=== block 1 ===
Fig. 1: block 1, M1 wires
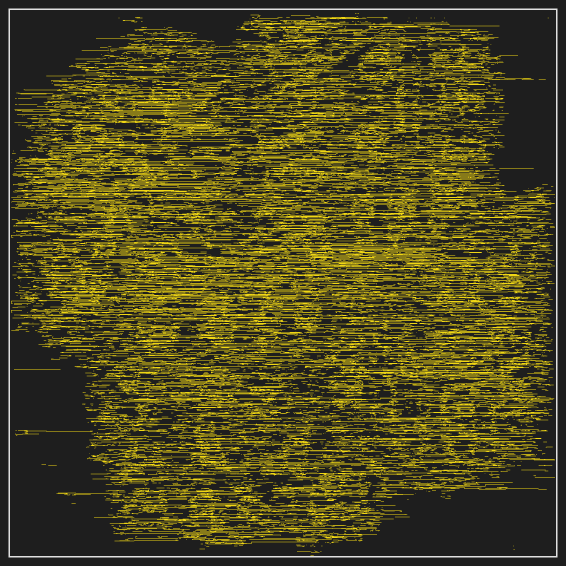

<file path="config.mk">
export PLATFORM = sky130hd
export DESIGN_NAME = draw_terrain
export DESIGN_NICKNAME = d
export VERILOG_FILES = /design/src/rtl/draw_terrain.sv
export SDC_FILE = /design/constraint.sdc
export NUM_CORES = 2
export LEC_CHECK = 0
export ABC_AREA = 0
export CAP_MARGIN = 20
export CORE_UTILIZATION = 35
export DETAILED_ROUTE_END_ITERATION = 8
export GPL_TIMING_DRIVEN = 1
export HOLD_SLACK_MARGIN = 0.08
export PLACE_DENSITY = 0.48
export SLEW_MARGIN = 25
export SYNTH_ARGS = -nofsm -noshare
export SYNTH_HDL_FRONTEND = slang
export SYNTH_SLANG_ARGS = --single-unit
</file>
<file path="constraint.sdc">
create_clock -name clk -period 3.7 [get_ports clk]
set_input_delay 0.925 -clock clk [delete_from_list [all_inputs] [get_ports clk]]
set_output_delay 0.925 -clock clk [all_outputs]
set_load 0.02 [all_outputs]
</file>
<file path="src/rtl/draw_terrain.sv">
// draw_terrain: draws a screen frame plus up to N_OBST outlined rectangular obstacles over
// the VGA pixel stream. Obstacles live in a run-time writable shadow table. That table is
// copied into the active (rendering) table only at a vblank rising edge, so a frame never
// shows a half-updated map.
//
// Optional build macro: TERRAIN_FILL_EN draws obstacle interiors in FILL_RGB. Without it the
// interior hit logic is not built, and interiors show BG_RGB.
//
// Ports:
//   clk, rst               pixel clock, asynchronous active-low reset
//   bg_in_*_i              incoming timing (hcount/vcount 11 b, sync and blank flags). The
//                          incoming rgb is replaced entirely, so only timing is taken in.
//   bg_out_*_o             timing delayed by 2 cycles, plus the drawn rgb
//   wr_en_i .. wr_y2_i     one-cycle write of {valid, x1, y1, x2, y2} into shadow slot wr_idx_i
//   commit_req_i           pulse requesting a shadow-to-active copy at the next vblank edge
//   commit_pending_o       high from the request until the copy completes
module draw_terrain #(
  parameter int unsigned N_OBST     = 16,
  parameter int unsigned IDX_W      = 6,
  parameter int unsigned BORDER_T   = 5,
  parameter int unsigned FRAME_T    = 1,
  parameter logic [11:0] WALL_RGB   = 12'h0_0_F,
`ifdef TERRAIN_FILL_EN
  parameter logic [11:0] FILL_RGB   = 12'h0_0_4,
`endif
  parameter logic [11:0] BG_RGB     = 12'h0_0_0,
  parameter int unsigned HOR_PIXELS = 1024,
  parameter int unsigned VER_PIXELS = 768
) (
  input  logic             clk,
  input  logic             rst,
  input  logic [10:0]      bg_in_hcount_i,
  input  logic [10:0]      bg_in_vcount_i,
  input  logic             bg_in_hsync_i,
  input  logic             bg_in_vsync_i,
  input  logic             bg_in_hblnk_i,
  input  logic             bg_in_vblnk_i,
  output logic [10:0]      bg_out_hcount_o,
  output logic [10:0]      bg_out_vcount_o,
  output logic             bg_out_hsync_o,
  output logic             bg_out_vsync_o,
  output logic             bg_out_hblnk_o,
  output logic             bg_out_vblnk_o,
  output logic [11:0]      bg_out_rgb_o,
  input  logic             wr_en_i,
  input  logic [IDX_W-1:0] wr_idx_i,
  input  logic             wr_valid_i,
  input  logic [10:0]      wr_x1_i,
  input  logic [10:0]      wr_y1_i,
  input  logic [10:0]      wr_x2_i,
  input  logic [10:0]      wr_y2_i,
  input  logic             commit_req_i,
  output logic             commit_pending_o
);

  typedef struct packed {
    logic        valid;
    logic [10:0] x1;
    logic [10:0] y1;
    logic [10:0] x2;
    logic [10:0] y2;
  } slot_t;

  localparam logic [11:0] BorderT = 12'(BORDER_T);
  localparam logic [11:0] FrameT  = 12'(FRAME_T);
  localparam logic [11:0] HorLim  = 12'(HOR_PIXELS - FRAME_T);
  localparam logic [11:0] VerLim  = 12'(VER_PIXELS - FRAME_T);

  // Sums are done at 12 bits so x1+T and h+T cannot wrap.
  function automatic logic slot_outer(slot_t s, logic [11:0] h, logic [11:0] v);
    return s.valid && ({1'b0, s.x1} <= h) && (h <= {1'b0, s.x2}) &&
           ({1'b0, s.y1} <= v) && (v <= {1'b0, s.y2});
  endfunction

  function automatic logic slot_inner(slot_t s, logic [11:0] h, logic [11:0] v);
    return ({1'b0, s.x1} + BorderT <= h) && (h + BorderT <= {1'b0, s.x2}) &&
           ({1'b0, s.y1} + BorderT <= v) && (v + BorderT <= {1'b0, s.y2});
  endfunction

  // ---------------------------------------------------------------------------------------
  // Obstacle tables and commit control
  // ---------------------------------------------------------------------------------------
  slot_t shadow_q [N_OBST];
  slot_t active_q [N_OBST];
  logic  pending_q, pending_d;
  logic  vblnk_prev_q;
  logic  wr_ok, do_commit;
  slot_t wr_slot;

  assign wr_ok     = wr_en_i && (32'(wr_idx_i) < N_OBST);
  assign do_commit = bg_in_vblnk_i && !vblnk_prev_q && pending_q;
  assign wr_slot   = '{valid: wr_valid_i, x1: wr_x1_i, y1: wr_y1_i, x2: wr_x2_i, y2: wr_y2_i};

  // A write or request landing on the commit edge misses this copy, so it re-arms pending.
  always_comb begin
    pending_d = pending_q || commit_req_i;
    if (do_commit) pending_d = commit_req_i || wr_ok;
  end

  always_ff @(posedge clk or negedge rst) begin
    if (!rst) begin
      for (int k = 0; k < N_OBST; k++) begin
        shadow_q[k] <= '0;
        active_q[k] <= '0;
      end
      pending_q    <= 1'b0;
      vblnk_prev_q <= 1'b0;
    end else begin
      for (int k = 0; k < N_OBST; k++) begin
        if (wr_ok && (wr_idx_i == IDX_W'(k))) shadow_q[k] <= wr_slot;
        // Copies the pre-write shadow value: a same-cycle write is not part of this commit.
        if (do_commit) active_q[k] <= shadow_q[k];
      end
      pending_q    <= pending_d;
      vblnk_prev_q <= bg_in_vblnk_i;
    end
  end

  assign commit_pending_o = pending_q;

  // ---------------------------------------------------------------------------------------
  // Stage 1: per-slot hit vectors, frame hit, blank flag, timing
  // ---------------------------------------------------------------------------------------
  logic [11:0]       h12, v12;
  logic [N_OBST-1:0] outline_d, outline_q;
  logic              frame_d, frame_q;
  logic              blank_q;
  logic [10:0]       hcount_q, vcount_q;
  logic              hsync_q, vsync_q, hblnk_q, vblnk_q;

  assign h12 = {1'b0, bg_in_hcount_i};
  assign v12 = {1'b0, bg_in_vcount_i};

  always_comb begin
    outline_d = '0;
    for (int k = 0; k < N_OBST; k++) begin
      outline_d[k] = slot_outer(active_q[k], h12, v12) && !slot_inner(active_q[k], h12, v12);
    end
  end

  assign frame_d = (h12 < FrameT) || (h12 >= HorLim) || (v12 < FrameT) || (v12 >= VerLim);

`ifdef TERRAIN_FILL_EN
  logic [N_OBST-1:0] interior_d, interior_q;

  always_comb begin
    interior_d = '0;
    for (int k = 0; k < N_OBST; k++) begin
      interior_d[k] = slot_outer(active_q[k], h12, v12) && slot_inner(active_q[k], h12, v12);
    end
  end

  always_ff @(posedge clk or negedge rst) begin
    if (!rst) interior_q <= '0;
    else      interior_q <= interior_d;
  end
`endif

  always_ff @(posedge clk or negedge rst) begin
    if (!rst) begin
      outline_q <= '0;
      frame_q   <= 1'b0;
      blank_q   <= 1'b0;
      hcount_q  <= '0;
      vcount_q  <= '0;
      hsync_q   <= 1'b0;
      vsync_q   <= 1'b0;
      hblnk_q   <= 1'b0;
      vblnk_q   <= 1'b0;
    end else begin
      outline_q <= outline_d;
      frame_q   <= frame_d;
      blank_q   <= bg_in_hblnk_i || bg_in_vblnk_i;
      hcount_q  <= bg_in_hcount_i;
      vcount_q  <= bg_in_vcount_i;
      hsync_q   <= bg_in_hsync_i;
      vsync_q   <= bg_in_vsync_i;
      hblnk_q   <= bg_in_hblnk_i;
      vblnk_q   <= bg_in_vblnk_i;
    end
  end

  // ---------------------------------------------------------------------------------------
  // Stage 2: reduce, select colour, register output
  // ---------------------------------------------------------------------------------------
  logic [11:0] rgb_d;

  always_comb begin
    rgb_d = BG_RGB;
    if (blank_q) begin
      rgb_d = 12'h000;
    end else if (frame_q || (|outline_q)) begin
      rgb_d = WALL_RGB;
`ifdef TERRAIN_FILL_EN
    end else if (|interior_q) begin
      rgb_d = FILL_RGB;
`endif
    end
  end

  always_ff @(posedge clk or negedge rst) begin
    if (!rst) begin
      bg_out_hcount_o <= '0;
      bg_out_vcount_o <= '0;
      bg_out_hsync_o  <= 1'b0;
      bg_out_vsync_o  <= 1'b0;
      bg_out_hblnk_o  <= 1'b0;
      bg_out_vblnk_o  <= 1'b0;
      bg_out_rgb_o    <= '0;
    end else begin
      bg_out_hcount_o <= hcount_q;
      bg_out_vcount_o <= vcount_q;
      bg_out_hsync_o  <= hsync_q;
      bg_out_vsync_o  <= vsync_q;
      bg_out_hblnk_o  <= hblnk_q;
      bg_out_vblnk_o  <= vblnk_q;
      bg_out_rgb_o    <= rgb_d;
    end
  end

endmodule

</file>
=== block 2 ===
## src/rtl/ram_fifo_pkg.sv

```systemverilog
// Shared defaults and the per-cycle operation type for the RAM-backed FIFO controller.
package ram_fifo_pkg;

    localparam int unsigned DATA_W_DEF = 8;
    localparam int unsigned ADDR_W_DEF = 6;
    localparam int unsigned DEPTH_DEF  = 2 ** ADDR_W_DEF;

    typedef enum logic [1:0] {
        OP_IDLE = 2'b00,
        OP_PUSH = 2'b01,
        OP_POP  = 2'b10,
        OP_BOTH = 2'b11
    } op_e;

endpackage

```

## src/rtl/ram_fifo_ptr.sv

```systemverilog
// ADDR_W-bit wrapping FIFO pointer with synchronous clear.
module ram_fifo_ptr
    import ram_fifo_pkg::*;
#(
    parameter int unsigned ADDR_W = ADDR_W_DEF
) (
    input  logic              clk,
    input  logic              rst,
    input  logic              inc,
    input  logic              clr,
    output logic [ADDR_W-1:0] ptr
);

    always_ff @(posedge clk) begin
        if (rst || clr) begin
            ptr <= '0;
        end else if (inc) begin
            ptr <= ptr + ADDR_W'(1);
        end
    end

endmodule

```

## src/rtl/ram_fifo_ctrl.sv

```systemverilog
// FIFO controller for an external dual-port RAM with 1-cycle registered read.
// Optional almost_full/almost_empty outputs under `RAM_FIFO_CTRL_ALMOST_EN.
module ram_fifo_ctrl
    import ram_fifo_pkg::*;
#(
    parameter int unsigned DATA_W    = DATA_W_DEF,
    parameter int unsigned ADDR_W    = ADDR_W_DEF,
    parameter int unsigned AFULL_TH  = DEPTH_DEF - 8,
    parameter int unsigned AEMPTY_TH = DEPTH_DEF / 8
) (
    input  logic              clk,
    input  logic              rst,
    input  logic              wr_req,
    input  logic [DATA_W-1:0] wr_data,
    input  logic              rd_req,
    input  logic              flush,
    input  logic              clr_err,
    output logic              rd_valid,
    output logic [DATA_W-1:0] rd_data,
    output logic              full,
    output logic              empty,
    output logic [ADDR_W:0]   count,
    output logic              ovf,
    output logic              udf,
    output logic              ram_cs,
    output logic              ram_we_a,
    output logic [ADDR_W-1:0] ram_addr_a,
    output logic [DATA_W-1:0] ram_din_a,
    output logic              ram_re_b,
    output logic [ADDR_W-1:0] ram_addr_b,
    input  logic [DATA_W-1:0] ram_dout_b
`ifdef RAM_FIFO_CTRL_ALMOST_EN
    ,
    output logic              almost_full,
    output logic              almost_empty
`endif
);

    localparam int unsigned DEPTH = 2 ** ADDR_W;
    localparam int unsigned CNT_W = ADDR_W + 1;

    logic [ADDR_W-1:0] wr_ptr;
    logic [ADDR_W-1:0] rd_ptr;
    logic              push_ok;
    logic              pop_ok;
    logic              push_rej;
    logic              pop_rej;
    logic              valid_q;
    logic [CNT_W-1:0]  cnt_next;
    op_e               op;

    always_comb begin
        push_ok  = 1'b0;
        pop_ok   = 1'b0;
        push_rej = 1'b0;
        pop_rej  = 1'b0;
        if (!rst && !flush) begin
            push_ok  = wr_req && !full;
            pop_ok   = rd_req && !empty;
            push_rej = wr_req && full;
            pop_rej  = rd_req && empty;
        end
        op = op_e'({pop_ok, push_ok});
        cnt_next = count;
        unique case (op)
            OP_PUSH: cnt_next = count + CNT_W'(1);
            OP_POP:  cnt_next = count - CNT_W'(1);
            default: cnt_next = count;
        endcase
        if (flush) begin
            cnt_next = '0;
        end
    end

    ram_fifo_ptr #(.ADDR_W(ADDR_W)) u_wr_ptr (
        .clk (clk),
        .rst (rst),
        .inc (push_ok),
        .clr (flush),
        .ptr (wr_ptr)
    );

    ram_fifo_ptr #(.ADDR_W(ADDR_W)) u_rd_ptr (
        .clk (clk),
        .rst (rst),
        .inc (pop_ok),
        .clr (flush),
        .ptr (rd_ptr)
    );

    assign ram_cs     = !rst;
    assign ram_we_a   = push_ok;
    assign ram_addr_a = wr_ptr;
    assign ram_din_a  = wr_data;
    assign ram_re_b   = pop_ok;
    assign ram_addr_b = rd_ptr;
    assign rd_data    = ram_dout_b;
    // A pop accepted just before rst/flush must not surface as valid data.
    assign rd_valid   = valid_q && !rst && !flush;

    always_ff @(posedge clk) begin
        if (rst) begin
            count   <= '0;
            empty   <= 1'b1;
            full    <= 1'b0;
            valid_q <= 1'b0;
            ovf     <= 1'b0;
            udf     <= 1'b0;
        end else begin
            count   <= cnt_next;
            empty   <= (cnt_next == '0);
            full    <= (cnt_next == CNT_W'(DEPTH));
            valid_q <= pop_ok;
            if (push_rej) begin
                ovf <= 1'b1;
            end else if (clr_err) begin
                ovf <= 1'b0;
            end
            if (pop_rej) begin
                udf <= 1'b1;
            end else if (clr_err) begin
                udf <= 1'b0;
            end
        end
    end

`ifdef RAM_FIFO_CTRL_ALMOST_EN
    always_ff @(posedge clk) begin
        if (rst) begin
            almost_full  <= 1'b0;
            almost_empty <= 1'b1;
        end else begin
            almost_full  <= (cnt_next >= CNT_W'(AFULL_TH));
            almost_empty <= (cnt_next <= CNT_W'(AEMPTY_TH));
        end
    end
`endif

endmodule

```

## config.mk

```make
export PLATFORM = sky130hd
export DESIGN_NAME = ram_fifo_ctrl
export DESIGN_NICKNAME = d
export VERILOG_FILES = /design/src/rtl/ram_fifo_pkg.sv /design/src/rtl/ram_fifo_ptr.sv /design/src/rtl/ram_fifo_ctrl.sv
export SDC_FILE = /design/constraint.sdc
export NUM_CORES = 1
export LEC_CHECK = 0
export CAP_MARGIN = 0
export CORE_ASPECT_RATIO = 1.5
export CORE_MARGIN = 5
export CORE_UTILIZATION = 38
export DETAILED_ROUTE_END_ITERATION = 6
export PLACE_DENSITY = 0.77
export SLEW_MARGIN = 15
export SYNTH_ARGS = -nofsm -noshare
export SYNTH_HDL_FRONTEND = slang
export SYNTH_HIERARCHICAL = 1
export SYNTH_SLANG_ARGS = --single-unit
```

## constraint.sdc

```tcl
create_clock -name clk -period 3 [get_ports clk]
set_clock_uncertainty 0.2 [all_clocks]
set_input_delay 0.3 -clock clk [delete_from_list [all_inputs] [get_ports clk]]
set_output_delay 0.3 -clock clk [all_outputs]
set_load 0.03 [all_outputs]
```

Fig. 2: block 1, clock wires, drivers and flops
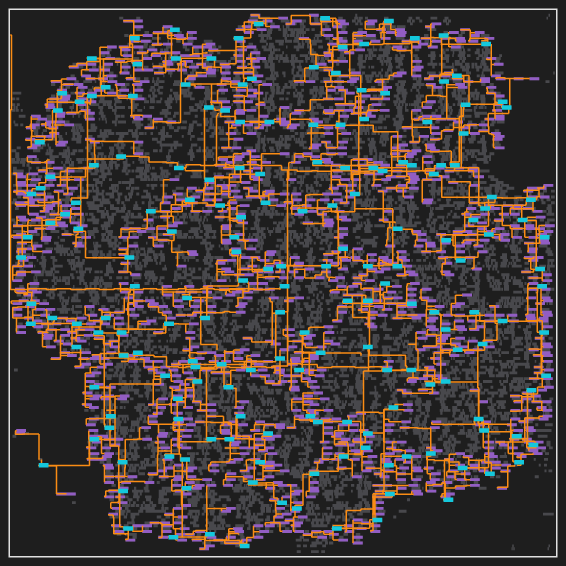
[orange] clock wires | length: 22.9 mm
[purple] flip-flops | count: 1,512
[cyan] clock-net drivers | count: 189
routed clock nets: 190

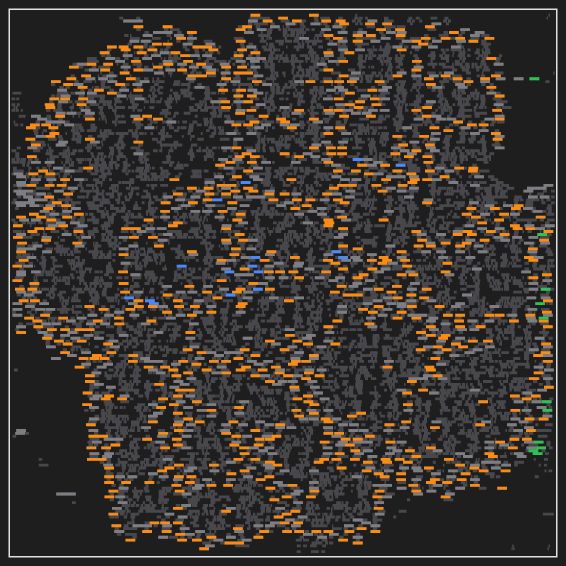
Fig. 3. Sequential cells grouped by signal name (block 1).
Other sequential cells in the stronger grey, the rest of the logic in the fainter grey.
| colour | signal | placed flops |
|---|---|---|
| green | bg_out_hcount_o | 11 |
| blue | outline_q | 16 |
| orange | shadow_q | 720 |

## Picture notes: Fig. 1
main direction: horizontal
wire length on this layer: 144 mm
share of all routed wire: 45%
Global Route met1 Usage: 31.82%
via count: 66,826
final wirelength: 316.7 mm

==> metrics.log, block 1 <==
[flow] summary of implementation run
[metrics] GRT Overall Usage: approximately a quarter
[metrics] cell area after layout: ~110,000 µm²
[metrics] Max-slew headroom: 28.34%
[metrics] maximum number of pins on one net before global-route repair: around 94
[metrics] type of the worst min-delay path: in -> async
[metrics] capture instance of the worst register-to-register path: outline_q[7]
[metrics] worst path bufs/invs: 3
[metrics] register area: between 30,000 and 40,000 µm²
[metrics] Power Sequential: between 20,000 and 25,000 µW
[metrics] Setup crit end: outline_q[14]
[metrics] cell type group with the largest total delay on the critical path: simple AND/OR/NAND/NOR gates
[metrics] power of the clock network: around 19,000 µW
[metrics] most crowded layer after global routing: met2
[metrics] cell with the biggest individual delay on the critical path: sky130_fd_sc_hd__clkdlybuf4s50_1
[metrics] CP peak stage delay: 490 ps
[metrics] largest fanout on the critical path: 5
[metrics] flip-flop and latch count after synthesis: around 1,500
[metrics] commonest cells after routing, fill and taps aside: sky130_fd_sc_hd__dfrtp_1, sky130_fd_sc_hd__ha_1, sky130_fd_sc_hd__mux2_2, sky130_fd_sc_hd__buf_4, sky130_fd_sc_hd__a21oi_1
[metrics] area of the core: between 200,000 and 300,000 µm²
[metrics] antenna diode instance count: 10
[metrics] sequential share of power: ~38%
[metrics] Signal buffers: a little under 900
[metrics] status: finished clean
[metrics] Crit Reg-Reg Startpoint: active_q[395]
[metrics] cell area after placement: 103,900 µm²
[metrics] top layer in use: met5
[metrics] Unique cell types: 74
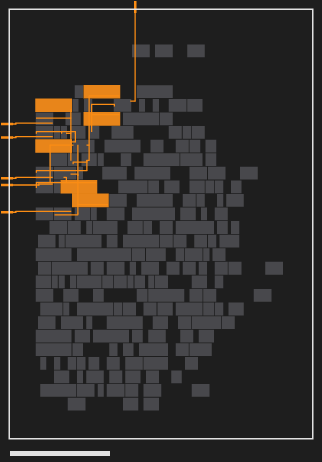
Fig. 4. I/O nets highlighted (block 2).
Scale bar: 20 µm.
| colour | port | bits | direction | edge | end cells | buffers | wire |
|---|---|---|---|---|---|---|---|
| orange | ram_addr_a | 6 | output | 5 left, 1 top | 6 | 6 | 198 µm |

==> metrics.log, block 2 <==
[flow] summary of implementation run
[metrics] part of the power in combinational logic: approximately 9%
[metrics] Setup Fix Bufs, Post-CTS: 1
[metrics] highest ir drop seen on vdd: slightly above 0.4 mV
[metrics] buffer share of cell area: approximately 25%
[metrics] clock period minus worst slack: 2898 ps
[metrics] post-detailed-placement half-perimeter wirelength: approximately 2.7 mm
[metrics] Top-area cell share: 33.07%
[metrics] # IOs: 65
[metrics] floorplan die height: roughly 86 µm
[metrics] Worst Hold Endpoint: udf
[metrics] chip area estimate from yosys synthesis: between 1000 and 1500 µm²
[metrics] P_leak: 0.0007734 µW
[metrics] logic area: approximately 800 µm²
[metrics] worst skew pair latency: around 260 ps
[metrics] biggest combinational cell group after synthesis: simple AND/OR/NAND/NOR gates
[metrics] OpenROAD warnings: 28
[metrics] final wirelength: between 3 and 4 mm
[metrics] Comb area share: between 40% and 50%
[metrics] Max-Cap Viols: 0
[metrics] inverter tally of the final layout excluding the clock network: 5
[metrics] length of the first detailed-routing pass in iterations: 4
[metrics] Met3 Routed Length: between 150 and 200 µm
[metrics] sinks on the clock net: 24
[metrics] highest achievable clock rate: roughly 0.35 GHz
[metrics] overall power of the completed layout: between 600 and 700 µW
[metrics] Arrival @ worst endpoint: 2850 ps
[metrics] CTS HTree Levels: 1
[metrics] global routing usage on met3: approximately 3.5%
[metrics] status: finished clean
[metrics] Hold Path Depth: 2
[metrics] final setup fails: 0
[metrics] cell with the biggest individual delay on the critical path: sky130_fd_sc_hd__or4_4
[metrics] commonest cells after routing, fill and taps aside: sky130_fd_sc_hd__clkdlybuf4s50_1, sky130_fd_sc_hd__dfxtp_1, sky130_fd_sc_hd__buf_4, sky130_fd_sc_hd__nor2_1
[metrics] reported net switching power: around 130 µW

=== block 3 ===
Fig. 5: block 3, routing congestion map
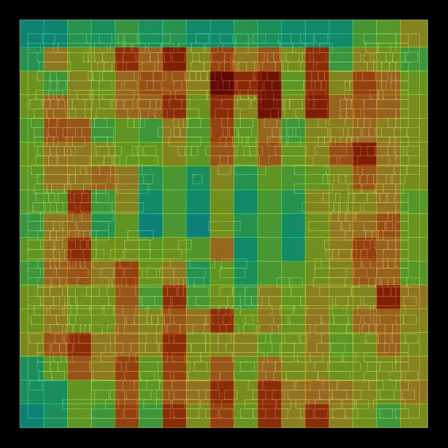

<file path="src/rtl/alu_arb_pkg.sv">
// rtl/alu_arb_pkg.sv - shared state encoding, widths and ALU op codes
package alu_arb_pkg;

  localparam int DATA_W   = 32;
  localparam int ALU_OP_W = 6;

  localparam logic [ALU_OP_W-1:0] ALU_ADD = 6'h20;
  localparam logic [ALU_OP_W-1:0] ALU_SUB = 6'h22;
  localparam logic [ALU_OP_W-1:0] ALU_AND = 6'h24;
  localparam logic [ALU_OP_W-1:0] ALU_OR  = 6'h25;

  typedef enum logic [1:0] {
    ST_IDLE = 2'd0,
    ST_EXEC = 2'd1,
    ST_CAPT = 2'd2,
    ST_RESP = 2'd3
  } arb_state_t;

endpackage

</file>
<file path="src/rtl/rr_arbiter2.sv">
// rtl/rr_arbiter2.sv - two-port grant, round-robin or fixed priority to port 0
module rr_arbiter2 #(
  parameter int RR_ENABLE = 1
) (
  input  logic       clk,
  input  logic       reset,
  input  logic [1:0] req,
  input  logic       accept,
  output logic [1:0] grant
);

  // 1 = port 1 wins the next contention; only moves when a grant is taken
  logic prio;

  always_comb begin
    grant = 2'b00;
    case (req)
      2'b01:   grant = 2'b01;
      2'b10:   grant = 2'b10;
      2'b11:   grant = ((RR_ENABLE != 0) && prio) ? 2'b10 : 2'b01;
      default: grant = 2'b00;
    endcase
  end

  always_ff @(posedge clk or negedge reset) begin
    if (!reset) begin
      prio <= 1'b0;
    end else if (accept) begin
      prio <= grant[0];
    end
  end

endmodule

</file>
<file path="src/rtl/alu_arbiter.sv">
// rtl/alu_arbiter.sv - two-port arbiter in front of one shared registered ALU
module alu_arbiter
  import alu_arb_pkg::*;
#(
  parameter int RR_ENABLE = 1,
  parameter int ALUOP_W   = ALU_OP_W
) (
  input  logic               clk,
  input  logic               reset,
  input  logic [1:0]         req_valid,
  output logic [1:0]         req_ready,
  input  logic [ALUOP_W-1:0] req_op0,
  input  logic [ALUOP_W-1:0] req_op1,
  input  logic [DATA_W-1:0]  req_a0,
  input  logic [DATA_W-1:0]  req_a1,
  input  logic [DATA_W-1:0]  req_b0,
  input  logic [DATA_W-1:0]  req_b1,
  output logic [1:0]         rsp_valid,
  input  logic [1:0]         rsp_ready,
  output logic [DATA_W-1:0]  rsp_result,
  output logic               rsp_zero,
  output logic               rsp_ov,
  output logic [ALUOP_W-1:0] alu_control,
  output logic [DATA_W-1:0]  alu_src0,
  output logic [DATA_W-1:0]  alu_src1,
  input  logic [DATA_W-1:0]  alu_result,
  input  logic               alu_zero,
  input  logic               alu_ov
);

  arb_state_t state;
  logic       owner;
  logic [1:0] grant;
  logic       accept;
  logic       acc_port;

  rr_arbiter2 #(.RR_ENABLE(RR_ENABLE)) u_grant (
    .clk    (clk),
    .reset  (reset),
    .req    (req_valid),
    .accept (accept),
    .grant  (grant)
  );

  // reset is folded in so ready drops the instant reset goes low
  assign req_ready = ((state == ST_IDLE) && reset) ? grant : 2'b00;
  assign accept    = |(req_valid & req_ready);
  assign acc_port  = req_ready[1];

  // ALU inputs are only written on accept, so they hold through CAPT and between ops
  always_ff @(posedge clk or negedge reset) begin
    if (!reset) begin
      state       <= ST_IDLE;
      owner       <= 1'b0;
      rsp_valid   <= 2'b00;
      rsp_result  <= '0;
      rsp_zero    <= 1'b0;
      rsp_ov      <= 1'b0;
      alu_control <= '0;
      alu_src0    <= '0;
      alu_src1    <= '0;
    end else begin
      case (state)
        ST_IDLE: begin
          if (accept) begin
            alu_control <= acc_port ? req_op1 : req_op0;
            alu_src0    <= acc_port ? req_a1  : req_a0;
            alu_src1    <= acc_port ? req_b1  : req_b0;
            owner       <= acc_port;
            state       <= ST_EXEC;
          end
        end
        ST_EXEC: begin
          state <= ST_CAPT;
        end
        ST_CAPT: begin
          rsp_result <= alu_result;
          rsp_zero   <= alu_zero;
          rsp_ov     <= alu_ov;
          rsp_valid  <= owner ? 2'b10 : 2'b01;
          state      <= ST_RESP;
        end
        ST_RESP: begin
          if (rsp_ready[owner]) begin
            rsp_valid <= 2'b00;
            state     <= ST_IDLE;
          end
        end
        default: begin
          state <= ST_IDLE;
        end
      endcase
    end
  end

endmodule

</file>
<file path="config.mk">
export PLATFORM = sky130hd
export DESIGN_NAME = alu_arbiter
export DESIGN_NICKNAME = d
export VERILOG_FILES = /design/src/rtl/alu_arb_pkg.sv /design/src/rtl/rr_arbiter2.sv /design/src/rtl/alu_arbiter.sv
export SDC_FILE = /design/constraint.sdc
export NUM_CORES = 1
export LEC_CHECK = 0
export CORE_MARGIN = 2
export CORE_UTILIZATION = 38
export DETAILED_ROUTE_END_ITERATION = 10
export HOLD_SLACK_MARGIN = 0.05
export PLACE_DENSITY = 0.8
export SYNTH_ARGS = -nofsm -noshare
export SYNTH_HDL_FRONTEND = slang
export SYNTH_SLANG_ARGS = --single-unit
</file>
<file path="constraint.sdc">
create_clock -name clk -period 2.3 [get_ports clk]
set_clock_uncertainty 0.2 [all_clocks]
set_input_delay 0.46 -clock clk [delete_from_list [all_inputs] [get_ports clk]]
set_output_delay 0.46 -clock clk [all_outputs]
set_load 0.05 [all_outputs]
</file>
=== block 4 ===
**config.mk**
```make
export PLATFORM = sky130hd
export DESIGN_NAME = btn_debounce
export DESIGN_NICKNAME = d
export VERILOG_FILES = /design/src/rtl/btn_debounce.sv
export SDC_FILE = /design/constraint.sdc
export NUM_CORES = 1
export LEC_CHECK = 0
export ABC_AREA = 1
export CORE_ASPECT_RATIO = 0.5
export CORE_MARGIN = 2
export CORE_UTILIZATION = 45
export CTS_CLUSTER_DIAMETER = 80
export DETAILED_ROUTE_END_ITERATION = 7
export GPL_TIMING_DRIVEN = 0
export PLACE_DENSITY = 0.59
export SLEW_MARGIN = 20
export SYNTH_ARGS = -nofsm -noshare
export SYNTH_HDL_FRONTEND = slang
export SYNTH_SLANG_ARGS = --single-unit
```
**constraint.sdc**
```tcl
create_clock -name mclk -period 1.45 [get_ports mclk]
set_input_delay 0.2175 -clock mclk [delete_from_list [all_inputs] [get_ports mclk]]
set_output_delay 0.2175 -clock mclk [all_outputs]
set_load 0.05 [all_outputs]
```
**src/rtl/btn_debounce.sv**
```systemverilog
// Push-button conditioner: 2-flop sync, per-button debounce, sticky press events, priority code with ack.
// Optional BTN_REPEAT_EN: held buttons re-raise their event every REPEAT_CYCLES.
module btn_debounce #(
  parameter int unsigned N_BTN         = 5,
  parameter int unsigned DB_CYCLES     = 250000,
  parameter int unsigned CNT_W         = 18,
  parameter int unsigned REPEAT_CYCLES = 12500000
) (
  input  logic             mclk,
  input  logic             rst_n,
  input  logic [N_BTN-1:0] btn,
  input  logic             evt_ack,
  output logic [N_BTN-1:0] btn_level,
  output logic             evt_valid,
  output logic [2:0]       btn_code,
  output logic [N_BTN-1:0] evt_pend
);

  localparam int unsigned CODE_W = 3;
  localparam logic [CNT_W-1:0] DB_LAST = CNT_W'(DB_CYCLES - 1);

  if (((DB_CYCLES >> CNT_W) != 0) || (REPEAT_CYCLES < 2)) begin : g_param_chk
    $error("btn_debounce: CNT_W too narrow for DB_CYCLES or REPEAT_CYCLES < 2");
  end

  logic [N_BTN-1:0]  r_sync1;
  logic [N_BTN-1:0]  r_sync2;
  logic [CNT_W-1:0]  r_cnt [N_BTN];
  logic [N_BTN-1:0]  r_level;
  logic [N_BTN-1:0]  r_pend;

  logic [N_BTN-1:0]  w_rise;
  logic [N_BTN-1:0]  w_rpt;
  logic [N_BTN-1:0]  w_set;
  logic [N_BTN-1:0]  w_clr;
  logic [CODE_W-1:0] w_code;

  // A level rises when the synced input has differed for DB_CYCLES edges and is now high
  always_comb begin
    w_rise = '0;
    for (int i = 0; i < N_BTN; i++) begin
      w_rise[i] = r_sync2[i] && !r_level[i] && (r_cnt[i] == DB_LAST);
    end
  end

`ifdef BTN_REPEAT_EN
  localparam int unsigned RPT_W = $clog2(REPEAT_CYCLES);
  localparam logic [RPT_W-1:0] RPT_LAST = RPT_W'(REPEAT_CYCLES - 1);

  logic [RPT_W-1:0] r_rpt [N_BTN];

  always_comb begin
    w_rpt = '0;
    for (int i = 0; i < N_BTN; i++) begin
      w_rpt[i] = r_level[i] && (r_rpt[i] == RPT_LAST);
    end
  end

  always_ff @(posedge mclk or negedge rst_n) begin
    if (!rst_n) begin
      for (int i = 0; i < N_BTN; i++) r_rpt[i] <= '0;
    end else begin
      for (int i = 0; i < N_BTN; i++) begin
        if (!r_level[i] || w_rise[i] || w_rpt[i]) begin
          r_rpt[i] <= '0;
        end else begin
          r_rpt[i] <= r_rpt[i] + RPT_W'(1);
        end
      end
    end
  end
`else
  assign w_rpt = '0;
`endif

  assign w_set = w_rise | w_rpt;

  // Lowest pending index wins; 7 means idle
  always_comb begin
    w_code = CODE_W'(7);
    for (int i = N_BTN - 1; i >= 0; i--) begin
      if (r_pend[i]) w_code = CODE_W'(i);
    end
  end

  // Isolate the lowest set bit; an ack with nothing pending clears nothing
  assign w_clr = evt_ack ? (r_pend & (~r_pend + N_BTN'(1))) : '0;

  always_ff @(posedge mclk or negedge rst_n) begin
    if (!rst_n) begin
      r_sync1 <= '0;
      r_sync2 <= '0;
      r_level <= '0;
      r_pend  <= '0;
      for (int i = 0; i < N_BTN; i++) r_cnt[i] <= '0;
    end else begin
      r_sync1 <= btn;
      r_sync2 <= r_sync1;
      for (int i = 0; i < N_BTN; i++) begin
        if (r_sync2[i] == r_level[i]) begin
          r_cnt[i] <= '0;
        end else if (r_cnt[i] == DB_LAST) begin
          r_level[i] <= r_sync2[i];
          r_cnt[i]   <= '0;
        end else begin
          r_cnt[i] <= r_cnt[i] + CNT_W'(1);
        end
      end
      // Set beats clear when a press lands on its own ack
      r_pend <= (r_pend & ~w_clr) | w_set;
    end
  end

  assign btn_level = r_level;
  assign evt_pend  = r_pend;
  assign evt_valid = |r_pend;
  assign btn_code  = w_code;

endmodule

```
=== block 5 ===
[config.mk]
export PLATFORM = sky130hd
export DESIGN_NAME = clk_div_prog
export DESIGN_NICKNAME = d
export VERILOG_FILES = /design/src/rtl/clk_div_pkg.sv /design/src/rtl/div_load_shadow.sv /design/src/rtl/clk_div_prog.sv
export SDC_FILE = /design/constraint.sdc
export NUM_CORES = 1
export LEC_CHECK = 0
export ABC_AREA = 1
export CAP_MARGIN = 30
export CORE_ASPECT_RATIO = 0.75
export CORE_MARGIN = 2
export CORE_UTILIZATION = 30
export CTS_CLUSTER_SIZE = 12
export DETAILED_ROUTE_END_ITERATION = 6
export GPL_ROUTABILITY_DRIVEN = 0
export PLACE_DENSITY_LB_ADDON = 0.12
export SLEW_MARGIN = 30
export SYNTH_ARGS = -nofsm -noshare
export SYNTH_HDL_FRONTEND = slang
export SYNTH_HIERARCHICAL = 1
export SYNTH_SLANG_ARGS = --single-unit
[constraint.sdc]
create_clock -name clock_in -period 5.8 [get_ports clock_in]
set_input_delay 0.58 -clock clock_in [delete_from_list [all_inputs] [get_ports clock_in]]
set_output_delay 0.58 -clock clock_in [all_outputs]
set_load 0.05 [all_outputs]
[src/rtl/clk_div_pkg.sv]
// Shared constants for the programmable clock-enable divider family.
package clk_div_pkg;

  // Output mode encodings: square wave of period 2N, or one-cycle pulse every N.
  localparam logic MODE_TOGGLE = 1'b0;
  localparam logic MODE_PULSE  = 1'b1;

  // Reset defaults shared by every timebase stage (replaces the fixed divide-by-5).
  localparam int   DEFAULT_DIV_VALUE = 5;
  localparam logic DEFAULT_DIV_MODE  = MODE_TOGGLE;

endpackage

[src/rtl/div_load_shadow.sv]
// Shadow register for divisor reloads: captures a request, holds it pending
// until the counter applies it, and acknowledges with a one-cycle pulse.
module div_load_shadow
  import clk_div_pkg::*;
#(
  parameter int WIDTH = 8
) (
  input  logic             clock_in,
  input  logic             reset,
  input  logic [WIDTH-1:0] div_value,
  input  logic             div_mode,
  input  logic             div_load,
  input  logic             apply,
  output logic             pend,
  output logic [WIDTH-1:0] pend_div,
  output logic             pend_mode,
  output logic             ack
);

  logic capture;

  // A new request is only taken when nothing is pending and we are not in the
  // ack cycle, so a requester still holding div_load during ack is not re-captured.
  assign capture = div_load && !pend && !ack;

  // Capture/apply bookkeeping; apply clears pend and raises ack for one cycle.
  always_ff @(posedge clock_in) begin
    if (reset) begin
      pend      <= 1'b0;
      ack       <= 1'b0;
      pend_div  <= WIDTH'(1);
      pend_mode <= MODE_TOGGLE;
    end else begin
      ack <= apply && pend;
      if (apply && pend) begin
        pend <= 1'b0;
      end else if (capture) begin
        pend      <= 1'b1;
        pend_div  <= (div_value == '0) ? WIDTH'(1) : div_value;
        pend_mode <= div_mode;
      end
    end
  end

endmodule

[src/rtl/clk_div_prog.sv]
// Programmable clock-enable divider: counts clock_in ticks and emits either a
// divide-by-2N square wave or a one-cycle pulse every N cycles.
module clk_div_prog
  import clk_div_pkg::*;
#(
  parameter int   WIDTH        = 8,
  parameter int   DEFAULT_DIV  = DEFAULT_DIV_VALUE,
  parameter logic DEFAULT_MODE = DEFAULT_DIV_MODE
) (
  input  logic             clock_in,
  input  logic             reset,
  input  logic             enable,
  input  logic [WIDTH-1:0] div_value,
  input  logic             div_mode,
  input  logic             div_load,
  output logic             div_ack,
  output logic             clock_out,
  output logic             tick,
  output logic [WIDTH-1:0] timer_cnt
);

  logic [WIDTH-1:0] act_div;
  logic             act_mode;
  logic             pend;
  logic [WIDTH-1:0] pend_div;
  logic             pend_mode;
  logic             terminal;
  logic             apply;

  // act_div is never 0, so the subtraction cannot underflow; >= tolerates a
  // count left above the new limit.
  assign terminal = (timer_cnt >= (act_div - WIDTH'(1)));

  // A pending divisor lands at the next wrap while running, or at once when idle.
  assign apply = pend && (!enable || terminal);

  div_load_shadow #(
    .WIDTH(WIDTH)
  ) u_shadow (
    .clock_in  (clock_in),
    .reset     (reset),
    .div_value (div_value),
    .div_mode  (div_mode),
    .div_load  (div_load),
    .apply     (apply),
    .pend      (pend),
    .pend_div  (pend_div),
    .pend_mode (pend_mode),
    .ack       (div_ack)
  );

  // Counter, outputs and active divisor; outputs in a wrap cycle follow the old mode.
  always_ff @(posedge clock_in) begin
    if (reset) begin
      timer_cnt <= '0;
      clock_out <= 1'b0;
      tick      <= 1'b0;
      act_div   <= WIDTH'(DEFAULT_DIV);
      act_mode  <= DEFAULT_MODE;
    end else if (enable) begin
      if (terminal) begin
        timer_cnt <= '0;
        tick      <= 1'b1;
        clock_out <= (act_mode == MODE_TOGGLE) ? ~clock_out : 1'b1;
        if (pend) begin
          act_div  <= pend_div;
          act_mode <= pend_mode;
        end
      end else begin
        timer_cnt <= timer_cnt + WIDTH'(1);
        tick      <= 1'b0;
        clock_out <= (act_mode == MODE_TOGGLE) ? clock_out : 1'b0;
      end
    end else begin
      tick <= 1'b0;
      if (pend) begin
        act_div   <= pend_div;
        act_mode  <= pend_mode;
        timer_cnt <= '0;
        if (pend_mode == MODE_PULSE) begin
          clock_out <= 1'b0;
        end
      end
    end
  end

endmodule

=== block 6 ===
$ cat config.mk
export PLATFORM = sky130hd
export DESIGN_NAME = regfile_scoreboard
export DESIGN_NICKNAME = d
export VERILOG_FILES = /design/src/rtl/regfile_scoreboard.sv
export SDC_FILE = /design/constraint.sdc
export NUM_CORES = 2
export LEC_CHECK = 0
export CAP_MARGIN = 20
export CORE_MARGIN = 3
export CORE_UTILIZATION = 46
export CTS_CLUSTER_DIAMETER = 120
export DETAILED_ROUTE_END_ITERATION = 6
export SKIP_CTS_REPAIR_TIMING = 1
export SLEW_MARGIN = 20
export SYNTH_ARGS = -nofsm -noshare
export SYNTH_HDL_FRONTEND = slang
export SYNTH_SLANG_ARGS = --single-unit
$ cat constraint.sdc
create_clock -name clk -period 12.76 [get_ports clk]
set_input_delay 1.276 -clock clk [delete_from_list [all_inputs] [get_ports clk]]
set_output_delay 1.276 -clock clk [all_outputs]
set_load 0.01 [all_outputs]
$ cat src/rtl/regfile_scoreboard.sv
// Register file with a per-register busy scoreboard: it issues an instruction only when
// its operands are ready, bypasses writeback data to the operands and flags stray writebacks.
module regfile_scoreboard #(
  parameter int XLEN     = 32,
  parameter int NREGS    = 32,
  parameter int ZERO_REG = 1,
  localparam int AW      = $clog2(NREGS)
) (
  input  logic            clk,
  input  logic            rst,
  input  logic            iss_valid,
  output logic            iss_ready,
  input  logic [AW-1:0]   iss_rs1,
  input  logic [AW-1:0]   iss_rs2,
  input  logic [AW-1:0]   iss_rd,
  input  logic            iss_wr,
  output logic [XLEN-1:0] rdata1,
  output logic [XLEN-1:0] rdata2,
  input  logic            wb_en,
  input  logic [AW-1:0]   wb_rd,
  input  logic [XLEN-1:0] wb_data,
  input  logic            flush,
  output logic [AW:0]     busy_count,
  output logic            wb_err
);

  logic [XLEN-1:0]  regs [NREGS];
  logic [NREGS-1:0] busy;
  logic [NREGS-1:0] busy_nxt;
  logic [NREGS-1:0] clr_mask;
  logic [NREGS-1:0] set_mask;
  logic             rd_zero, wb_zero, rs1_zero, rs2_zero;
  logic             byp1, byp2, byp_rd, haz1, haz2, haz_rd, accept, wb_live;

  function automatic logic is_zero(input logic [AW-1:0] a);
    return (ZERO_REG != 0) && (a == {AW{1'b0}});
  endfunction

  function automatic logic [AW:0] popcount(input logic [NREGS-1:0] v);
    logic [AW:0] c;
    c = {(AW+1){1'b0}};
    for (int i = 0; i < NREGS; i++) begin
      c = c + {{AW{1'b0}}, v[i]};
    end
    return c;
  endfunction

  // Hazard detection, issue handshake and next-state busy vector
  always_comb begin
    rd_zero   = is_zero(iss_rd);
    wb_zero   = is_zero(wb_rd);
    rs1_zero  = is_zero(iss_rs1);
    rs2_zero  = is_zero(iss_rs2);
    wb_live   = wb_en && !wb_zero;
    byp1      = wb_en && (wb_rd == iss_rs1);
    byp2      = wb_en && (wb_rd == iss_rs2);
    byp_rd    = wb_en && (wb_rd == iss_rd);
    haz1      = busy[iss_rs1] && !byp1;
    haz2      = busy[iss_rs2] && !byp2;
    haz_rd    = iss_wr && !rd_zero && busy[iss_rd] && !byp_rd;
    iss_ready = !flush && !haz1 && !haz2 && !haz_rd;
    accept    = iss_valid && iss_ready;
    clr_mask  = wb_live ? ({{(NREGS-1){1'b0}}, 1'b1} << wb_rd) : {NREGS{1'b0}};
    set_mask  = (accept && iss_wr && !rd_zero) ? ({{(NREGS-1){1'b0}}, 1'b1} << iss_rd)
                                               : {NREGS{1'b0}};
    // A new reservation wins over a same-cycle writeback to the same register
    busy_nxt  = ((flush ? {NREGS{1'b0}} : busy) & ~clr_mask) | set_mask;
  end

  // Operand read ports with writeback bypass
  always_comb begin
    if (rs1_zero) begin
      rdata1 = {XLEN{1'b0}};
    end else if (byp1) begin
      rdata1 = wb_data;
    end else begin
      rdata1 = regs[iss_rs1];
    end
    if (rs2_zero) begin
      rdata2 = {XLEN{1'b0}};
    end else if (byp2) begin
      rdata2 = wb_data;
    end else begin
      rdata2 = regs[iss_rs2];
    end
  end

  // Register data storage
  always_ff @(posedge clk) begin
    if (!rst) begin
      for (int i = 0; i < NREGS; i++) begin
        regs[i] <= {XLEN{1'b0}};
      end
    end else if (wb_live) begin
      regs[wb_rd] <= wb_data;
    end
  end

  // Busy vector, its population count and the sticky writeback error
  always_ff @(posedge clk) begin
    if (!rst) begin
      busy       <= {NREGS{1'b0}};
      busy_count <= {(AW+1){1'b0}};
      wb_err     <= 1'b0;
    end else begin
      busy       <= busy_nxt;
      busy_count <= popcount(busy_nxt);
      if (wb_live && !busy[wb_rd]) begin
        wb_err <= 1'b1;
      end
    end
  end

endmodule

Fig. 6: block 3, clock wires, drivers and flops
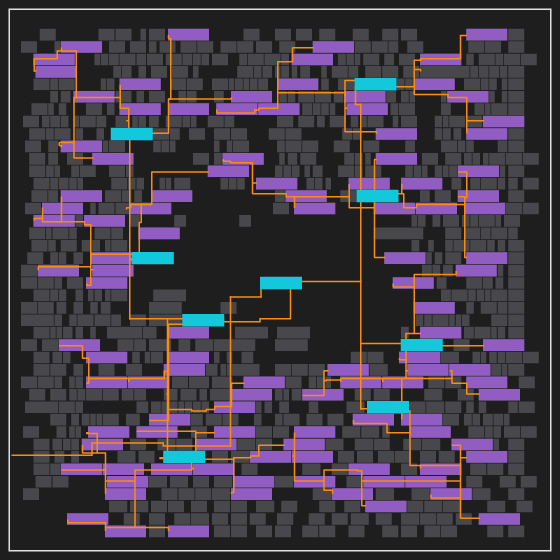
[cyan] clock-net drivers | count: 9
[purple] flip-flops | count: 110
[orange] clock wires | length: 1,280 µm
routed clock nets: 10
flops lie: widely spread
worst skew pair latency: 340 ps
power share of the clock group: 12.7%

## Picture notes: Fig. 5
Global Route met1 Usage: 28.80%
routed length per instance: 18.15 µm
most crowded layer after global routing: met2

==> metrics.log, block 3 <==
[flow] summary of implementation run
[metrics] fraction of area in registers: approximately 33%
[metrics] Signal buffers: about 300
[metrics] Total Die Area: 13,990 µm²
[metrics] final wirelength: between 15 and 20 mm
[metrics] critical path class: in -> out
[metrics] synthesized instance count: slightly above 500
[metrics] Final nets: ~950
[metrics] Seq/Total Area, Yosys: between 50 and 60%
[metrics] logic area: 2041 µm²
[metrics] Yosys top cell by area: sky130_fd_sc_hd__dfrtp_1
[metrics] reported net switching power: about 6500 µW
[metrics] Unique cell types: 21
[metrics] via count: just over 5,000
[metrics] met2 capacity usage during global routing: 41.47%
[metrics] Comb area share: 24.15%
[metrics] sinks on the clock net: 110
[metrics] Max-Cap Viols: 0
[metrics] global routing usage on met3: under 10%
[metrics] number of cell instances on the worst register-to-register path: 6
[metrics] capture instance of the worst register-to-register path: alu_control[5]
[metrics] via count of the first global-routing pass: 5,289
[metrics] flip-flop and latch count after synthesis: between 100 and 150
[metrics] simple-gate portion of the synthesized area: between 6 and 7%
[metrics] TritonCTS Buffers: 9
[metrics] xor-xnor portion of the synthesized cell area: 0%
[metrics] FFs w/ async S/R, synth: 100.0%
[metrics] per-cell via count in the routed design: approximately 5.4
[metrics] OpenROAD warnings: 29
[metrics] top flop regs: alu_src0 x32, alu_src1 x32, rsp_result x32
[metrics] met2 wirelength from detailed routing: between 8 and 9 mm
[metrics] post-synthesis share of cell area spent on and-or and or-and gates: 24.08%
[metrics] largest fanout on the critical path: 5
[metrics] DR DRC count: 0
[metrics] Top-area cell share: roughly 55%
[metrics] cell area after placement: 8097 µm²
[metrics] fp util: ~39%
[metrics] clock period minus worst slack: about 2300 ps
[metrics] Crit Reg-Reg Startpoint: state[1]
[metrics] power of the clock network: about 1700 µW
[metrics] Avg Inst Size Synth: ~9.8 µm²
[metrics] status: finished clean
[metrics] final hold slack: approximately 66 ps
[metrics] maximum number of pins on one net before global-route repair: about 73
[metrics] most instantiated flip-flop cell in the synthesis netlist: sky130_fd_sc_hd__dfrtp_1
[metrics] die x size: about 120 µm
[metrics] highest ir drop seen on vdd: 0.7051 mV
[metrics] post-route core utilization: 66.68%
[metrics] Post-CTS Resized: 3
[metrics] type of the worst min-delay path: in -> async
[metrics] Arrival @ worst endpoint: 1600 ps
[metrics] unrepaired setup endpoints after global routing: false
[metrics] most frequent logic cell in the layout: sky130_fd_sc_hd__clkdlybuf4s50_1
[metrics] Setup crit end: req_ready[1]
[metrics] MUX share of area: 8.749%
[metrics] Max-slew headroom: 41.93%
[metrics] crit path cell chain: clkdlybuf4s50_1 -> nand3_2 -> nor2_2 -> buf_12
[metrics] cell area after layout: about 8400 µm²
[metrics] synth top area cells: sky130_fd_sc_hd__dfrtp_1, sky130_fd_sc_hd__a31oi_1, sky130_fd_sc_hd__mux2_2, sky130_fd_sc_hd__o21ai_0, sky130_fd_sc_hd__a21oi_1
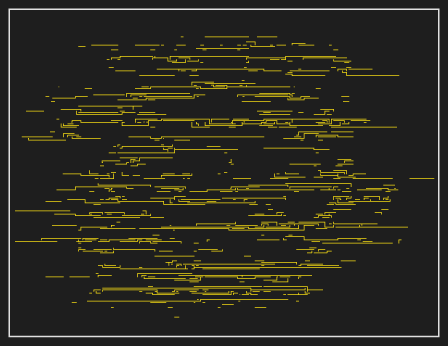
Fig. 7. M1 wires (block 5).
longest straight run: 31.3 µm
main direction: horizontal

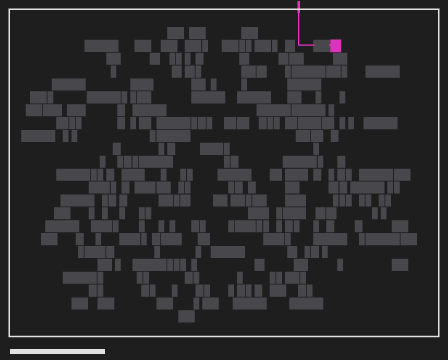
Fig. 8. I/O nets highlighted (block 5).
Scale bar: 20 µm.
| colour | port | bits | direction | edge | end cells | buffers | wire |
|---|---|---|---|---|---|---|---|
| magenta | div_mode | 1 | input | top | 1 | 1 | 10.7 µm |

==> metrics.log, block 5 <==
[flow] summary of implementation run
[metrics] critical path class: reg -> reg
[metrics] number of DRC markers after the initial detailed-route iteration: 47
[metrics] reported net switching power: between 150 and 200 µW
[metrics] most frequent logic cell in the layout: sky130_fd_sc_hd__nand2_1
[metrics] power of the clock network: between 150 and 200 µW
[metrics] FFs w/ async S/R, synth: 0%
[metrics] clock edge transition at the registers on the reported setup and hold paths: about 60 ps
[metrics] switching share of power: about a third
[metrics] global routing usage on met3: 3.370%
[metrics] final wirelength: 3.651 mm
[metrics] Post-CTS Resized: 0
[metrics] Max-Cap Viols: 0
[metrics] GRT Overall Usage: 12.51%
[metrics] part of the power in combinational logic: between 20% and 30%
[metrics] flip-flop and latch count after synthesis: 30
[metrics] Synth warnings: 6
[metrics] type of the worst min-delay path: reg -> reg
[metrics] Crit. path cell count: 15
[metrics] status: finished clean
[metrics] Global Route met1 Usage: 18.63%
[metrics] number of clock-tree buffers in the layout: 7
[metrics] reg-to-reg slack, setup: around 2700 ps
[metrics] Power Sequential: 236 µW
[metrics] DR DRC count: 0
[metrics] per-cell via count in the routed design: 4.305
[metrics] Clock Network Area Fraction: around 4.4%
[metrics] highest ir drop seen on vdd: roughly 0.096 mV
[metrics] highest achievable clock rate: 0.3273 GHz
[metrics] CP startpoint: act_div[0]
[metrics] register area: between 600 and 700 µm²
[metrics] Pwr top: sequential cells
[metrics] number of cell instances on the worst register-to-register path: 15
[metrics] post-layout period usage: about 53%
[metrics] category of the worst setup path launch point: flop
[metrics] Hold Path Depth: 2
[metrics] area of the mapped netlist: 1678 µm²
[metrics] chip area estimate from yosys synthesis: approximately 1700 µm²
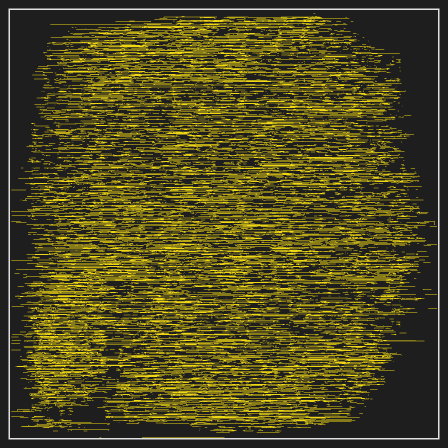
Fig. 9. M1 wires (block 6).
main direction: horizontal
longest straight run: 79.1 µm
wire length on this layer: 81.8 mm
nets with wire on the layer: 3,860
final wirelength: 209.8 mm
Global Route met1 Usage: 45.22%

==> metrics.log, block 6 <==
[flow] summary of implementation run
[metrics] routed length per instance: between 30 and 40 µm
[metrics] met2 capacity usage during global routing: between 40% and 50%
[metrics] xor-xnor portion of the synthesized cell area: less than 1%
[metrics] Signal buffers: approximately 220
[metrics] Internal Power: roughly 6600 µW
[metrics] global routing usage on met3: 6.551%
[metrics] Seq/Total Area, Yosys: 53.44%
[metrics] register bank with the most flops: regs
[metrics] Layout area overhead: 11.63%
[metrics] number of clock-tree buffers in the layout: 153
[metrics] number of sequential storage elements: ~1,100
[metrics] clock period minus worst slack: around 9000 ps
[metrics] die x size: roughly 360 µm
[metrics] Unique cell types: around 62
[metrics] chip area estimate from yosys synthesis: about 59,000 µm²
[metrics] GRT Overall Usage: 31.85%
[metrics] worst skew pair latency: ~730 ps
[metrics] number of cell instances on the worst register-to-register path: 22
[metrics] status: finished clean
[metrics] layout cell share with drive strength beyond 1: between 20% and 30%
[metrics] Max-slew headroom: a little under a quarter
[metrics] Arrival @ worst endpoint: ~9600 ps
[metrics] placer congestion estimate: 0.9106
[metrics] met1 wire length: a little over 80 mm
[metrics] highest achievable clock rate: about 0.11 GHz
[metrics] Crit Reg-Reg Startpoint: busy[28]
[metrics] via count of the first global-routing pass: 37,526
[metrics] number of enable flip-flop cells: just over 1,000
[metrics] post-synthesis cell type with the largest instance count: sky130_fd_sc_hd__edfxtp_1
[metrics] Combinational Gates: 2,450
[metrics] sequential share of power: between 40% and 50%
[metrics] logic area: 26,200 µm²
[metrics] simple-gate portion of the synthesized area: about an eighth
[metrics] inverter tally of the final layout excluding the clock network: 32
[metrics] start point of the worst hold path: wb_err
[metrics] power share of the clock group: about two fifths
[metrics] met2 wirelength from detailed routing: around 95 mm
[metrics] most frequent logic cell in the layout: sky130_fd_sc_hd__edfxtp_1
[metrics] TritonCTS Buffers: about 120
[metrics] power per cell area: about 130 nW/µm²
[metrics] slack of the critical path: 3758 ps
[metrics] setup clock skew after layout: roughly 12 ps
[metrics] Power Sequential: 4110 µW
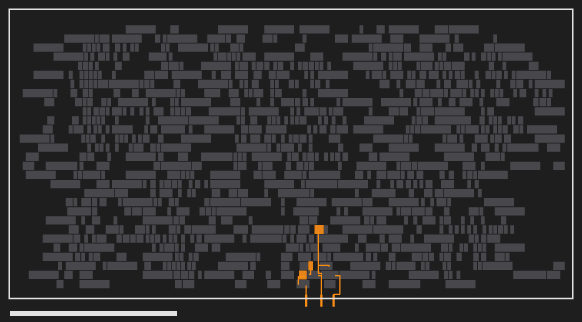
Fig. 10. I/O nets highlighted (block 4).
Scale bar: 50 µm.
| colour | port | bits | direction | edge | end cells | buffers | wire |
|---|---|---|---|---|---|---|---|
| orange | btn_code | 3 | output | bottom | 3 | 3 | 43.6 µm |

==> metrics.log, block 4 <==
[flow] summary of implementation run
[metrics] violations in the final reports: setup timing
[metrics] slack of the critical path: -96.30 ps
[metrics] number of rows in the core area: 29
[metrics] flip-flop count of the largest register after layout: 90
[metrics] final wirelength: between 10 and 15 mm
[metrics] Top-area cell share: around 45%
[metrics] status: finished with violations
[metrics] final setup fails: 3
[metrics] number of enable flip-flop cells: 0
[metrics] synthesized instance count: ~770
[metrics] worst path bufs/invs: 2
[metrics] type of the worst min-delay path: in -> reg
[metrics] count of port buffers added during placement: 21
[metrics] Avg Inst Size Synth: a little under 8 µm²
[metrics] crit path cell chain: nor2_4 -> nand3_2 -> clkinvlp_4 -> nand2_4 -> buf_8
[metrics] met2 wirelength from detailed routing: ~5.7 mm
[metrics] final hold violation count: 0
[metrics] Setup crit end: evt_valid
[metrics] antenna diode instance count: 0

=== block 7 ===
Fig. 11: block 7, M1 wires
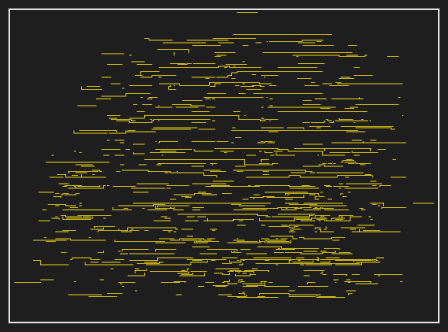

## src/rtl/sig_gen_pkg.sv

```systemverilog
// Shared types for the signal-generator register write path.
package sig_gen_pkg;

  localparam int ADDR_W  = 3;
  localparam int DATA_W  = 5;
  localparam int FRAME_W = ADDR_W + DATA_W;

  typedef struct packed {
    logic [ADDR_W-1:0] addr;
    logic [DATA_W-1:0] data;
  } wr_word_t;

  typedef enum logic [1:0] {
    IDLE,
    SETUP,
    STROBE,
    GAP
  } drain_state_t;

endpackage

```

## src/rtl/sync_fifo.sv

```systemverilog
// Single-clock FIFO; a push into a full FIFO is accepted only when a pop happens in the same cycle.
module sync_fifo #(
  parameter int WIDTH = 8,
  parameter int DEPTH = 4
) (
  input  logic                     clk,
  input  logic                     rst_n,
  input  logic                     push,
  input  logic [WIDTH-1:0]         push_data,
  input  logic                     pop,
  output logic [WIDTH-1:0]         pop_data,
  output logic                     full,
  output logic                     empty,
  output logic [$clog2(DEPTH):0]   level
);

  localparam int PTR_W = $clog2(DEPTH);
  localparam int LVL_W = PTR_W + 1;

  logic [WIDTH-1:0] r_mem [DEPTH];
  logic [PTR_W-1:0] r_wr_ptr;
  logic [PTR_W-1:0] r_rd_ptr;
  logic [LVL_W-1:0] r_level;
  logic             w_do_push;
  logic             w_do_pop;

  assign full      = (r_level == LVL_W'(DEPTH));
  assign empty     = (r_level == '0);
  assign level     = r_level;
  assign pop_data  = r_mem[r_rd_ptr];
  assign w_do_pop  = pop && !empty;
  assign w_do_push = push && (!full || w_do_pop);

  // Storage is not reset; the pointers alone define what is valid.
  always_ff @(posedge clk) begin
    if (w_do_push) begin
      r_mem[r_wr_ptr] <= push_data;
    end
  end

  always_ff @(posedge clk or negedge rst_n) begin
    if (!rst_n) begin
      r_wr_ptr <= '0;
      r_rd_ptr <= '0;
      r_level  <= '0;
    end else begin
      if (w_do_push) begin
        r_wr_ptr <= r_wr_ptr + PTR_W'(1);
      end
      if (w_do_pop) begin
        r_rd_ptr <= r_rd_ptr + PTR_W'(1);
      end
      if (w_do_push && !w_do_pop) begin
        r_level <= r_level + LVL_W'(1);
      end else if (w_do_pop && !w_do_push) begin
        r_level <= r_level - LVL_W'(1);
      end
    end
  end

endmodule

```

## src/rtl/spi_reg_loader.sv

```systemverilog
// Collects {addr,data} frames from a mode-0 SPI link and replays each one as a
// slow, fully held register write so a generator on a scaled clock sees it once.
module spi_reg_loader
  import sig_gen_pkg::*;
#(
  parameter int FIFO_DEPTH  = 4,
  parameter int HOLD_CYCLES = 128
) (
  input  logic                          clk,
  input  logic                          rst_n,
  input  logic                          spi_sclk,
  input  logic                          spi_cs_n,
  input  logic                          spi_mosi,
  input  logic                          ovf_clr,
  output logic                          wr_strobe,
  output logic [ADDR_W-1:0]             wr_addr,
  output logic [DATA_W-1:0]             wr_data,
  output logic [$clog2(FIFO_DEPTH):0]   fifo_level,
  output logic                          overflow,
  output logic                          busy
);

  localparam int CNT_W = $clog2(HOLD_CYCLES + 1);
  localparam int BIT_W = $clog2(FRAME_W);

  logic [1:0]         r_sclk_s;
  logic [1:0]         r_cs_s;
  logic [1:0]         r_mosi_s;
  logic               r_sclk_d;
  logic               r_cs_d;
  logic [FRAME_W-2:0] r_shift;
  logic [BIT_W-1:0]   r_bit_cnt;

  drain_state_t       r_state;
  drain_state_t       w_state_nxt;
  logic [CNT_W-1:0]   r_cnt;
  logic [CNT_W-1:0]   w_cnt_nxt;
  logic               r_strobe;
  logic [ADDR_W-1:0]  r_addr;
  logic [DATA_W-1:0]  r_data;
  logic               r_ovf;

  logic               w_sclk_rise;
  logic               w_cs_fall;
  logic               w_cs_rise;
  logic               w_bit_en;
  logic               w_push;
  logic               w_pop;
  logic               w_full;
  logic               w_empty;
  logic               w_drop;
  wr_word_t           w_frame;
  wr_word_t           w_head;

  // Two-flop synchronizers plus one delay stage for edge detection.
  always_ff @(posedge clk or negedge rst_n) begin
    if (!rst_n) begin
      r_sclk_s <= 2'b00;
      r_cs_s   <= 2'b11;
      r_mosi_s <= 2'b00;
      r_sclk_d <= 1'b0;
      r_cs_d   <= 1'b1;
    end else begin
      r_sclk_s <= {r_sclk_s[0], spi_sclk};
      r_cs_s   <= {r_cs_s[0], spi_cs_n};
      r_mosi_s <= {r_mosi_s[0], spi_mosi};
      r_sclk_d <= r_sclk_s[1];
      r_cs_d   <= r_cs_s[1];
    end
  end

  assign w_sclk_rise = r_sclk_s[1] & ~r_sclk_d;
  assign w_cs_fall   = ~r_cs_s[1] & r_cs_d;
  assign w_cs_rise   = r_cs_s[1] & ~r_cs_d;
  assign w_bit_en    = w_sclk_rise & ~r_cs_s[1];
  assign w_push      = w_bit_en && (r_bit_cnt == BIT_W'(FRAME_W - 1));
  assign w_frame     = {r_shift, r_mosi_s[1]};

  // Counter wraps after the 8th bit so a held-low cs_n yields back-to-back frames.
  always_ff @(posedge clk or negedge rst_n) begin
    if (!rst_n) begin
      r_shift   <= '0;
      r_bit_cnt <= '0;
    end else if (w_cs_fall || w_cs_rise) begin
      r_bit_cnt <= '0;
    end else if (w_bit_en) begin
      r_shift   <= {r_shift[FRAME_W-3:0], r_mosi_s[1]};
      r_bit_cnt <= r_bit_cnt + BIT_W'(1);
    end
  end

  sync_fifo #(
    .WIDTH (FRAME_W),
    .DEPTH (FIFO_DEPTH)
  ) u_fifo (
    .clk       (clk),
    .rst_n     (rst_n),
    .push      (w_push),
    .push_data (w_frame),
    .pop       (w_pop),
    .pop_data  (w_head),
    .full      (w_full),
    .empty     (w_empty),
    .level     (fifo_level)
  );

  assign w_drop = w_push && w_full && !w_pop;

  // A drop beats a simultaneous clear so no lost frame goes unreported.
  always_ff @(posedge clk or negedge rst_n) begin
    if (!rst_n) begin
      r_ovf <= 1'b0;
    end else if (w_drop) begin
      r_ovf <= 1'b1;
    end else if (ovf_clr) begin
      r_ovf <= 1'b0;
    end
  end

  always_ff @(posedge clk or negedge rst_n) begin
    if (!rst_n) begin
      r_state  <= IDLE;
      r_cnt    <= '0;
      r_strobe <= 1'b0;
      r_addr   <= '0;
      r_data   <= '0;
    end else begin
      r_state  <= w_state_nxt;
      r_cnt    <= w_cnt_nxt;
      r_strobe <= (w_state_nxt == STROBE);
      if (w_pop) begin
        r_addr <= w_head.addr;
        r_data <= w_head.data;
      end
    end
  end

  // Each of SETUP/STROBE/GAP lasts HOLD_CYCLES; IDLE costs one cycle between writes.
  always_comb begin
    w_state_nxt = r_state;
    w_cnt_nxt   = r_cnt;
    w_pop       = 1'b0;
    case (r_state)
      IDLE: begin
        if (!w_empty) begin
          w_pop       = 1'b1;
          w_cnt_nxt   = '0;
          w_state_nxt = SETUP;
        end
      end
      SETUP, STROBE, GAP: begin
        if (r_cnt == CNT_W'(HOLD_CYCLES - 1)) begin
          w_cnt_nxt = '0;
          case (r_state)
            SETUP:   w_state_nxt = STROBE;
            STROBE:  w_state_nxt = GAP;
            default: w_state_nxt = IDLE;
          endcase
        end else begin
          w_cnt_nxt = r_cnt + CNT_W'(1);
        end
      end
      default: w_state_nxt = IDLE;
    endcase
  end

  assign wr_strobe = r_strobe;
  assign wr_addr   = r_addr;
  assign wr_data   = r_data;
  assign overflow  = r_ovf;
  assign busy      = !w_empty || (r_state != IDLE);

endmodule

```

## config.mk

```make
export PLATFORM = sky130hd
export DESIGN_NAME = spi_reg_loader
export DESIGN_NICKNAME = d
export VERILOG_FILES = /design/src/rtl/sig_gen_pkg.sv /design/src/rtl/sync_fifo.sv /design/src/rtl/spi_reg_loader.sv
export SDC_FILE = /design/constraint.sdc
export NUM_CORES = 1
export LEC_CHECK = 0
export CAP_MARGIN = 10
export CELL_PAD_IN_SITES_DETAIL_PLACEMENT = 1
export CELL_PAD_IN_SITES_GLOBAL_PLACEMENT = 1
export CORE_ASPECT_RATIO = 0.7
export CORE_MARGIN = 5
export CORE_UTILIZATION = 49
export CTS_CLUSTER_SIZE = 14
export DETAILED_ROUTE_END_ITERATION = 10
export PLACE_DENSITY = 0.9
export SKIP_CTS_REPAIR_TIMING = 1
export SLEW_MARGIN = 20
export SYNTH_ARGS = -nofsm -noshare
export SYNTH_HDL_FRONTEND = slang
export SYNTH_SLANG_ARGS = --single-unit
```

## constraint.sdc

```tcl
create_clock -name clk -period 3.4 [get_ports clk]
set_input_delay 0.68 -clock clk [delete_from_list [all_inputs] [get_ports clk]]
set_output_delay 0.68 -clock clk [all_outputs]
set_load 0.01 [all_outputs]
```

=== block 8 ===
--- src/rtl/sram_controller.sv ---
// sram_controller: memory-stage controller servicing one 32-bit load/store
// as two 16-bit phases (low then high halfword) on an asynchronous SRAM.
// Holds the pipeline with freeze while an access is in flight.
// Optional one-entry last-word read cache: define SRAM_LAST_WORD_CACHE_EN.
module sram_controller #(
    parameter int BASE_ADDR     = 1024,
    parameter int ACCESS_CYCLES = 2,
    parameter int SRAM_ADDR_W   = 18
) (
    input  logic                   clk,
    input  logic                   rst,
    input  logic                   memREn,
    input  logic                   memWEn,
    input  logic [31:0]            address,
    input  logic [31:0]            writeData,
    output logic [31:0]            readData,
    output logic                   freeze,
    output logic [SRAM_ADDR_W-1:0] sramAddr,
    output logic [15:0]            sramDqOut,
    input  logic [15:0]            sramDqIn,
    output logic                   sramDqOe,
    output logic                   sramWeN
);

    localparam int CNT_W = (ACCESS_CYCLES > 2) ? $clog2(ACCESS_CYCLES) : 1;
    localparam logic [CNT_W-1:0] LAST_CNT = CNT_W'(ACCESS_CYCLES - 1);
`ifdef SRAM_LAST_WORD_CACHE_EN
    localparam int IDX_W = 30;
`else
    localparam int IDX_W = SRAM_ADDR_W - 1;
`endif

    typedef enum logic [1:0] {
        IDLE = 2'd0,
        LO   = 2'd1,
        HI   = 2'd2,
        DONE = 2'd3
    } state_t;

    state_t           state, stateNext;
    logic [CNT_W-1:0] cnt, cntNext;
    logic             lastPhase;
    logic             accept;
    logic             hit;
    logic             reqValid;
    logic [IDX_W-1:0] reqWordIdx;

    logic             opWrite;
    logic [IDX_W-1:0] wordIdx;
    logic [31:0]      wdLatch;

    assign reqValid   = memREn | memWEn;
    assign reqWordIdx = IDX_W'((address - 32'(BASE_ADDR)) >> 2);
    assign lastPhase  = (cnt == LAST_CNT);

`ifdef SRAM_LAST_WORD_CACHE_EN
    logic        cacheValid;
    logic [29:0] cacheTag;
    logic [31:0] cacheData;

    assign hit = memREn && !memWEn && cacheValid && (cacheTag == reqWordIdx);

    // Last-word cache: cleared by reset, filled/updated on every completed access
    always_ff @(posedge clk) begin
        if (rst) begin
            cacheValid <= 1'b0;
        end else if (state == DONE) begin
            cacheValid <= 1'b1;
            cacheTag   <= wordIdx;
            cacheData  <= opWrite ? wdLatch : readData;
        end
    end
`else
    assign hit = 1'b0;
`endif

    // State and phase counter register
    always_ff @(posedge clk) begin
        if (rst) begin
            state <= IDLE;
            cnt   <= '0;
        end else begin
            state <= stateNext;
            cnt   <= cntNext;
        end
    end

    // Next-state logic and SRAM/pipeline control outputs
    always_comb begin
        stateNext = state;
        cntNext   = cnt;
        accept    = 1'b0;
        freeze    = 1'b0;
        sramAddr  = '0;
        sramDqOut = '0;
        sramDqOe  = 1'b0;
        sramWeN   = 1'b1;
        case (state)
            IDLE: begin
                if (reqValid && !hit) begin
                    freeze    = 1'b1;
                    accept    = 1'b1;
                    stateNext = LO;
                    cntNext   = '0;
                end
            end
            LO, HI: begin
                freeze   = 1'b1;
                sramAddr = {wordIdx[SRAM_ADDR_W-2:0], (state == HI)};
                if (opWrite) begin
                    sramDqOe  = 1'b1;
                    sramDqOut = (state == HI) ? wdLatch[31:16] : wdLatch[15:0];
                    // WE rises on the last phase cycle so data is held across the edge
                    sramWeN   = lastPhase;
                end
                if (lastPhase) begin
                    stateNext = (state == LO) ? HI : DONE;
                    cntNext   = '0;
                end else begin
                    cntNext = cnt + 1'b1;
                end
            end
            DONE: begin
                stateNext = IDLE;
            end
            default: begin
                stateNext = IDLE;
            end
        endcase
    end

    // Request latch and load result assembly
    always_ff @(posedge clk) begin
        if (rst) begin
            opWrite  <= 1'b0;
            wordIdx  <= '0;
            wdLatch  <= '0;
            readData <= '0;
        end else begin
            if (accept) begin
                opWrite <= memWEn;
                wordIdx <= reqWordIdx;
                wdLatch <= writeData;
            end
            if (!opWrite && lastPhase) begin
                if (state == LO) readData[15:0]  <= sramDqIn;
                if (state == HI) readData[31:16] <= sramDqIn;
            end
`ifdef SRAM_LAST_WORD_CACHE_EN
            if (state == IDLE && hit) readData <= cacheData;
`endif
        end
    end

endmodule

--- config.mk ---
export PLATFORM = sky130hd
export DESIGN_NAME = sram_controller
export DESIGN_NICKNAME = d
export VERILOG_FILES = /design/src/rtl/sram_controller.sv
export SDC_FILE = /design/constraint.sdc
export NUM_CORES = 1
export LEC_CHECK = 0
export CAP_MARGIN = 0
export CORE_ASPECT_RATIO = 1.25
export CORE_MARGIN = 1
export CORE_UTILIZATION = 35
export DETAILED_ROUTE_END_ITERATION = 8
export PLACE_DENSITY = 0.71
export SLEW_MARGIN = 5
export SYNTH_ARGS = -nofsm -noshare
export SYNTH_HDL_FRONTEND = slang
export SYNTH_SLANG_ARGS = --single-unit
--- constraint.sdc ---
create_clock -name clk -period 1.9 [get_ports clk]
set_clock_uncertainty 0.15 [all_clocks]
set_input_delay 0.19 -clock clk [delete_from_list [all_inputs] [get_ports clk]]
set_output_delay 0.19 -clock clk [all_outputs]
set_load 0.01 [all_outputs]
=== block 9 ===
`config.mk`:
```
export PLATFORM = sky130hd
export DESIGN_NAME = cc_set_ctrl
export DESIGN_NICKNAME = d
export VERILOG_FILES = /design/src/rtl/cc_set_ctrl.sv
export SDC_FILE = /design/constraint.sdc
export NUM_CORES = 1
export LEC_CHECK = 0
export CORE_MARGIN = 10
export CORE_UTILIZATION = 30
export CTS_BUF_LIST = sky130_fd_sc_hd__clkbuf_4 sky130_fd_sc_hd__clkbuf_8 sky130_fd_sc_hd__clkbuf_16
export DETAILED_ROUTE_END_ITERATION = 7
export PLACE_DENSITY_LB_ADDON = 0.05
export SLEW_MARGIN = 25
export SYNTH_ARGS = -nofsm -noshare
export SYNTH_HDL_FRONTEND = slang
export SYNTH_SLANG_ARGS = --single-unit
```
`constraint.sdc`:
```
create_clock -name clk -period 3.55 [get_ports clk]
set_input_delay 0.355 -clock clk [delete_from_list [all_inputs] [get_ports clk]]
set_output_delay 0.355 -clock clk [all_outputs]
set_load 0.01 [all_outputs]
```
`src/rtl/cc_set_ctrl.sv`:
```
// Front-panel controller for the BCD clock: set-time / set-alarm state machine,
// stored alarm time and enable, and the alarm LED ring timer.
module cc_set_ctrl #(
    parameter int RING_LEN = 60
) (
    input  logic       clk,
    input  logic       reset,
    input  logic       btn_mode,
    input  logic       btn_next,
    input  logic       btn_inc,
    input  logic       btn_stop,
    input  logic [1:0] cur_ht,
    input  logic [3:0] cur_ho,
    input  logic [2:0] cur_mt,
    input  logic [3:0] cur_mo,
    input  logic [2:0] cur_st,
    input  logic [3:0] cur_so,
    output logic [1:0] set_ht,
    output logic [3:0] set_ho,
    output logic [2:0] set_mt,
    output logic [3:0] set_mo,
    output logic [2:0] set_st,
    output logic [3:0] set_so,
    output logic       set_load,
    output logic [1:0] alm_ht,
    output logic [3:0] alm_ho,
    output logic [2:0] alm_mt,
    output logic [3:0] alm_mo,
    output logic       alarm_en,
    output logic [1:0] edit_mode,
    output logic [1:0] edit_field,
    output logic       led_alarm
);

    typedef enum logic [2:0] {
        ST_RUN, ST_TH, ST_TM, ST_TS, ST_AH, ST_AM, ST_AEN
    } state_t;

    localparam logic [7:0] RING_LOAD = 8'(RING_LEN);

    state_t     state_r;
    logic       mode_q_r, next_q_r, inc_q_r, stop_q_r;
    logic [7:0] ring_r;
    logic       mode_press_s, next_press_s, inc_press_s, stop_press_s;
    logic       match_s;

    // Hours field 00..23 in BCD, wrapping to 00.
    function automatic logic [5:0] inc_hours(input logic [1:0] t, input logic [3:0] o);
        logic [5:0] r;
        if (t == 2'd2 && o == 4'd3) r = 6'd0;
        else if (o == 4'd9)         r = {t + 2'd1, 4'd0};
        else                        r = {t, o + 4'd1};
        return r;
    endfunction

    // Minutes/seconds field 00..59 in BCD, wrapping to 00.
    function automatic logic [6:0] inc_sexa(input logic [2:0] t, input logic [3:0] o);
        logic [6:0] r;
        if (t == 3'd5 && o == 4'd9) r = 7'd0;
        else if (o == 4'd9)         r = {t + 3'd1, 4'd0};
        else                        r = {t, o + 4'd1};
        return r;
    endfunction

    // Edge detection; stop is outside the mode > next > inc priority chain.
    always_comb begin
        mode_press_s = btn_mode & ~mode_q_r;
        next_press_s = btn_next & ~next_q_r;
        inc_press_s  = btn_inc  & ~inc_q_r;
        stop_press_s = btn_stop & ~stop_q_r;
        match_s      = (state_r == ST_RUN) && alarm_en &&
                       (cur_ht == alm_ht) && (cur_ho == alm_ho) &&
                       (cur_mt == alm_mt) && (cur_mo == alm_mo) &&
                       (cur_st == 3'd0) && (cur_so == 4'd0);
    end

    // Panel state machine with registered edit outputs.
    always_ff @(posedge clk) begin
        if (reset) begin
            state_r    <= ST_RUN;
            mode_q_r   <= 1'b0;
            next_q_r   <= 1'b0;
            inc_q_r    <= 1'b0;
            stop_q_r   <= 1'b0;
            {set_ht, set_ho, set_mt, set_mo, set_st, set_so} <= 20'd0;
            {alm_ht, alm_ho, alm_mt, alm_mo} <= 13'd0;
            alarm_en   <= 1'b0;
            set_load   <= 1'b0;
            edit_mode  <= 2'd0;
            edit_field <= 2'd0;
        end else begin
            mode_q_r <= btn_mode;
            next_q_r <= btn_next;
            inc_q_r  <= btn_inc;
            stop_q_r <= btn_stop;
            set_load <= 1'b0;
            case (state_r)
                ST_RUN: begin
                    if (mode_press_s) begin
                        {set_ht, set_ho, set_mt, set_mo, set_st, set_so} <=
                            {cur_ht, cur_ho, cur_mt, cur_mo, cur_st, cur_so};
                        state_r    <= ST_TH;
                        edit_mode  <= 2'd1;
                        edit_field <= 2'd0;
                    end
                end
                ST_TH, ST_TM, ST_TS: begin
                    if (mode_press_s) begin
                        state_r    <= ST_AH;
                        set_load   <= 1'b1;
                        edit_mode  <= 2'd2;
                        edit_field <= 2'd0;
                    end else if (next_press_s) begin
                        case (state_r)
                            ST_TH:   begin state_r <= ST_TM; edit_field <= 2'd1; end
                            ST_TM:   begin state_r <= ST_TS; edit_field <= 2'd2; end
                            default: begin state_r <= ST_TH; edit_field <= 2'd0; end
                        endcase
                    end else if (inc_press_s) begin
                        case (state_r)
                            ST_TH:   {set_ht, set_ho} <= inc_hours(set_ht, set_ho);
                            ST_TM:   {set_mt, set_mo} <= inc_sexa(set_mt, set_mo);
                            default: {set_st, set_so} <= inc_sexa(set_st, set_so);
                        endcase
                    end
                end
                ST_AH, ST_AM: begin
                    if (mode_press_s) begin
                        state_r    <= ST_AEN;
                        edit_mode  <= 2'd3;
                        edit_field <= 2'd0;
                    end else if (next_press_s) begin
                        state_r    <= (state_r == ST_AH) ? ST_AM : ST_AH;
                        edit_field <= (state_r == ST_AH) ? 2'd1 : 2'd0;
                    end else if (inc_press_s) begin
                        if (state_r == ST_AH) {alm_ht, alm_ho} <= inc_hours(alm_ht, alm_ho);
                        else                  {alm_mt, alm_mo} <= inc_sexa(alm_mt, alm_mo);
                    end
                end
                ST_AEN: begin
                    if (mode_press_s) begin
                        state_r    <= ST_RUN;
                        edit_mode  <= 2'd0;
                        edit_field <= 2'd0;
                    end else if (inc_press_s) begin
                        alarm_en <= ~alarm_en;
                    end
                end
                default: begin
                    state_r    <= ST_RUN;
                    edit_mode  <= 2'd0;
                    edit_field <= 2'd0;
                end
            endcase
        end
    end

    // Ring timer: stop, leaving RUN or a disarmed alarm silence it before a match reloads it.
    always_ff @(posedge clk) begin
        if (reset) begin
            ring_r    <= 8'd0;
            led_alarm <= 1'b0;
        end else if (stop_press_s || (state_r != ST_RUN) || mode_press_s || !alarm_en) begin
            ring_r    <= 8'd0;
            led_alarm <= 1'b0;
        end else if (match_s) begin
            ring_r    <= RING_LOAD;
            led_alarm <= (RING_LOAD != 8'd0);
        end else if (ring_r != 8'd0) begin
            ring_r    <= ring_r - 8'd1;
            led_alarm <= (ring_r != 8'd1);
        end else begin
            ring_r    <= 8'd0;
            led_alarm <= 1'b0;
        end
    end

endmodule

```
=== block 10 ===
## src/rtl/calc_alu_seq.sv

```systemverilog
// calc_alu_seq: sequential sign-magnitude add/subtract/multiply unit with saturation.
module calc_alu_seq #(
    parameter int WIDTH = 16
) (
    input  logic             clk,
    input  logic             RST,
    input  logic             start,
    input  logic [2:0]       op,
    input  logic [WIDTH-1:0] operand_a,
    input  logic [WIDTH-1:0] operand_b,
    output logic             busy,
    output logic             done,
    output logic [WIDTH-1:0] result,
    output logic             overflow,
    output logic             error
);
    localparam int M  = WIDTH - 1;
    localparam int PW = 2 * M;
    localparam int CW = $clog2(WIDTH);
    typedef enum logic [1:0] {IDLE, ADDSUB, MUL, FIN} state_t;
    state_t state, state_nx;
    logic sa, sb;
    logic [M-1:0] ma, mb;
    logic [PW-1:0] acc, partial, raw_mag;
    logic [CW-1:0] cnt;
    logic [M:0] xa, xb, sum_mag;
    logic is_add, is_sub, is_mul, mul_last, a_ge_b, sum_sign, raw_sign, ovf, res_sign;
    logic [M-1:0] sat_mag;
    assign is_add   = op == 3'b010;
    assign is_sub   = op == 3'b011;
    assign is_mul   = op == 3'b100;
    assign mul_last = cnt == CW'(M - 1);
    assign busy     = state != IDLE;
    assign done     = state == FIN;
    always_comb begin
        state_nx = state;
        case (state)
            IDLE:    if (start) state_nx = (is_add || is_sub) ? ADDSUB : is_mul ? MUL : FIN;
            ADDSUB:  state_nx = FIN;
            MUL:     if (mul_last) state_nx = FIN;
            default: state_nx = IDLE;
        endcase
    end
    // Unequal signs subtract the smaller magnitude and inherit the larger one's sign.
    always_comb begin
        xa       = {1'b0, ma};
        xb       = {1'b0, mb};
        a_ge_b   = xa >= xb;
        sum_mag  = (sa == sb) ? xa + xb : a_ge_b ? xa - xb : xb - xa;
        sum_sign = (sa == sb) ? sa : a_ge_b ? sa : sb;
        partial  = mb[cnt] ? acc + ({{M{1'b0}}, ma} << cnt) : acc;
        raw_mag  = (state == MUL) ? partial : PW'(sum_mag);
        raw_sign = (state == MUL) ? sa ^ sb : sum_sign;
        ovf      = |raw_mag[PW-1:M];
        sat_mag  = ovf ? {M{1'b1}} : raw_mag[M-1:0];
        res_sign = raw_sign & (sat_mag != '0);
    end
    always_ff @(posedge clk) begin
        if (RST) begin
            state    <= IDLE;
            sa       <= 1'b0;
            sb       <= 1'b0;
            ma       <= '0;
            mb       <= '0;
            acc      <= '0;
            cnt      <= '0;
            result   <= '0;
            overflow <= 1'b0;
            error    <= 1'b0;
        end else begin
            state <= state_nx;
            case (state)
                IDLE: if (start) begin
                    sa       <= operand_a[WIDTH-1];
                    ma       <= operand_a[M-1:0];
                    sb       <= operand_b[WIDTH-1] ^ is_sub;
                    mb       <= operand_b[M-1:0];
                    acc      <= '0;
                    cnt      <= '0;
                    result   <= '0;
                    overflow <= 1'b0;
                    error    <= !(is_add || is_sub || is_mul);
                end
                ADDSUB: begin
                    result   <= {res_sign, sat_mag};
                    overflow <= ovf;
                end
                MUL: begin
                    acc <= partial;
                    cnt <= cnt + 1'b1;
                    if (mul_last) begin
                        result   <= {res_sign, sat_mag};
                        overflow <= ovf;
                    end
                end
                default: ;
            endcase
        end
    end
endmodule

```

## config.mk

```make
export PLATFORM = sky130hd
export DESIGN_NAME = calc_alu_seq
export DESIGN_NICKNAME = d
export VERILOG_FILES = /design/src/rtl/calc_alu_seq.sv
export SDC_FILE = /design/constraint.sdc
export NUM_CORES = 1
export LEC_CHECK = 0
export CAP_MARGIN = 20
export CELL_PAD_IN_SITES_DETAIL_PLACEMENT = 1
export CELL_PAD_IN_SITES_GLOBAL_PLACEMENT = 1
export CORE_UTILIZATION = 45
export CTS_CLUSTER_DIAMETER = 120
export DETAILED_ROUTE_END_ITERATION = 12
export GPL_ROUTABILITY_DRIVEN = 1
export MAX_ROUTING_LAYER = met4
export PLACE_DENSITY = 0.9
export SYNTH_ARGS = -nofsm -noshare
export SYNTH_HDL_FRONTEND = slang
export SYNTH_SLANG_ARGS = --single-unit
```

## constraint.sdc

```tcl
create_clock -name clk -period 6.2 [get_ports clk]
set_input_delay 0.62 -clock clk [delete_from_list [all_inputs] [get_ports clk]]
set_output_delay 0.62 -clock clk [all_outputs]
set_load 0.05 [all_outputs]
```


## Gallery

Routing congestion map.
picture 1
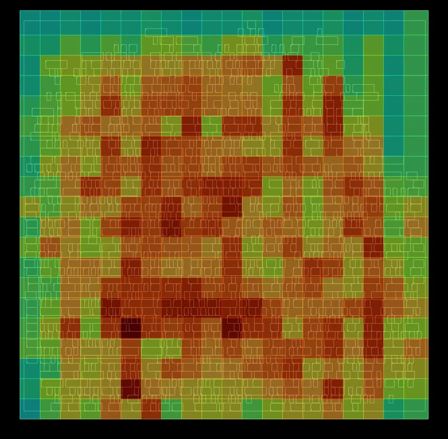
picture 2
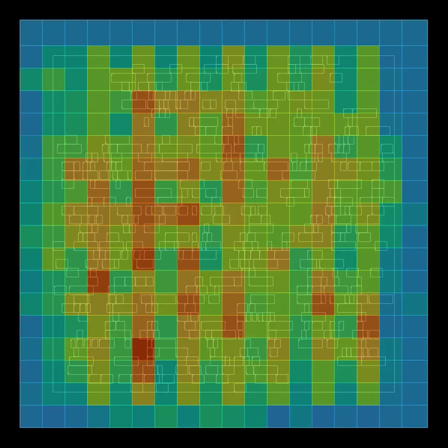
picture 3
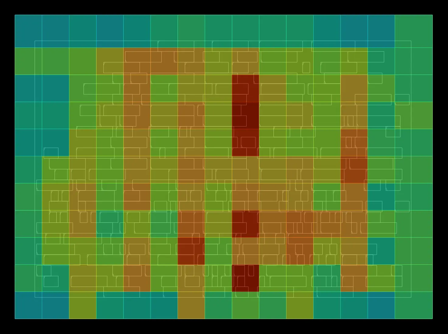
picture 4
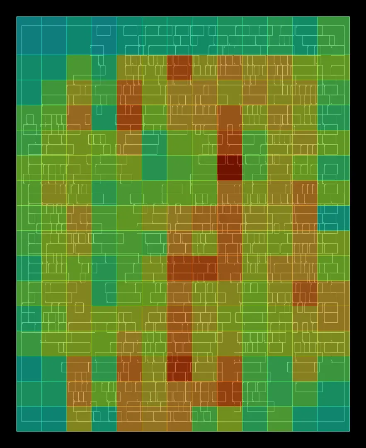
The one with the highest track usage is picture 1.
The one with the lowest track usage is picture 2.
Block 7 is picture 3.
Block 9 is picture 2.
Block 8 is picture 4.
Block 10 is picture 1.

Fig. 12: block 7, I/O nets highlighted
Scale bar: 20 µm.
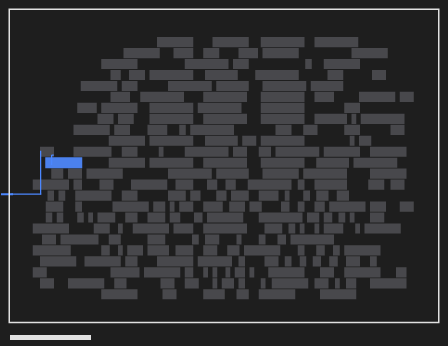
| colour | port | bits | direction | edge | end cells | buffers | wire |
|---|---|---|---|---|---|---|---|
| blue | spi_mosi | 1 | input | left | 1 | 1 | 20.7 µm |

About Fig. 11:
longest straight run: 34.0 µm
main direction: horizontal
nets with wire on the layer: 221
wire length on this layer: 2,710 µm
share of all routed wire: 45%
Global Route met1 Usage: 21.60%
via count: 1,690
final wirelength: 5.977 mm

==> metrics.log, block 7 <==
[flow] summary of implementation run
[metrics] cell occurring most often along the worst timing path: sky130_fd_sc_hd__inv_1
[metrics] post-route core utilization: 57.63%
[metrics] overall power of the completed layout: between 1500 and 2000 µW
[metrics] sequential share of power: roughly three fifths
[metrics] Total Die Area: ~8200 µm²
[metrics] total congestion overflow after global routing: 0
[metrics] biggest combinational cell group after synthesis: multiplexers
[metrics] CP Data Required Time: 2720 ps
[metrics] P_leak: around 0.0015 µW
[metrics] top flop regs: u_fifo.r_mem x32, r_cnt x8, r_shift x7
[metrics] net count entering floorplan: around 220
[metrics] Final ANT Viol Nets: 0
[metrics] OpenROAD warnings: 30
[metrics] Commonest cells post-synth: sky130_fd_sc_hd__dfrtp_1, sky130_fd_sc_hd__edfxtp_1, sky130_fd_sc_hd__mux2_2
[metrics] number of sequential storage elements: roughly 77
[metrics] met2 capacity usage during global routing: a little over a quarter
[metrics] post-synthesis cell type with the largest instance count: sky130_fd_sc_hd__dfrtp_1
[metrics] Arrival @ worst endpoint: roughly 2400 ps
[metrics] CTS HTree Levels: 3
[metrics] worst skew pair latency: roughly 350 ps
[metrics] category of the worst setup path capture point: primary output
[metrics] global routing usage on met3: 5.117%
[metrics] status: finished clean
[metrics] Comb area share: 27.98%
[metrics] part of the power in combinational logic: ~8.5%
[metrics] top layer in use: met4
[metrics] critical path class: reg -> out
[metrics] final setup fails: 0
[metrics] highest ir drop seen on vdd: approximately 0.28 mV
[metrics] power of the clock network: roughly 600 µW
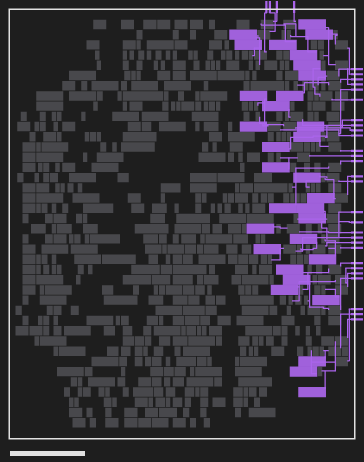
Fig. 13. I/O nets highlighted (block 8).
Scale bar: 20 µm.
| colour | port | bits | direction | edge | end cells | buffers | wire |
|---|---|---|---|---|---|---|---|
| purple | readData | 32 | output | 28 right, 4 top | 32 | 32 | 585 µm |
# IOs: 153
count of port buffers added during placement: 137

==> metrics.log, block 8 <==
[flow] summary of implementation run
[metrics] Global Route met1 Usage: a little under a quarter
[metrics] TritonCTS Buffers: 9
[metrics] fill count: approximately 890
[metrics] status: finished clean
[metrics] post-synthesis cell type with the largest instance count: sky130_fd_sc_hd__nand2_1
[metrics] floorplan die height: about 110 µm
[metrics] Power Sequential: 2240 µW
[metrics] Comb area share: a little under a third
[metrics] highest ir drop seen on vdd: around 0.53 mV
[metrics] reg-to-reg slack, setup: about 100 ps
[metrics] Comb group: 2140 µW
[metrics] post-synthesis share of cell area spent on and-or and or-and gates: ~14%
[metrics] register area: between 1500 and 2000 µm²
[metrics] Unique cell types: 29
[metrics] highest achievable clock rate: around 0.53 GHz
[metrics] area of the core: between 9000 and 10,000 µm²
[metrics] sequential share of power: 36.5%
[metrics] FFs w/ async S/R, synth: 0%
[metrics] crit path cell chain: buf_6 -> ha_4 -> buf_6 -> buf_6 -> mux2i_1 -> nor2_1 -> buf_2
[metrics] antenna violations before repair: 0
[metrics] met2 wirelength from detailed routing: 4.615 mm
[metrics] synthesized instance count: 453
[metrics] number of DRC markers after the initial detailed-route iteration: 105
[metrics] area of the mapped netlist: 3513 µm²
[metrics] Avg Inst Size Synth: 7.756 µm²
[metrics] CP Data Required Time: about 1600 ps
[metrics] Hold Path Depth: 3
[metrics] inverter tally of the final layout excluding the clock network: 6
[metrics] logic area: around 1800 µm²
[metrics] Combinational Gates: 331
[metrics] Seq/Total Area, Yosys: approximately 48%
[metrics] DP Cell Count: about 700
[metrics] CP peak stage delay: 330 ps
[metrics] DR DRC count: 0
[metrics] power of the clock network: ~1800 µW
[metrics] cell area after layout: about 5600 µm²
[metrics] antenna diode instance count: 0
[metrics] number of cell instances on the worst register-to-register path: 8
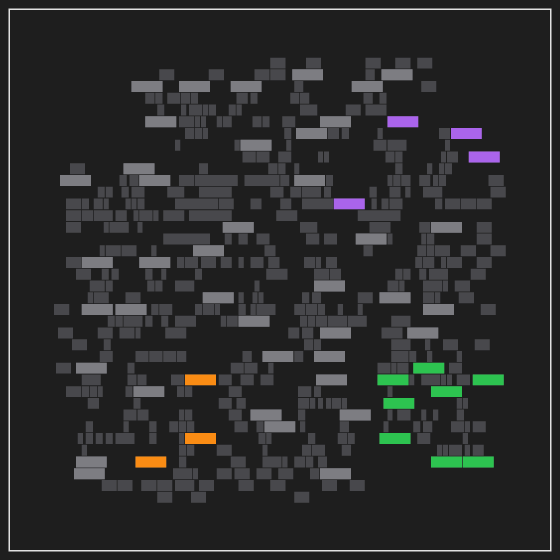
Fig. 14. Sequential cells grouped by signal name (block 9).
Other sequential cells in the stronger grey, the rest of the logic in the fainter grey.
| colour | signal | placed flops |
|---|---|---|
| purple | set_so | 4 |
| green | ring_r | 8 |
| orange | alm_mt | 3 |
not coloured: 40
fraction of area in registers: 26.22%
register area: 1101 µm²
Power Sequential: 725 µW
post-route core utilization: 38.74%

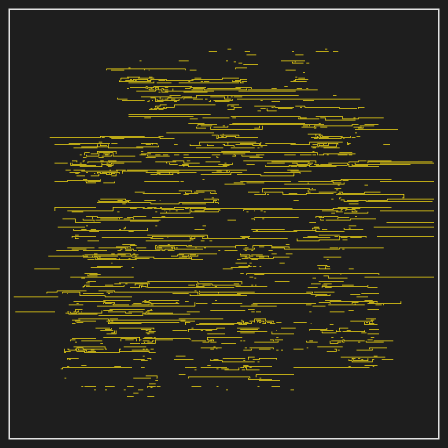
Fig. 15. M1 wires (block 9).
wire length on this layer: 4,740 µm
share of all routed wire: 49%
longest straight run: 49.7 µm
main direction: horizontal
nets with wire on the layer: 428
final wirelength: 9.704 mm
Global Route met1 Usage: 16.55%

==> metrics.log, block 9 <==
[flow] summary of implementation run
[metrics] OpenROAD warnings: 35
[metrics] Total Die Area: ~16,000 µm²
[metrics] Max-slew headroom: between 30 and 40%
[metrics] synth top area cells: sky130_fd_sc_hd__dfxtp_1, sky130_fd_sc_hd__ha_1, sky130_fd_sc_hd__a21oi_1, sky130_fd_sc_hd__xnor2_1, sky130_fd_sc_hd__nor2_1
[metrics] final hold slack: around 520 ps
[metrics] Post-CTS Resized: 0
[metrics] length of the first detailed-routing pass in iterations: 4
[metrics] flip-flop count of the largest register after layout: 8
[metrics] power of the clock network: 451 µW
[metrics] category of the worst setup path launch point: flop
[metrics] post-layout period usage: 68.89%
[metrics] global routing usage on met3: 3.718%
[metrics] Met3 Routed Length: 586 µm
[metrics] final slew viol count: 0
[metrics] CP peak stage delay: slightly above 900 ps
[metrics] CP startpoint: state_r[0]
[metrics] FFs w/ async S/R, synth: 0%
[metrics] DR DRC count: 0
[metrics] clock edge transition at the registers on the reported setup and hold paths: between 100 and 150 ps
[metrics] number of cell instances on the worst register-to-register path: 5
[metrics] antenna diode instance count: 0
[metrics] die x size: between 100 and 150 µm
[metrics] slack of the critical path: roughly 1100 ps
[metrics] chip area estimate from yosys synthesis: between 3000 and 4000 µm²
[metrics] synthesized instance count: between 300 and 400
[metrics] largest fanout on the critical path: 21
[metrics] Commonest cells post-synth: sky130_fd_sc_hd__dfxtp_1, sky130_fd_sc_hd__a21oi_1, sky130_fd_sc_hd__nor2_1
[metrics] Final ANT Viol Nets: 0
[metrics] routed length per instance: around 16 µm
[metrics] Max clock buf depth: 2
[metrics] area of the core: ~11,000 µm²
[metrics] clock period minus worst slack: roughly 2400 ps
[metrics] MUX share of area: around 1.3%
[metrics] Post-CTS Hold Buffers: 0
[metrics] met2 capacity usage during global routing: a little under a fifth
[metrics] Top-area cell share: ~33%
[metrics] via count: ~3,000
[metrics] buffer share of cell area: between 15 and 20%
[metrics] antenna violations before repair: 0
[metrics] number of sequential storage elements: ~55
[metrics] status: finished clean
[metrics] DP Cell Count: 582
[metrics] flip-flop and latch count after synthesis: 55
[metrics] number of DRC markers after the initial detailed-route iteration: between 150 and 200
[metrics] # IOs: between 60 and 70
[metrics] number of rows in the core area: 38
[metrics] CP Data Required Time: roughly 3800 ps
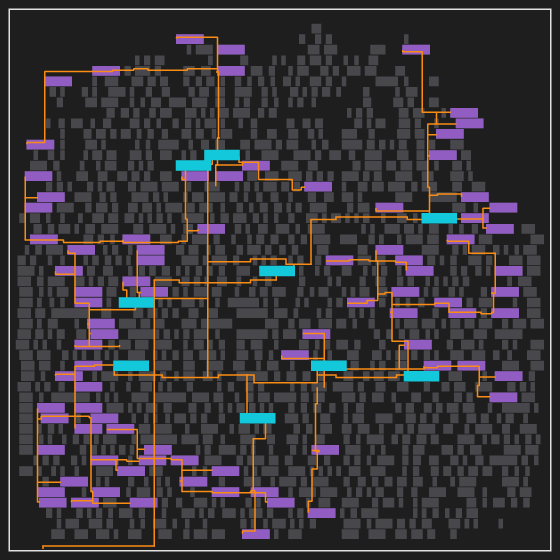
Fig. 16. Clock wires, drivers and flops (block 10).
[orange] clock wires | length: 1,370 µm
[cyan] clock-net drivers | count: 9
[purple] flip-flops | count: 86
flops lie: widely spread

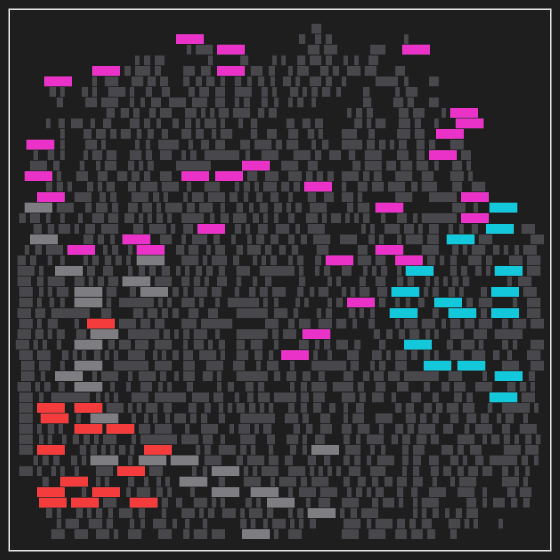
Fig. 17. Sequential cells grouped by signal name (block 10).
Other sequential cells in the stronger grey, the rest of the logic in the fainter grey.
| colour | signal | placed flops |
|---|---|---|
| red | mb | 15 |
| magenta | acc | 30 |
| cyan | result | 16 |
not coloured: 25

==> metrics.log, block 10 <==
[flow] summary of implementation run
[metrics] status: finished clean
[metrics] Commonest cells post-synth: sky130_fd_sc_hd__nand2_1, sky130_fd_sc_hd__a21oi_1, sky130_fd_sc_hd__nor2_1
[metrics] post-synthesis share of cell area spent on and-or and or-and gates: 27.21%
[metrics] simple-gate portion of the synthesized area: between 20% and 30%
[metrics] TritonCTS clock tree: done
[metrics] highest ir drop seen on vdd: around 0.31 mV
[metrics] fraction of area in registers: 18.11%
[metrics] power of the clock network: about 570 µW
[metrics] Global Route met1 Usage: 41.87%
[metrics] power share of the clock group: ~16%
[metrics] met2 capacity usage during global routing: between 50% and 60%
[metrics] post-detailed-placement half-perimeter wirelength: between 20 and 25 mm
[metrics] GRT Overall Usage: 32.69%
[metrics] CP peak stage delay: 780 ps
[metrics] post-synthesis cell type with the largest instance count: sky130_fd_sc_hd__nand2_1
[metrics] net count entering floorplan: 1,302
[metrics] placer congestion estimate: ~0.98
[metrics] met2 wirelength from detailed routing: about 14 mm
[metrics] capture instance of the worst register-to-register path: result[15]
[metrics] commonest cells after routing, fill and taps aside: sky130_fd_sc_hd__nand2_1, sky130_fd_sc_hd__a21oi_1, sky130_fd_sc_hd__nor2_1, sky130_fd_sc_hd__dfxtp_1, sky130_fd_sc_hd__ha_1
[metrics] Final ANT Viol Nets: 0
[metrics] Setup Fix Bufs, Post-CTS: 0
[metrics] cell type group with the largest total delay on the critical path: AND-OR/OR-AND gates
[metrics] via count: 9,070
[metrics] Clock Network Area Fraction: 3.160%
[metrics] Tightest Pin Transition: 1115 ps
[metrics] Crit. path cell count: 17
[metrics] worst skew pair latency: 370 ps
[metrics] Combinational Gates: roughly 950
[metrics] final hold violation count: 0
[metrics] via count of the first global-routing pass: ~9,000
[metrics] power per cell area: approximately 360 nW/µm²
[metrics] cell with the biggest individual delay on the critical path: sky130_fd_sc_hd__o21ai_2
[metrics] length of the first detailed-routing pass in iterations: 5
[metrics] Internal Power: 1659 µW
[metrics] Crit Reg-Reg Startpoint: cnt[1]
[metrics] final setup fails: 0
[metrics] unrepaired setup endpoints after global routing: false
[metrics] post-layout period usage: 93.14%
[metrics] part of the power in combinational logic: between 60% and 70%
[metrics] MUX share of area: under 10%

=== block 11 ===
Fig. 18: block 11, routing congestion map
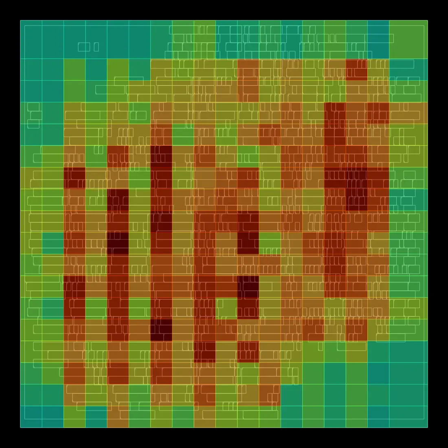

`src/rtl/packet_transmitter.sv`:
```
// packet_transmitter: buffers payload bytes and emits SRC, DEST, SIZE, DATA..., CRC frames on the packet link
module packet_transmitter #(
   parameter int DEPTH = 16,
   parameter int CW    = 5
) (
   input  logic          clk1,
   input  logic          rst,
   input  logic          wr_en,
   input  logic [7:0]    wr_data,
   output logic          wr_full,
   output logic [CW-1:0] fifo_count,
   input  logic          cmd_valid,
   input  logic [7:0]    cmd_src,
   input  logic [7:0]    cmd_dest,
   input  logic [7:0]    cmd_size,
   output logic          cmd_ready,
   input  logic          stop_packet_send,
   output logic          packet_valid_o,
   output logic [7:0]    pdata_o,
   output logic          busy,
   output logic          err_size
);
   localparam int AW = $clog2(DEPTH);
   localparam logic [2:0] IDLE = 3'd0;
   localparam logic [2:0] SRC  = 3'd1;
   localparam logic [2:0] DEST = 3'd2;
   localparam logic [2:0] SIZE = 3'd3;
   localparam logic [2:0] DATA = 3'd4;
   localparam logic [2:0] CRC  = 3'd5;

   logic [7:0]    mem_q [DEPTH];
   logic [AW-1:0] wr_ptr_q, wr_ptr_d, rd_ptr_q, rd_ptr_d;
   logic [CW-1:0] count_q, count_d;
   logic [2:0]    state_q, state_d;
   logic [7:0]    dest_q, dest_d, size_q, size_d, cnt_q, cnt_d;
   logic [7:0]    crc_q, crc_d, pdata_q, pdata_d;
   logic          valid_q, valid_d, err_q, err_d;
   logic          push, pop, legal, accept, more;
   logic [7:0]    head;

   assign push       = wr_en && !wr_full;
   assign head       = mem_q[rd_ptr_q];
   assign legal      = cmd_size <= 8'(DEPTH);
   assign cmd_ready  = state_q == IDLE && !stop_packet_send && (!legal || 8'(count_q) >= cmd_size);
   assign accept     = cmd_valid && cmd_ready;
   assign wr_full    = count_q == CW'(DEPTH);
   assign fifo_count = count_q;
   assign busy       = state_q != IDLE;
   assign packet_valid_o = valid_q;
   assign pdata_o    = pdata_q;
   assign err_size   = err_q;
   assign wr_ptr_d   = wr_ptr_q + AW'(push);
   assign rd_ptr_d   = rd_ptr_q + AW'(pop);
   assign count_d    = count_q + CW'(push) - CW'(pop);
   // SIZE and DATA share the "next payload byte or CRC" decision
   assign more       = state_q == SIZE ? size_q != 8'd0 : cnt_q != 8'd0;

   always_comb begin
      state_d = state_q;
      dest_d  = dest_q;
      size_d  = size_q;
      cnt_d   = cnt_q;
      crc_d   = crc_q;
      pdata_d = pdata_q;
      valid_d = valid_q;
      err_d   = 1'b0;
      pop     = 1'b0;
      case (state_q)
         IDLE: begin
            err_d = accept && !legal;
            if (accept && legal) begin
               state_d = SRC;
               dest_d  = cmd_dest;
               size_d  = cmd_size;
               pdata_d = cmd_src;
               crc_d   = cmd_src;
               valid_d = 1'b1;
            end
         end
         SRC: begin
            state_d = DEST;
            pdata_d = dest_q;
            crc_d   = crc_q ^ dest_q;
         end
         DEST: begin
            state_d = SIZE;
            pdata_d = size_q;
            crc_d   = crc_q ^ size_q;
         end
         SIZE, DATA: begin
            state_d = more ? DATA : CRC;
            pdata_d = more ? head : crc_q;
            crc_d   = more ? crc_q ^ head : crc_q;
            cnt_d   = more ? (state_q == SIZE ? size_q : cnt_q) - 8'd1 : cnt_q;
            pop     = more;
         end
         default: begin
            state_d = IDLE;
            pdata_d = 8'd0;
            valid_d = 1'b0;
         end
      endcase
   end

   always_ff @(posedge clk1) begin
      if (push) mem_q[wr_ptr_q] <= wr_data;
   end

   always_ff @(posedge clk1 or posedge rst) begin
      if (rst) begin
         wr_ptr_q <= '0;
         rd_ptr_q <= '0;
         count_q  <= '0;
         state_q  <= IDLE;
         dest_q   <= 8'd0;
         size_q   <= 8'd0;
         cnt_q    <= 8'd0;
         crc_q    <= 8'd0;
         pdata_q  <= 8'd0;
         valid_q  <= 1'b0;
         err_q    <= 1'b0;
      end else begin
         wr_ptr_q <= wr_ptr_d;
         rd_ptr_q <= rd_ptr_d;
         count_q  <= count_d;
         state_q  <= state_d;
         dest_q   <= dest_d;
         size_q   <= size_d;
         cnt_q    <= cnt_d;
         crc_q    <= crc_d;
         pdata_q  <= pdata_d;
         valid_q  <= valid_d;
         err_q    <= err_d;
      end
   end
endmodule

```
`config.mk`:
```
export PLATFORM = sky130hd
export DESIGN_NAME = packet_transmitter
export DESIGN_NICKNAME = d
export VERILOG_FILES = /design/src/rtl/packet_transmitter.sv
export SDC_FILE = /design/constraint.sdc
export NUM_CORES = 1
export LEC_CHECK = 0
export ABC_AREA = 1
export CAP_MARGIN = 20
export CORE_UTILIZATION = 54
export CTS_CLUSTER_SIZE = 25
export DETAILED_ROUTE_END_ITERATION = 8
export GPL_TIMING_DRIVEN = 0
export PLACE_DENSITY = 0.77
export SYNTH_ARGS = -nofsm -noshare
export SYNTH_HDL_FRONTEND = slang
export SYNTH_SLANG_ARGS = --single-unit
```
`constraint.sdc`:
```
create_clock -name clk1 -period 2.6 [get_ports clk1]
set_input_delay 0.52 -clock clk1 [delete_from_list [all_inputs] [get_ports clk1]]
set_output_delay 0.52 -clock clk1 [all_outputs]
set_load 0.01 [all_outputs]
```
=== block 12 ===
File: src/rtl/demux16_pkg.sv
// -----------------------------------------------------------------------------
// demux16_pkg
// Shared constants and types for the 1-to-16 bit collector.
//   WIDTH     : assembled word width (fixed at 16)
//   SEL_W     : position select width, log2(WIDTH)
//   FULL_MASK : mask value meaning every position has been written
//   state_t   : collector state, FILL (accepting bits) / FULL (word parked)
// -----------------------------------------------------------------------------
package demux16_pkg;

   localparam int WIDTH = 16;
   localparam int SEL_W = 4;

   localparam logic [WIDTH-1:0] FULL_MASK = 16'hFFFF;

   typedef enum logic {
      FILL = 1'b0,
      FULL = 1'b1
   } state_t;

endpackage : demux16_pkg

File: src/rtl/demux16_collect_dec4to16.sv
// -----------------------------------------------------------------------------
// dec4to16
// Combinational one-hot decoder: turns a 4-bit position into the write strobe
// used to update one bit of the assembly word and its mask.
//   idx    in  SEL_W  position to write
//   strobe out WIDTH  one-hot strobe, bit idx set
// -----------------------------------------------------------------------------
module dec4to16
   import demux16_pkg::*;
(
   input  logic [SEL_W-1:0] idx,
   output logic [WIDTH-1:0] strobe
);

   assign strobe = {{(WIDTH-1){1'b0}}, 1'b1} << idx;

endmodule : dec4to16

File: src/rtl/demux16_collect.sv
// -----------------------------------------------------------------------------
// demux16_collect
// Registered 1-to-16 demultiplexer/collector. Single bits arrive through a
// valid/ready handshake and are steered into an assembly word either by an
// explicit select (addressed mode) or by an auto-incrementing pointer
// (sequential mode). Completed words move to a one-entry output register.
//   clk       in   1   clock, rising edge
//   rst       in   1   asynchronous active-high reset
//   in        in   1   data bit
//   sel       in   4   target position in addressed mode
//   mode      in   1   0 = addressed, 1 = sequential
//   commit    in   1   complete the word with this accepted bit
//   in_valid  in   1   input fields valid
//   in_ready  out  1   collector can accept a bit
//   out       out  16  completed word
//   out_mask  out  16  positions written in out
//   out_valid out  1   out/out_mask valid
//   out_ready in   1   consumer takes the word
// -----------------------------------------------------------------------------
module demux16_collect
   import demux16_pkg::*;
(
   input  logic             clk,
   input  logic             rst,
   input  logic             in,
   input  logic [SEL_W-1:0] sel,
   input  logic             mode,
   input  logic             commit,
   input  logic             in_valid,
   output logic             in_ready,
   output logic [WIDTH-1:0] out,
   output logic [WIDTH-1:0] out_mask,
   output logic             out_valid,
   input  logic             out_ready
);

   state_t           state_q,     state_d;
   logic [WIDTH-1:0] asm_q,       asm_d;
   logic [WIDTH-1:0] mask_q,      mask_d;
   logic [SEL_W-1:0] ptr_q,       ptr_d;
   logic             word_mode_q, word_mode_d;
   logic [WIDTH-1:0] out_d,       out_mask_d;
   logic             out_valid_d;

   logic             accept;
   logic             slot_free;
   logic             eff_mode;
   logic [SEL_W-1:0] wr_idx;
   logic [WIDTH-1:0] strobe;
   logic [WIDTH-1:0] asm_upd;
   logic [WIDTH-1:0] mask_upd;
   logic             done;

   // in_ready depends on state only, so it cannot form a loop with the source.
   assign in_ready  = (state_q == FILL);
   assign accept    = in_valid & in_ready;
   // Slot can take a new word if empty or being drained this cycle.
   assign slot_free = ~out_valid | out_ready;

   // The mode is sampled on the first bit of a word (empty mask) and held
   // for the rest of it.
   assign eff_mode  = (mask_q == '0) ? mode : word_mode_q;
   assign wr_idx    = eff_mode ? ptr_q : sel;

   dec4to16 u_dec (
      .idx    (wr_idx),
      .strobe (strobe)
   );

   assign asm_upd  = in ? (asm_q | strobe) : (asm_q & ~strobe);
   assign mask_upd = mask_q | strobe;
   assign done     = accept & ((mask_upd == FULL_MASK)
                               | (eff_mode & (ptr_q == SEL_W'(WIDTH-1)))
                               | commit);

   // NOTE: every signal assigned here gets a default first, so no path can
   // leave one unassigned and infer a latch.
   always_comb begin
      state_d     = state_q;
      asm_d       = asm_q;
      mask_d      = mask_q;
      ptr_d       = ptr_q;
      word_mode_d = word_mode_q;
      out_d       = out;
      out_mask_d  = out_mask;
      // A transfer empties the slot unless a new word lands in it below.
      out_valid_d = out_valid & ~out_ready;

      unique case (state_q)
         FILL: begin
            if (accept) begin
               word_mode_d = eff_mode;
               if (done && slot_free) begin
                  out_d       = asm_upd;
                  out_mask_d  = mask_upd;
                  out_valid_d = 1'b1;
                  asm_d       = '0;
                  mask_d      = '0;
                  ptr_d       = '0;
               end else if (done) begin
                  // Slot still occupied: park the finished word.
                  asm_d   = asm_upd;
                  mask_d  = mask_upd;
                  state_d = FULL;
               end else begin
                  asm_d  = asm_upd;
                  mask_d = mask_upd;
                  if (eff_mode) ptr_d = ptr_q + SEL_W'(1);
               end
            end
         end
         FULL: begin
            if (slot_free) begin
               out_d       = asm_q;
               out_mask_d  = mask_q;
               out_valid_d = 1'b1;
               asm_d       = '0;
               mask_d      = '0;
               ptr_d       = '0;
               state_d     = FILL;
            end
         end
         default: state_d = FILL;
      endcase
   end

   // NOTE: sequential state uses non-blocking assignments so every register
   // samples pre-edge values regardless of process ordering.
   always_ff @(posedge clk or posedge rst) begin
      if (rst) begin
         state_q     <= FILL;
         asm_q       <= '0;
         mask_q      <= '0;
         ptr_q       <= '0;
         word_mode_q <= 1'b0;
         out         <= '0;
         out_mask    <= '0;
         out_valid   <= 1'b0;
      end else begin
         state_q     <= state_d;
         asm_q       <= asm_d;
         mask_q      <= mask_d;
         ptr_q       <= ptr_d;
         word_mode_q <= word_mode_d;
         out         <= out_d;
         out_mask    <= out_mask_d;
         out_valid   <= out_valid_d;
      end
   end

endmodule : demux16_collect

File: config.mk
export PLATFORM = sky130hd
export DESIGN_NAME = demux16_collect
export DESIGN_NICKNAME = d
export VERILOG_FILES = /design/src/rtl/demux16_pkg.sv /design/src/rtl/demux16_collect_dec4to16.sv /design/src/rtl/demux16_collect.sv
export SDC_FILE = /design/constraint.sdc
export NUM_CORES = 1
export LEC_CHECK = 0
export ABC_AREA = 1
export CORE_MARGIN = 3
export CORE_UTILIZATION = 30
export DETAILED_ROUTE_END_ITERATION = 6
export RECOVER_POWER = 25
export SYNTH_ARGS = -nofsm -noshare
export SYNTH_HDL_FRONTEND = slang
export SYNTH_SLANG_ARGS = --single-unit
File: constraint.sdc
create_clock -name clk -period 3.61 [get_ports clk]
set_input_delay 0.361 -clock clk [delete_from_list [all_inputs] [get_ports clk]]
set_output_delay 0.361 -clock clk [all_outputs]
set_load 0.02 [all_outputs]

==> screenshots <==
M1 wires.
panel A
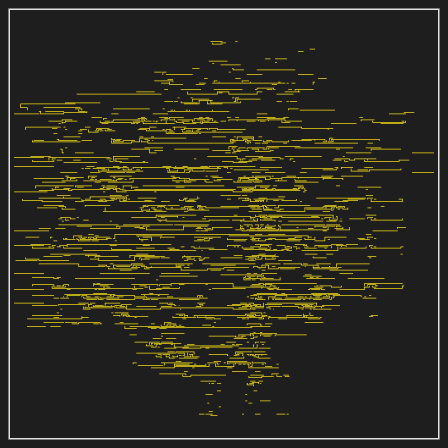
panel B
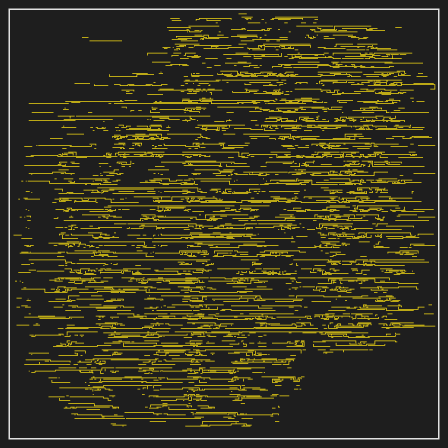
- block 11 = panel B
- block 12 = panel A

Key to panel A:
longest straight run: 37.3 µm
nets with wire on the layer: 527
share of all routed wire: 49%
wire length on this layer: 4,790 µm
main direction: horizontal

Fig. 19: block 12, I/O nets highlighted
Scale bar: 20 µm.
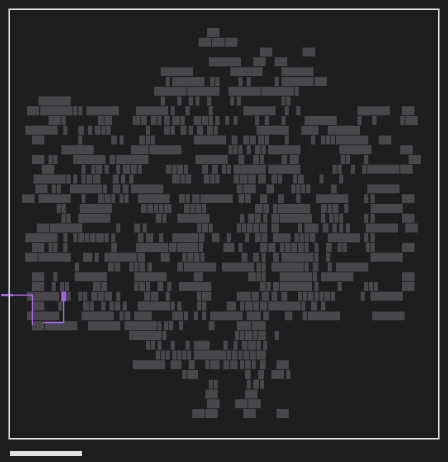
| colour | port | bits | direction | edge | end cells | buffers | wire |
|---|---|---|---|---|---|---|---|
| purple | in | 1 | input | left | 1 | 1 | 26.9 µm |
# IOs: 45
count of port buffers added during placement: 44

==> metrics.log, block 12 <==
[flow] summary of implementation run
[metrics] met2 wirelength from detailed routing: 4.379 mm
[metrics] via count: 3,440
[metrics] Pwr top: combinational logic
[metrics] CP startpoint: mask_q[12]
[metrics] highest achievable clock rate: about 0.32 GHz
[metrics] final wirelength: slightly below 10 mm
[metrics] Unique cell types: 26
[metrics] slack of the critical path: roughly 470 ps
[metrics] post-layout period usage: around 87%
[metrics] cell area after layout: approximately 4700 µm²
[metrics] CP peak stage delay: around 370 ps
[metrics] worst path bufs/invs: 1
[metrics] biggest combinational cell group after synthesis: simple AND/OR/NAND/NOR gates
[metrics] Power Sequential: 1280 µW
[metrics] number of rows in the core area: ~40
[metrics] Met3 Routed Length: 466 µm
[metrics] simple-gate portion of the synthesized area: about a third
[metrics] TritonCTS Buffers: 9
[metrics] met1 wire length: around 4.8 mm
[metrics] number of cell instances on the worst register-to-register path: 20
[metrics] layout cell share with drive strength beyond 1: between 7 and 8%
[metrics] most crowded layer after global routing: met2
[metrics] status: finished clean
[metrics] synth top area cells: sky130_fd_sc_hd__dfrtp_1, sky130_fd_sc_hd__nand2_1, sky130_fd_sc_hd__o21ai_0, sky130_fd_sc_hd__nand4_1, sky130_fd_sc_hd__inv_1
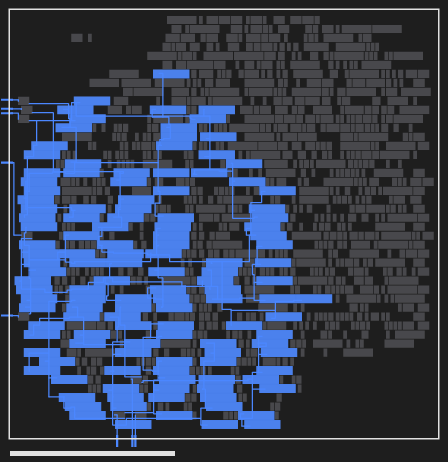
Fig. 20. I/O nets highlighted (block 11).
Scale bar: 50 µm.
| colour | port | bits | direction | edge | end cells | buffers | wire |
|---|---|---|---|---|---|---|---|
| blue | wr_data | 8 | input | 5 left, 3 bottom | 128 | 8 | 1,350 µm |
# IOs: 55
count of port buffers added during placement: 54

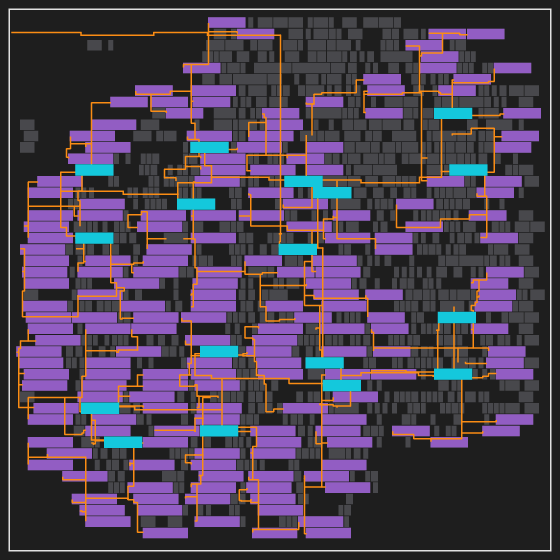
Fig. 21. Clock wires, drivers and flops (block 11).
[cyan] clock-net drivers | count: 17
[orange] clock wires | length: 2,010 µm
[purple] flip-flops | count: 186
flops lie: widely spread
worst skew pair latency: 440 ps
power share of the clock group: 21.4%
setup clock skew after layout: 11.46 ps
power of the clock network: 2570 µW

## Picture notes: Fig. 18
global routing usage on met3: 5.822%
routed length per instance: 17.59 µm
GRT Overall Usage: 26.87%
most crowded layer after global routing: met2

==> metrics.log, block 11 <==
[flow] summary of implementation run
[metrics] status: finished clean
[metrics] Internal Power: between 6000 and 7000 µW
[metrics] xor-xnor portion of the synthesized cell area: under 10%
[metrics] area of the core: 15,890 µm²
[metrics] number of sequential storage elements: between 150 and 200
[metrics] total congestion overflow after global routing: 0
[metrics] number of DRC markers after the initial detailed-route iteration: a little under 700
[metrics] TritonCTS Buffers: 17
[metrics] Post-CTS Hold Buffers: 0
[metrics] commonest cells after routing, fill and taps aside: sky130_fd_sc_hd__nand2_1, sky130_fd_sc_hd__edfxtp_1, sky130_fd_sc_hd__nand3_1, sky130_fd_sc_hd__inv_1, sky130_fd_sc_hd__dfrtp_1
[metrics] Clock Network Area Fraction: 5.741%
[metrics] post-synthesis cell type with the largest instance count: sky130_fd_sc_hd__nand2_1
[metrics] Total Die Area: 16,770 µm²
[metrics] cell type group with the largest total delay on the critical path: buffers and inverters
[metrics] net count entering floorplan: 958
[metrics] post-route core utilization: between 60 and 70%
[metrics] category of the worst setup path launch point: flop
[metrics] OpenROAD warnings: 27
[metrics] part of the power in combinational logic: between 40% and 50%
[metrics] cell area after layout: about 10,000 µm²
[metrics] buffer share of cell area: under 10%
[metrics] placer congestion estimate: 0.9218
[metrics] most instantiated flip-flop cell in the synthesis netlist: sky130_fd_sc_hd__edfxtp_1
[metrics] Setup crit end: wr_full
[metrics] flip-flop count of the largest register after layout: roughly 130
[metrics] adder-cell share of the synthesized area: around 2.5%
[metrics] Global Route met1 Usage: a little over a third
[metrics] worst path bufs/invs: 2
[metrics] cell area after placement: 9612 µm²
[metrics] register area: 5295 µm²
[metrics] biggest combinational cell group after synthesis: simple AND/OR/NAND/NOR gates
[metrics] Well Taps: 216
[metrics] Commonest cells post-synth: sky130_fd_sc_hd__nand2_1, sky130_fd_sc_hd__edfxtp_1, sky130_fd_sc_hd__inv_1
[metrics] reported net switching power: around 5100 µW
[metrics] clk root buf: sky130_fd_sc_hd__clkbuf_16
[metrics] Layout area overhead: 17.93%
[metrics] final total negative setup slack: 0 ps
[metrics] TritonCTS clock tree: done
[metrics] power per cell area: between 1000 and 1500 nW/µm²
[metrics] Max-Cap Viols: 0
[metrics] P_leak: between 0.004 and 0.005 µW
[metrics] cell with the biggest individual delay on the critical path: sky130_fd_sc_hd__clkdlybuf4s50_1
[metrics] Crit Reg-Reg Startpoint: fifo_count[3]
[metrics] critical path class: reg -> out

=== block 13 ===
Fig. 22: block 13, sequential cells grouped by signal name
Other sequential cells in the stronger grey, the rest of the logic in the fainter grey.
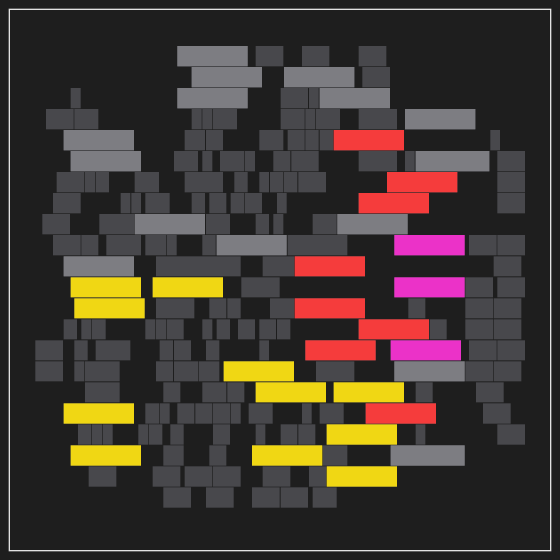
Fig. 23: block 13, I/O nets highlighted
Scale bar: 20 µm.
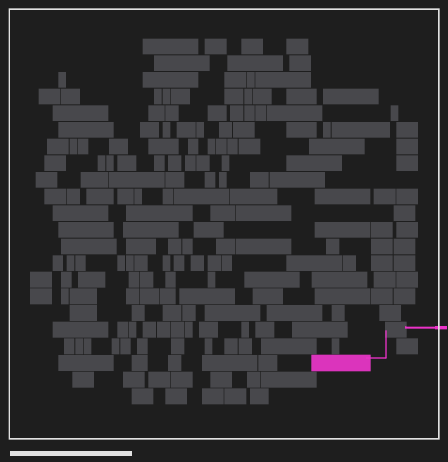
--- config.mk ---
export PLATFORM = sky130hd
export DESIGN_NAME = vga_scan_compositor
export DESIGN_NICKNAME = d
export VERILOG_FILES = /design/src/rtl/vga_scan_compositor.sv
export SDC_FILE = /design/constraint.sdc
export NUM_CORES = 1
export LEC_CHECK = 0
export ABC_CLOCK_PERIOD_IN_PS = 5300
export CAP_MARGIN = 20
export CORE_MARGIN = 3
export CORE_UTILIZATION = 40
export CTS_CLUSTER_DIAMETER = 40
export DETAILED_ROUTE_END_ITERATION = 12
export GPL_TIMING_DRIVEN = 0
export PLACE_DENSITY = 0.66
export RECOVER_POWER = 25
export SLEW_MARGIN = 25
export SYNTH_ARGS = -nofsm -noshare
export SYNTH_HDL_FRONTEND = slang
export SYNTH_SLANG_ARGS = --single-unit
--- constraint.sdc ---
create_clock -name clk -period 5.3 [get_ports clk]
set_clock_uncertainty 0.05 [all_clocks]
set_input_delay 0.795 -clock clk [delete_from_list [all_inputs] [get_ports clk]]
set_output_delay 0.795 -clock clk [all_outputs]
set_load 0.01 [all_outputs]
--- src/rtl/vga_scan_compositor.sv ---
// VGA scan compositor: pixel counters, delayed timing decode and final
// sync/rgb output register aligned with the pipelined overlay pixels.
module vga_scan_compositor #(
  parameter int H_VISIBLE = 640,
  parameter int H_FRONT   = 16,
  parameter int H_SYNC    = 96,
  parameter int H_BACK    = 48,
  parameter int V_VISIBLE = 480,
  parameter int V_FRONT   = 10,
  parameter int V_SYNC    = 2,
  parameter int V_BACK    = 33,
  parameter bit SYNC_POL  = 1'b0,
  parameter int PIPE_LAT  = 2
) (
  input  logic        clk,
  input  logic        reset,
  output logic [10:0] vga_h,
  output logic [10:0] vga_v,
  input  logic [2:0]  overlay_pixel,
  input  logic        overlay_on,
  input  logic [2:0]  bg_pixel,
  output logic        hsync,
  output logic        vsync,
  output logic [2:0]  rgb,
  output logic        active,
  output logic        frame_start
);

  localparam logic [10:0] H_TOTAL =
    11'(H_VISIBLE + H_FRONT + H_SYNC + H_BACK);
  localparam logic [10:0] V_TOTAL =
    11'(V_VISIBLE + V_FRONT + V_SYNC + V_BACK);
  localparam logic [10:0] H_VIS = 11'(H_VISIBLE);
  localparam logic [10:0] V_VIS = 11'(V_VISIBLE);
  localparam logic [10:0] HS_BEG = 11'(H_VISIBLE + H_FRONT);
  localparam logic [10:0] HS_END =
    11'(H_VISIBLE + H_FRONT + H_SYNC);
  localparam logic [10:0] VS_BEG = 11'(V_VISIBLE + V_FRONT);
  localparam logic [10:0] VS_END =
    11'(V_VISIBLE + V_FRONT + V_SYNC);

  typedef struct packed {
    logic hs;
    logic vs;
    logic act;
    logic fs;
  } tdec_t;

  tdec_t dec;
  tdec_t tap;
  tdec_t dly [PIPE_LAT];

  if (PIPE_LAT < 1 || PIPE_LAT > 4) begin : g_lat_chk
    $error("PIPE_LAT must be in 1..4");
  end

  always_ff @(posedge clk or posedge reset) begin
    if (reset) begin
      vga_h <= '0;
      vga_v <= '0;
    end else if (vga_h == H_TOTAL - 11'd1) begin
      vga_h <= '0;
      if (vga_v == V_TOTAL - 11'd1)
        vga_v <= '0;
      else
        vga_v <= vga_v + 11'd1;
    end else begin
      vga_h <= vga_h + 11'd1;
    end
  end

  always_comb begin
    dec     = '0;
    dec.hs  = (vga_h >= HS_BEG) && (vga_h < HS_END);
    dec.vs  = (vga_v >= VS_BEG) && (vga_v < VS_END);
    dec.act = (vga_h < H_VIS) && (vga_v < V_VIS);
    dec.fs  = (vga_h == '0) && (vga_v == '0);
  end

  // delay matches the overlay chain so syncs line up with pixels
  always_ff @(posedge clk or posedge reset) begin
    if (reset) begin
      for (int i = 0; i < PIPE_LAT; i++)
        dly[i] <= '0;
    end else begin
      dly[0] <= dec;
      for (int i = 1; i < PIPE_LAT; i++)
        dly[i] <= dly[i-1];
    end
  end

  assign tap = dly[PIPE_LAT-1];

  always_ff @(posedge clk or posedge reset) begin
    if (reset) begin
      rgb         <= '0;
      active      <= 1'b0;
      frame_start <= 1'b0;
      hsync       <= ~SYNC_POL;
      vsync       <= ~SYNC_POL;
    end else begin
      if (!tap.act)
        rgb <= '0;
      else if (overlay_on)
        rgb <= overlay_pixel;
      else
        rgb <= bg_pixel;
      active      <= tap.act;
      frame_start <= tap.fs;
      hsync       <= tap.hs ? SYNC_POL : ~SYNC_POL;
      vsync       <= tap.vs ? SYNC_POL : ~SYNC_POL;
    end
  end

endmodule

==> metrics.log <==
[flow] summary of implementation run
[metrics] count of port buffers added during placement: 37
[metrics] CTS HTree Levels: 2
[metrics] Met3 Routed Length: 193 µm
[metrics] TritonCTS clock tree: done
[metrics] met1 wire length: 1.539 mm
[metrics] Top-area cell share: a little over half
[metrics] Final ANT Viol Nets: 0
[metrics] highest achievable clock rate: between 0.4 and 0.5 GHz
[metrics] part of the power in combinational logic: 3.3%
[metrics] start point of the worst hold path: dly[5]
[metrics] logic area: 646.9 µm²
[metrics] Tightest Pin Transition: ~1300 ps
[metrics] overall power of the completed layout: ~550 µW
[metrics] final total negative setup slack: 0 ps
[metrics] Comb area share: 29.63%
[metrics] Yosys top cell by area: sky130_fd_sc_hd__dfrtp_1
[metrics] Combinational Gates: between 90 and 100
[metrics] CP startpoint: vga_h[10]
[metrics] clock period minus worst slack: 2232 ps
[metrics] die x size: 69.89 µm
[metrics] buffer share of cell area: between 10% and 20%
[metrics] fraction of area in registers: roughly 43%
[metrics] post-detailed-placement half-perimeter wirelength: 2.480 mm
[metrics] Avg Inst Size Synth: between 10 and 15 µm²
[metrics] worst skew pair latency: between 200 and 300 ps
[metrics] inverter tally of the final layout excluding the clock network: 11
[metrics] number of sequential storage elements: 37
[metrics] status: finished clean
[metrics] largest fanout on the critical path: 6
[metrics] Setup Fix Bufs, Post-CTS: 0
[metrics] largest cell class by area: registers
[metrics] reported net switching power: around 110 µW
[metrics] register area: 928.4 µm²
[metrics] layout cell share with drive strength beyond 1: 6.771%
[metrics] Well Taps: around 48
[metrics] number of enable flip-flop cells: 0
[metrics] Commonest cells post-synth: sky130_fd_sc_hd__dfrtp_1, sky130_fd_sc_hd__inv_1, sky130_fd_sc_hd__nand2_1
[metrics] final slew viol count: 0
[metrics] post-synthesis share of cell area spent on and-or and or-and gates: 4.981%
[metrics] sequential share of power: 51.4%
[metrics] critical path class: reg -> out
[metrics] Synth warnings: 0
[metrics] final hold violation count: 0
[metrics] net count entering floorplan: roughly 160
[metrics] cell area after layout: 2183 µm²
[metrics] Max-Cap Viols: 0
[metrics] unrepaired setup endpoints after global routing: false
[metrics] top flop regs: vga_h x11, vga_v x11, dly x8
[metrics] clk root buf: sky130_fd_sc_hd__clkbuf_8
[metrics] most instantiated flip-flop cell in the synthesis netlist: sky130_fd_sc_hd__dfrtp_1
[metrics] power share of the clock group: about 45%
[metrics] number of rows in the core area: 22
[metrics] power of the clock network: 251 µW
[metrics] category of the worst setup path launch point: flop
[metrics] via count of the first global-routing pass: 1,223
[metrics] Global Route met1 Usage: 18.51%
[metrics] Non-Filler Instances: 240
## Picture notes: Fig. 22
| colour | signal | placed flops |
|---|---|---|
| yellow | vga_v | 11 |
| red | dly | 8 |
| magenta | rgb | 3 |
not coloured: 15

## Picture notes: Fig. 23
| colour | port | bits | direction | edge | end cells | buffers | wire |
|---|---|---|---|---|---|---|---|
| magenta | vsync | 1 | output | right | 1 | 1 | 12.6 µm |



==> screenshots <==
I/O nets highlighted.
shot_01.png
Scale bar: 200 µm.
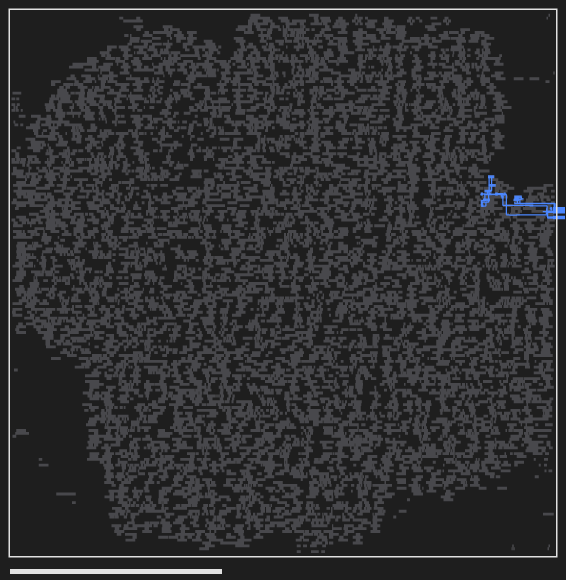
shot_02.png
Scale bar: 100 µm.
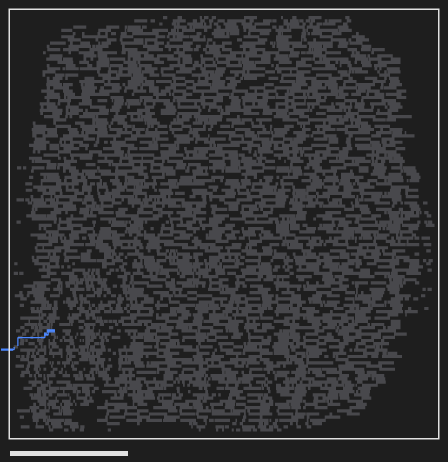
shot_03.png
Scale bar: 50 µm.
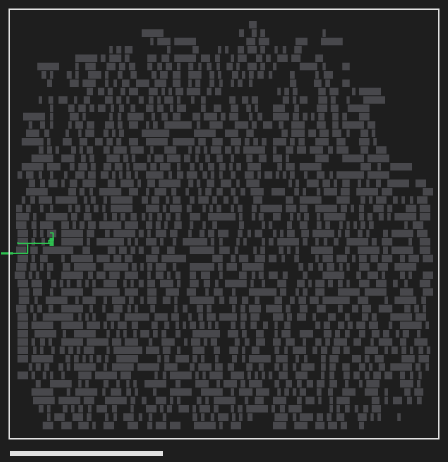
shot_04.png
Scale bar: 50 µm.
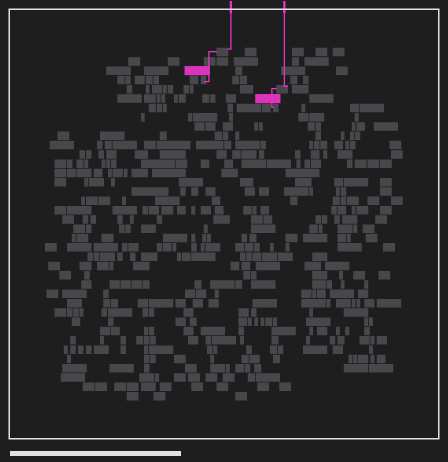
shot_05.png
Scale bar: 20 µm.
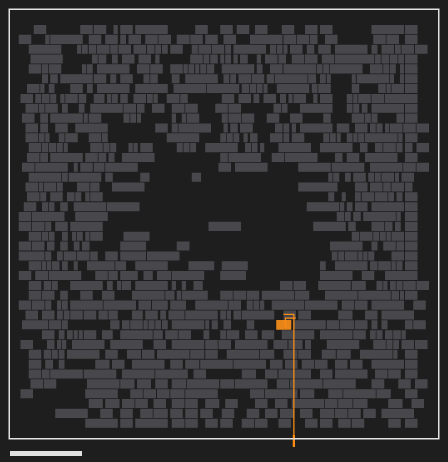
shot_02.png is block 6.
shot_01.png is block 1.
shot_03.png is block 10.
shot_04.png is block 9.
shot_05.png is block 3.

Key to shot_03.png:
| colour | port | bits | direction | edge | end cells | buffers | wire |
|---|---|---|---|---|---|---|---|
| green | busy | 1 | output | left | 1 | 1 | 26.2 µm |


==> screenshots <==
M1 wires.
(a)
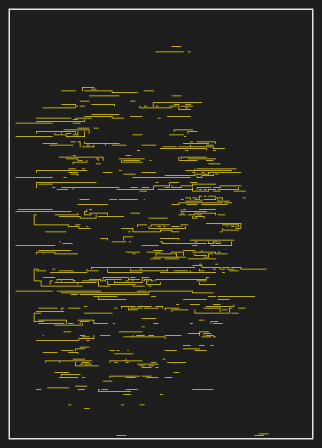
(b)
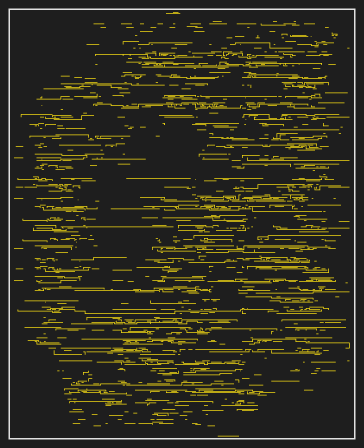
(c)
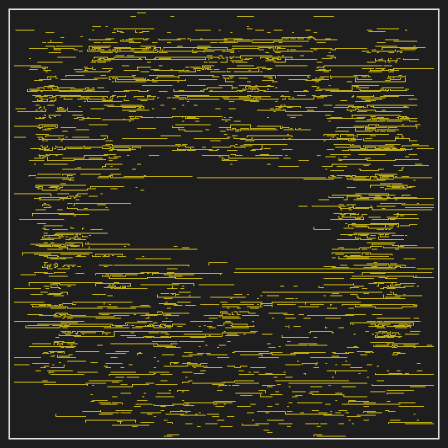
(d)
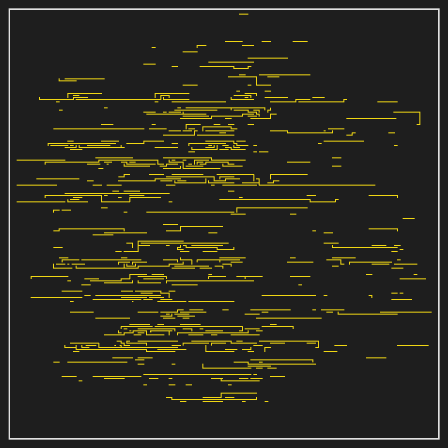
(e)
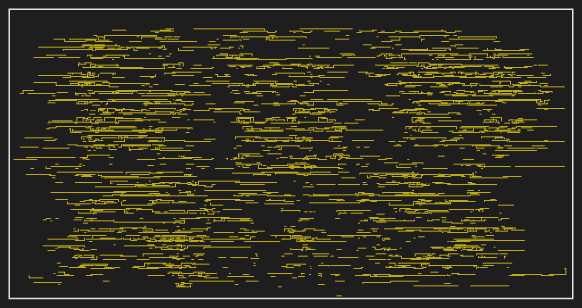
(f)
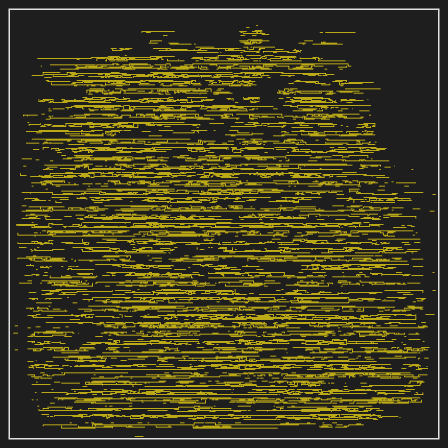
| picture | from |
|---|---|
| (a) | block 2 |
| (d) | block 13 |
| (e) | block 4 |
| (f) | block 10 |
| (b) | block 8 |
| (c) | block 3 |

Key to (f):
nets with wire on the layer: 1,199
longest straight run: 60.3 µm
share of all routed wire: 45%
main direction: horizontal
wire length on this layer: 13,600 µm

Power figures rest on the tool's default switching activity, not on a simulated workload.
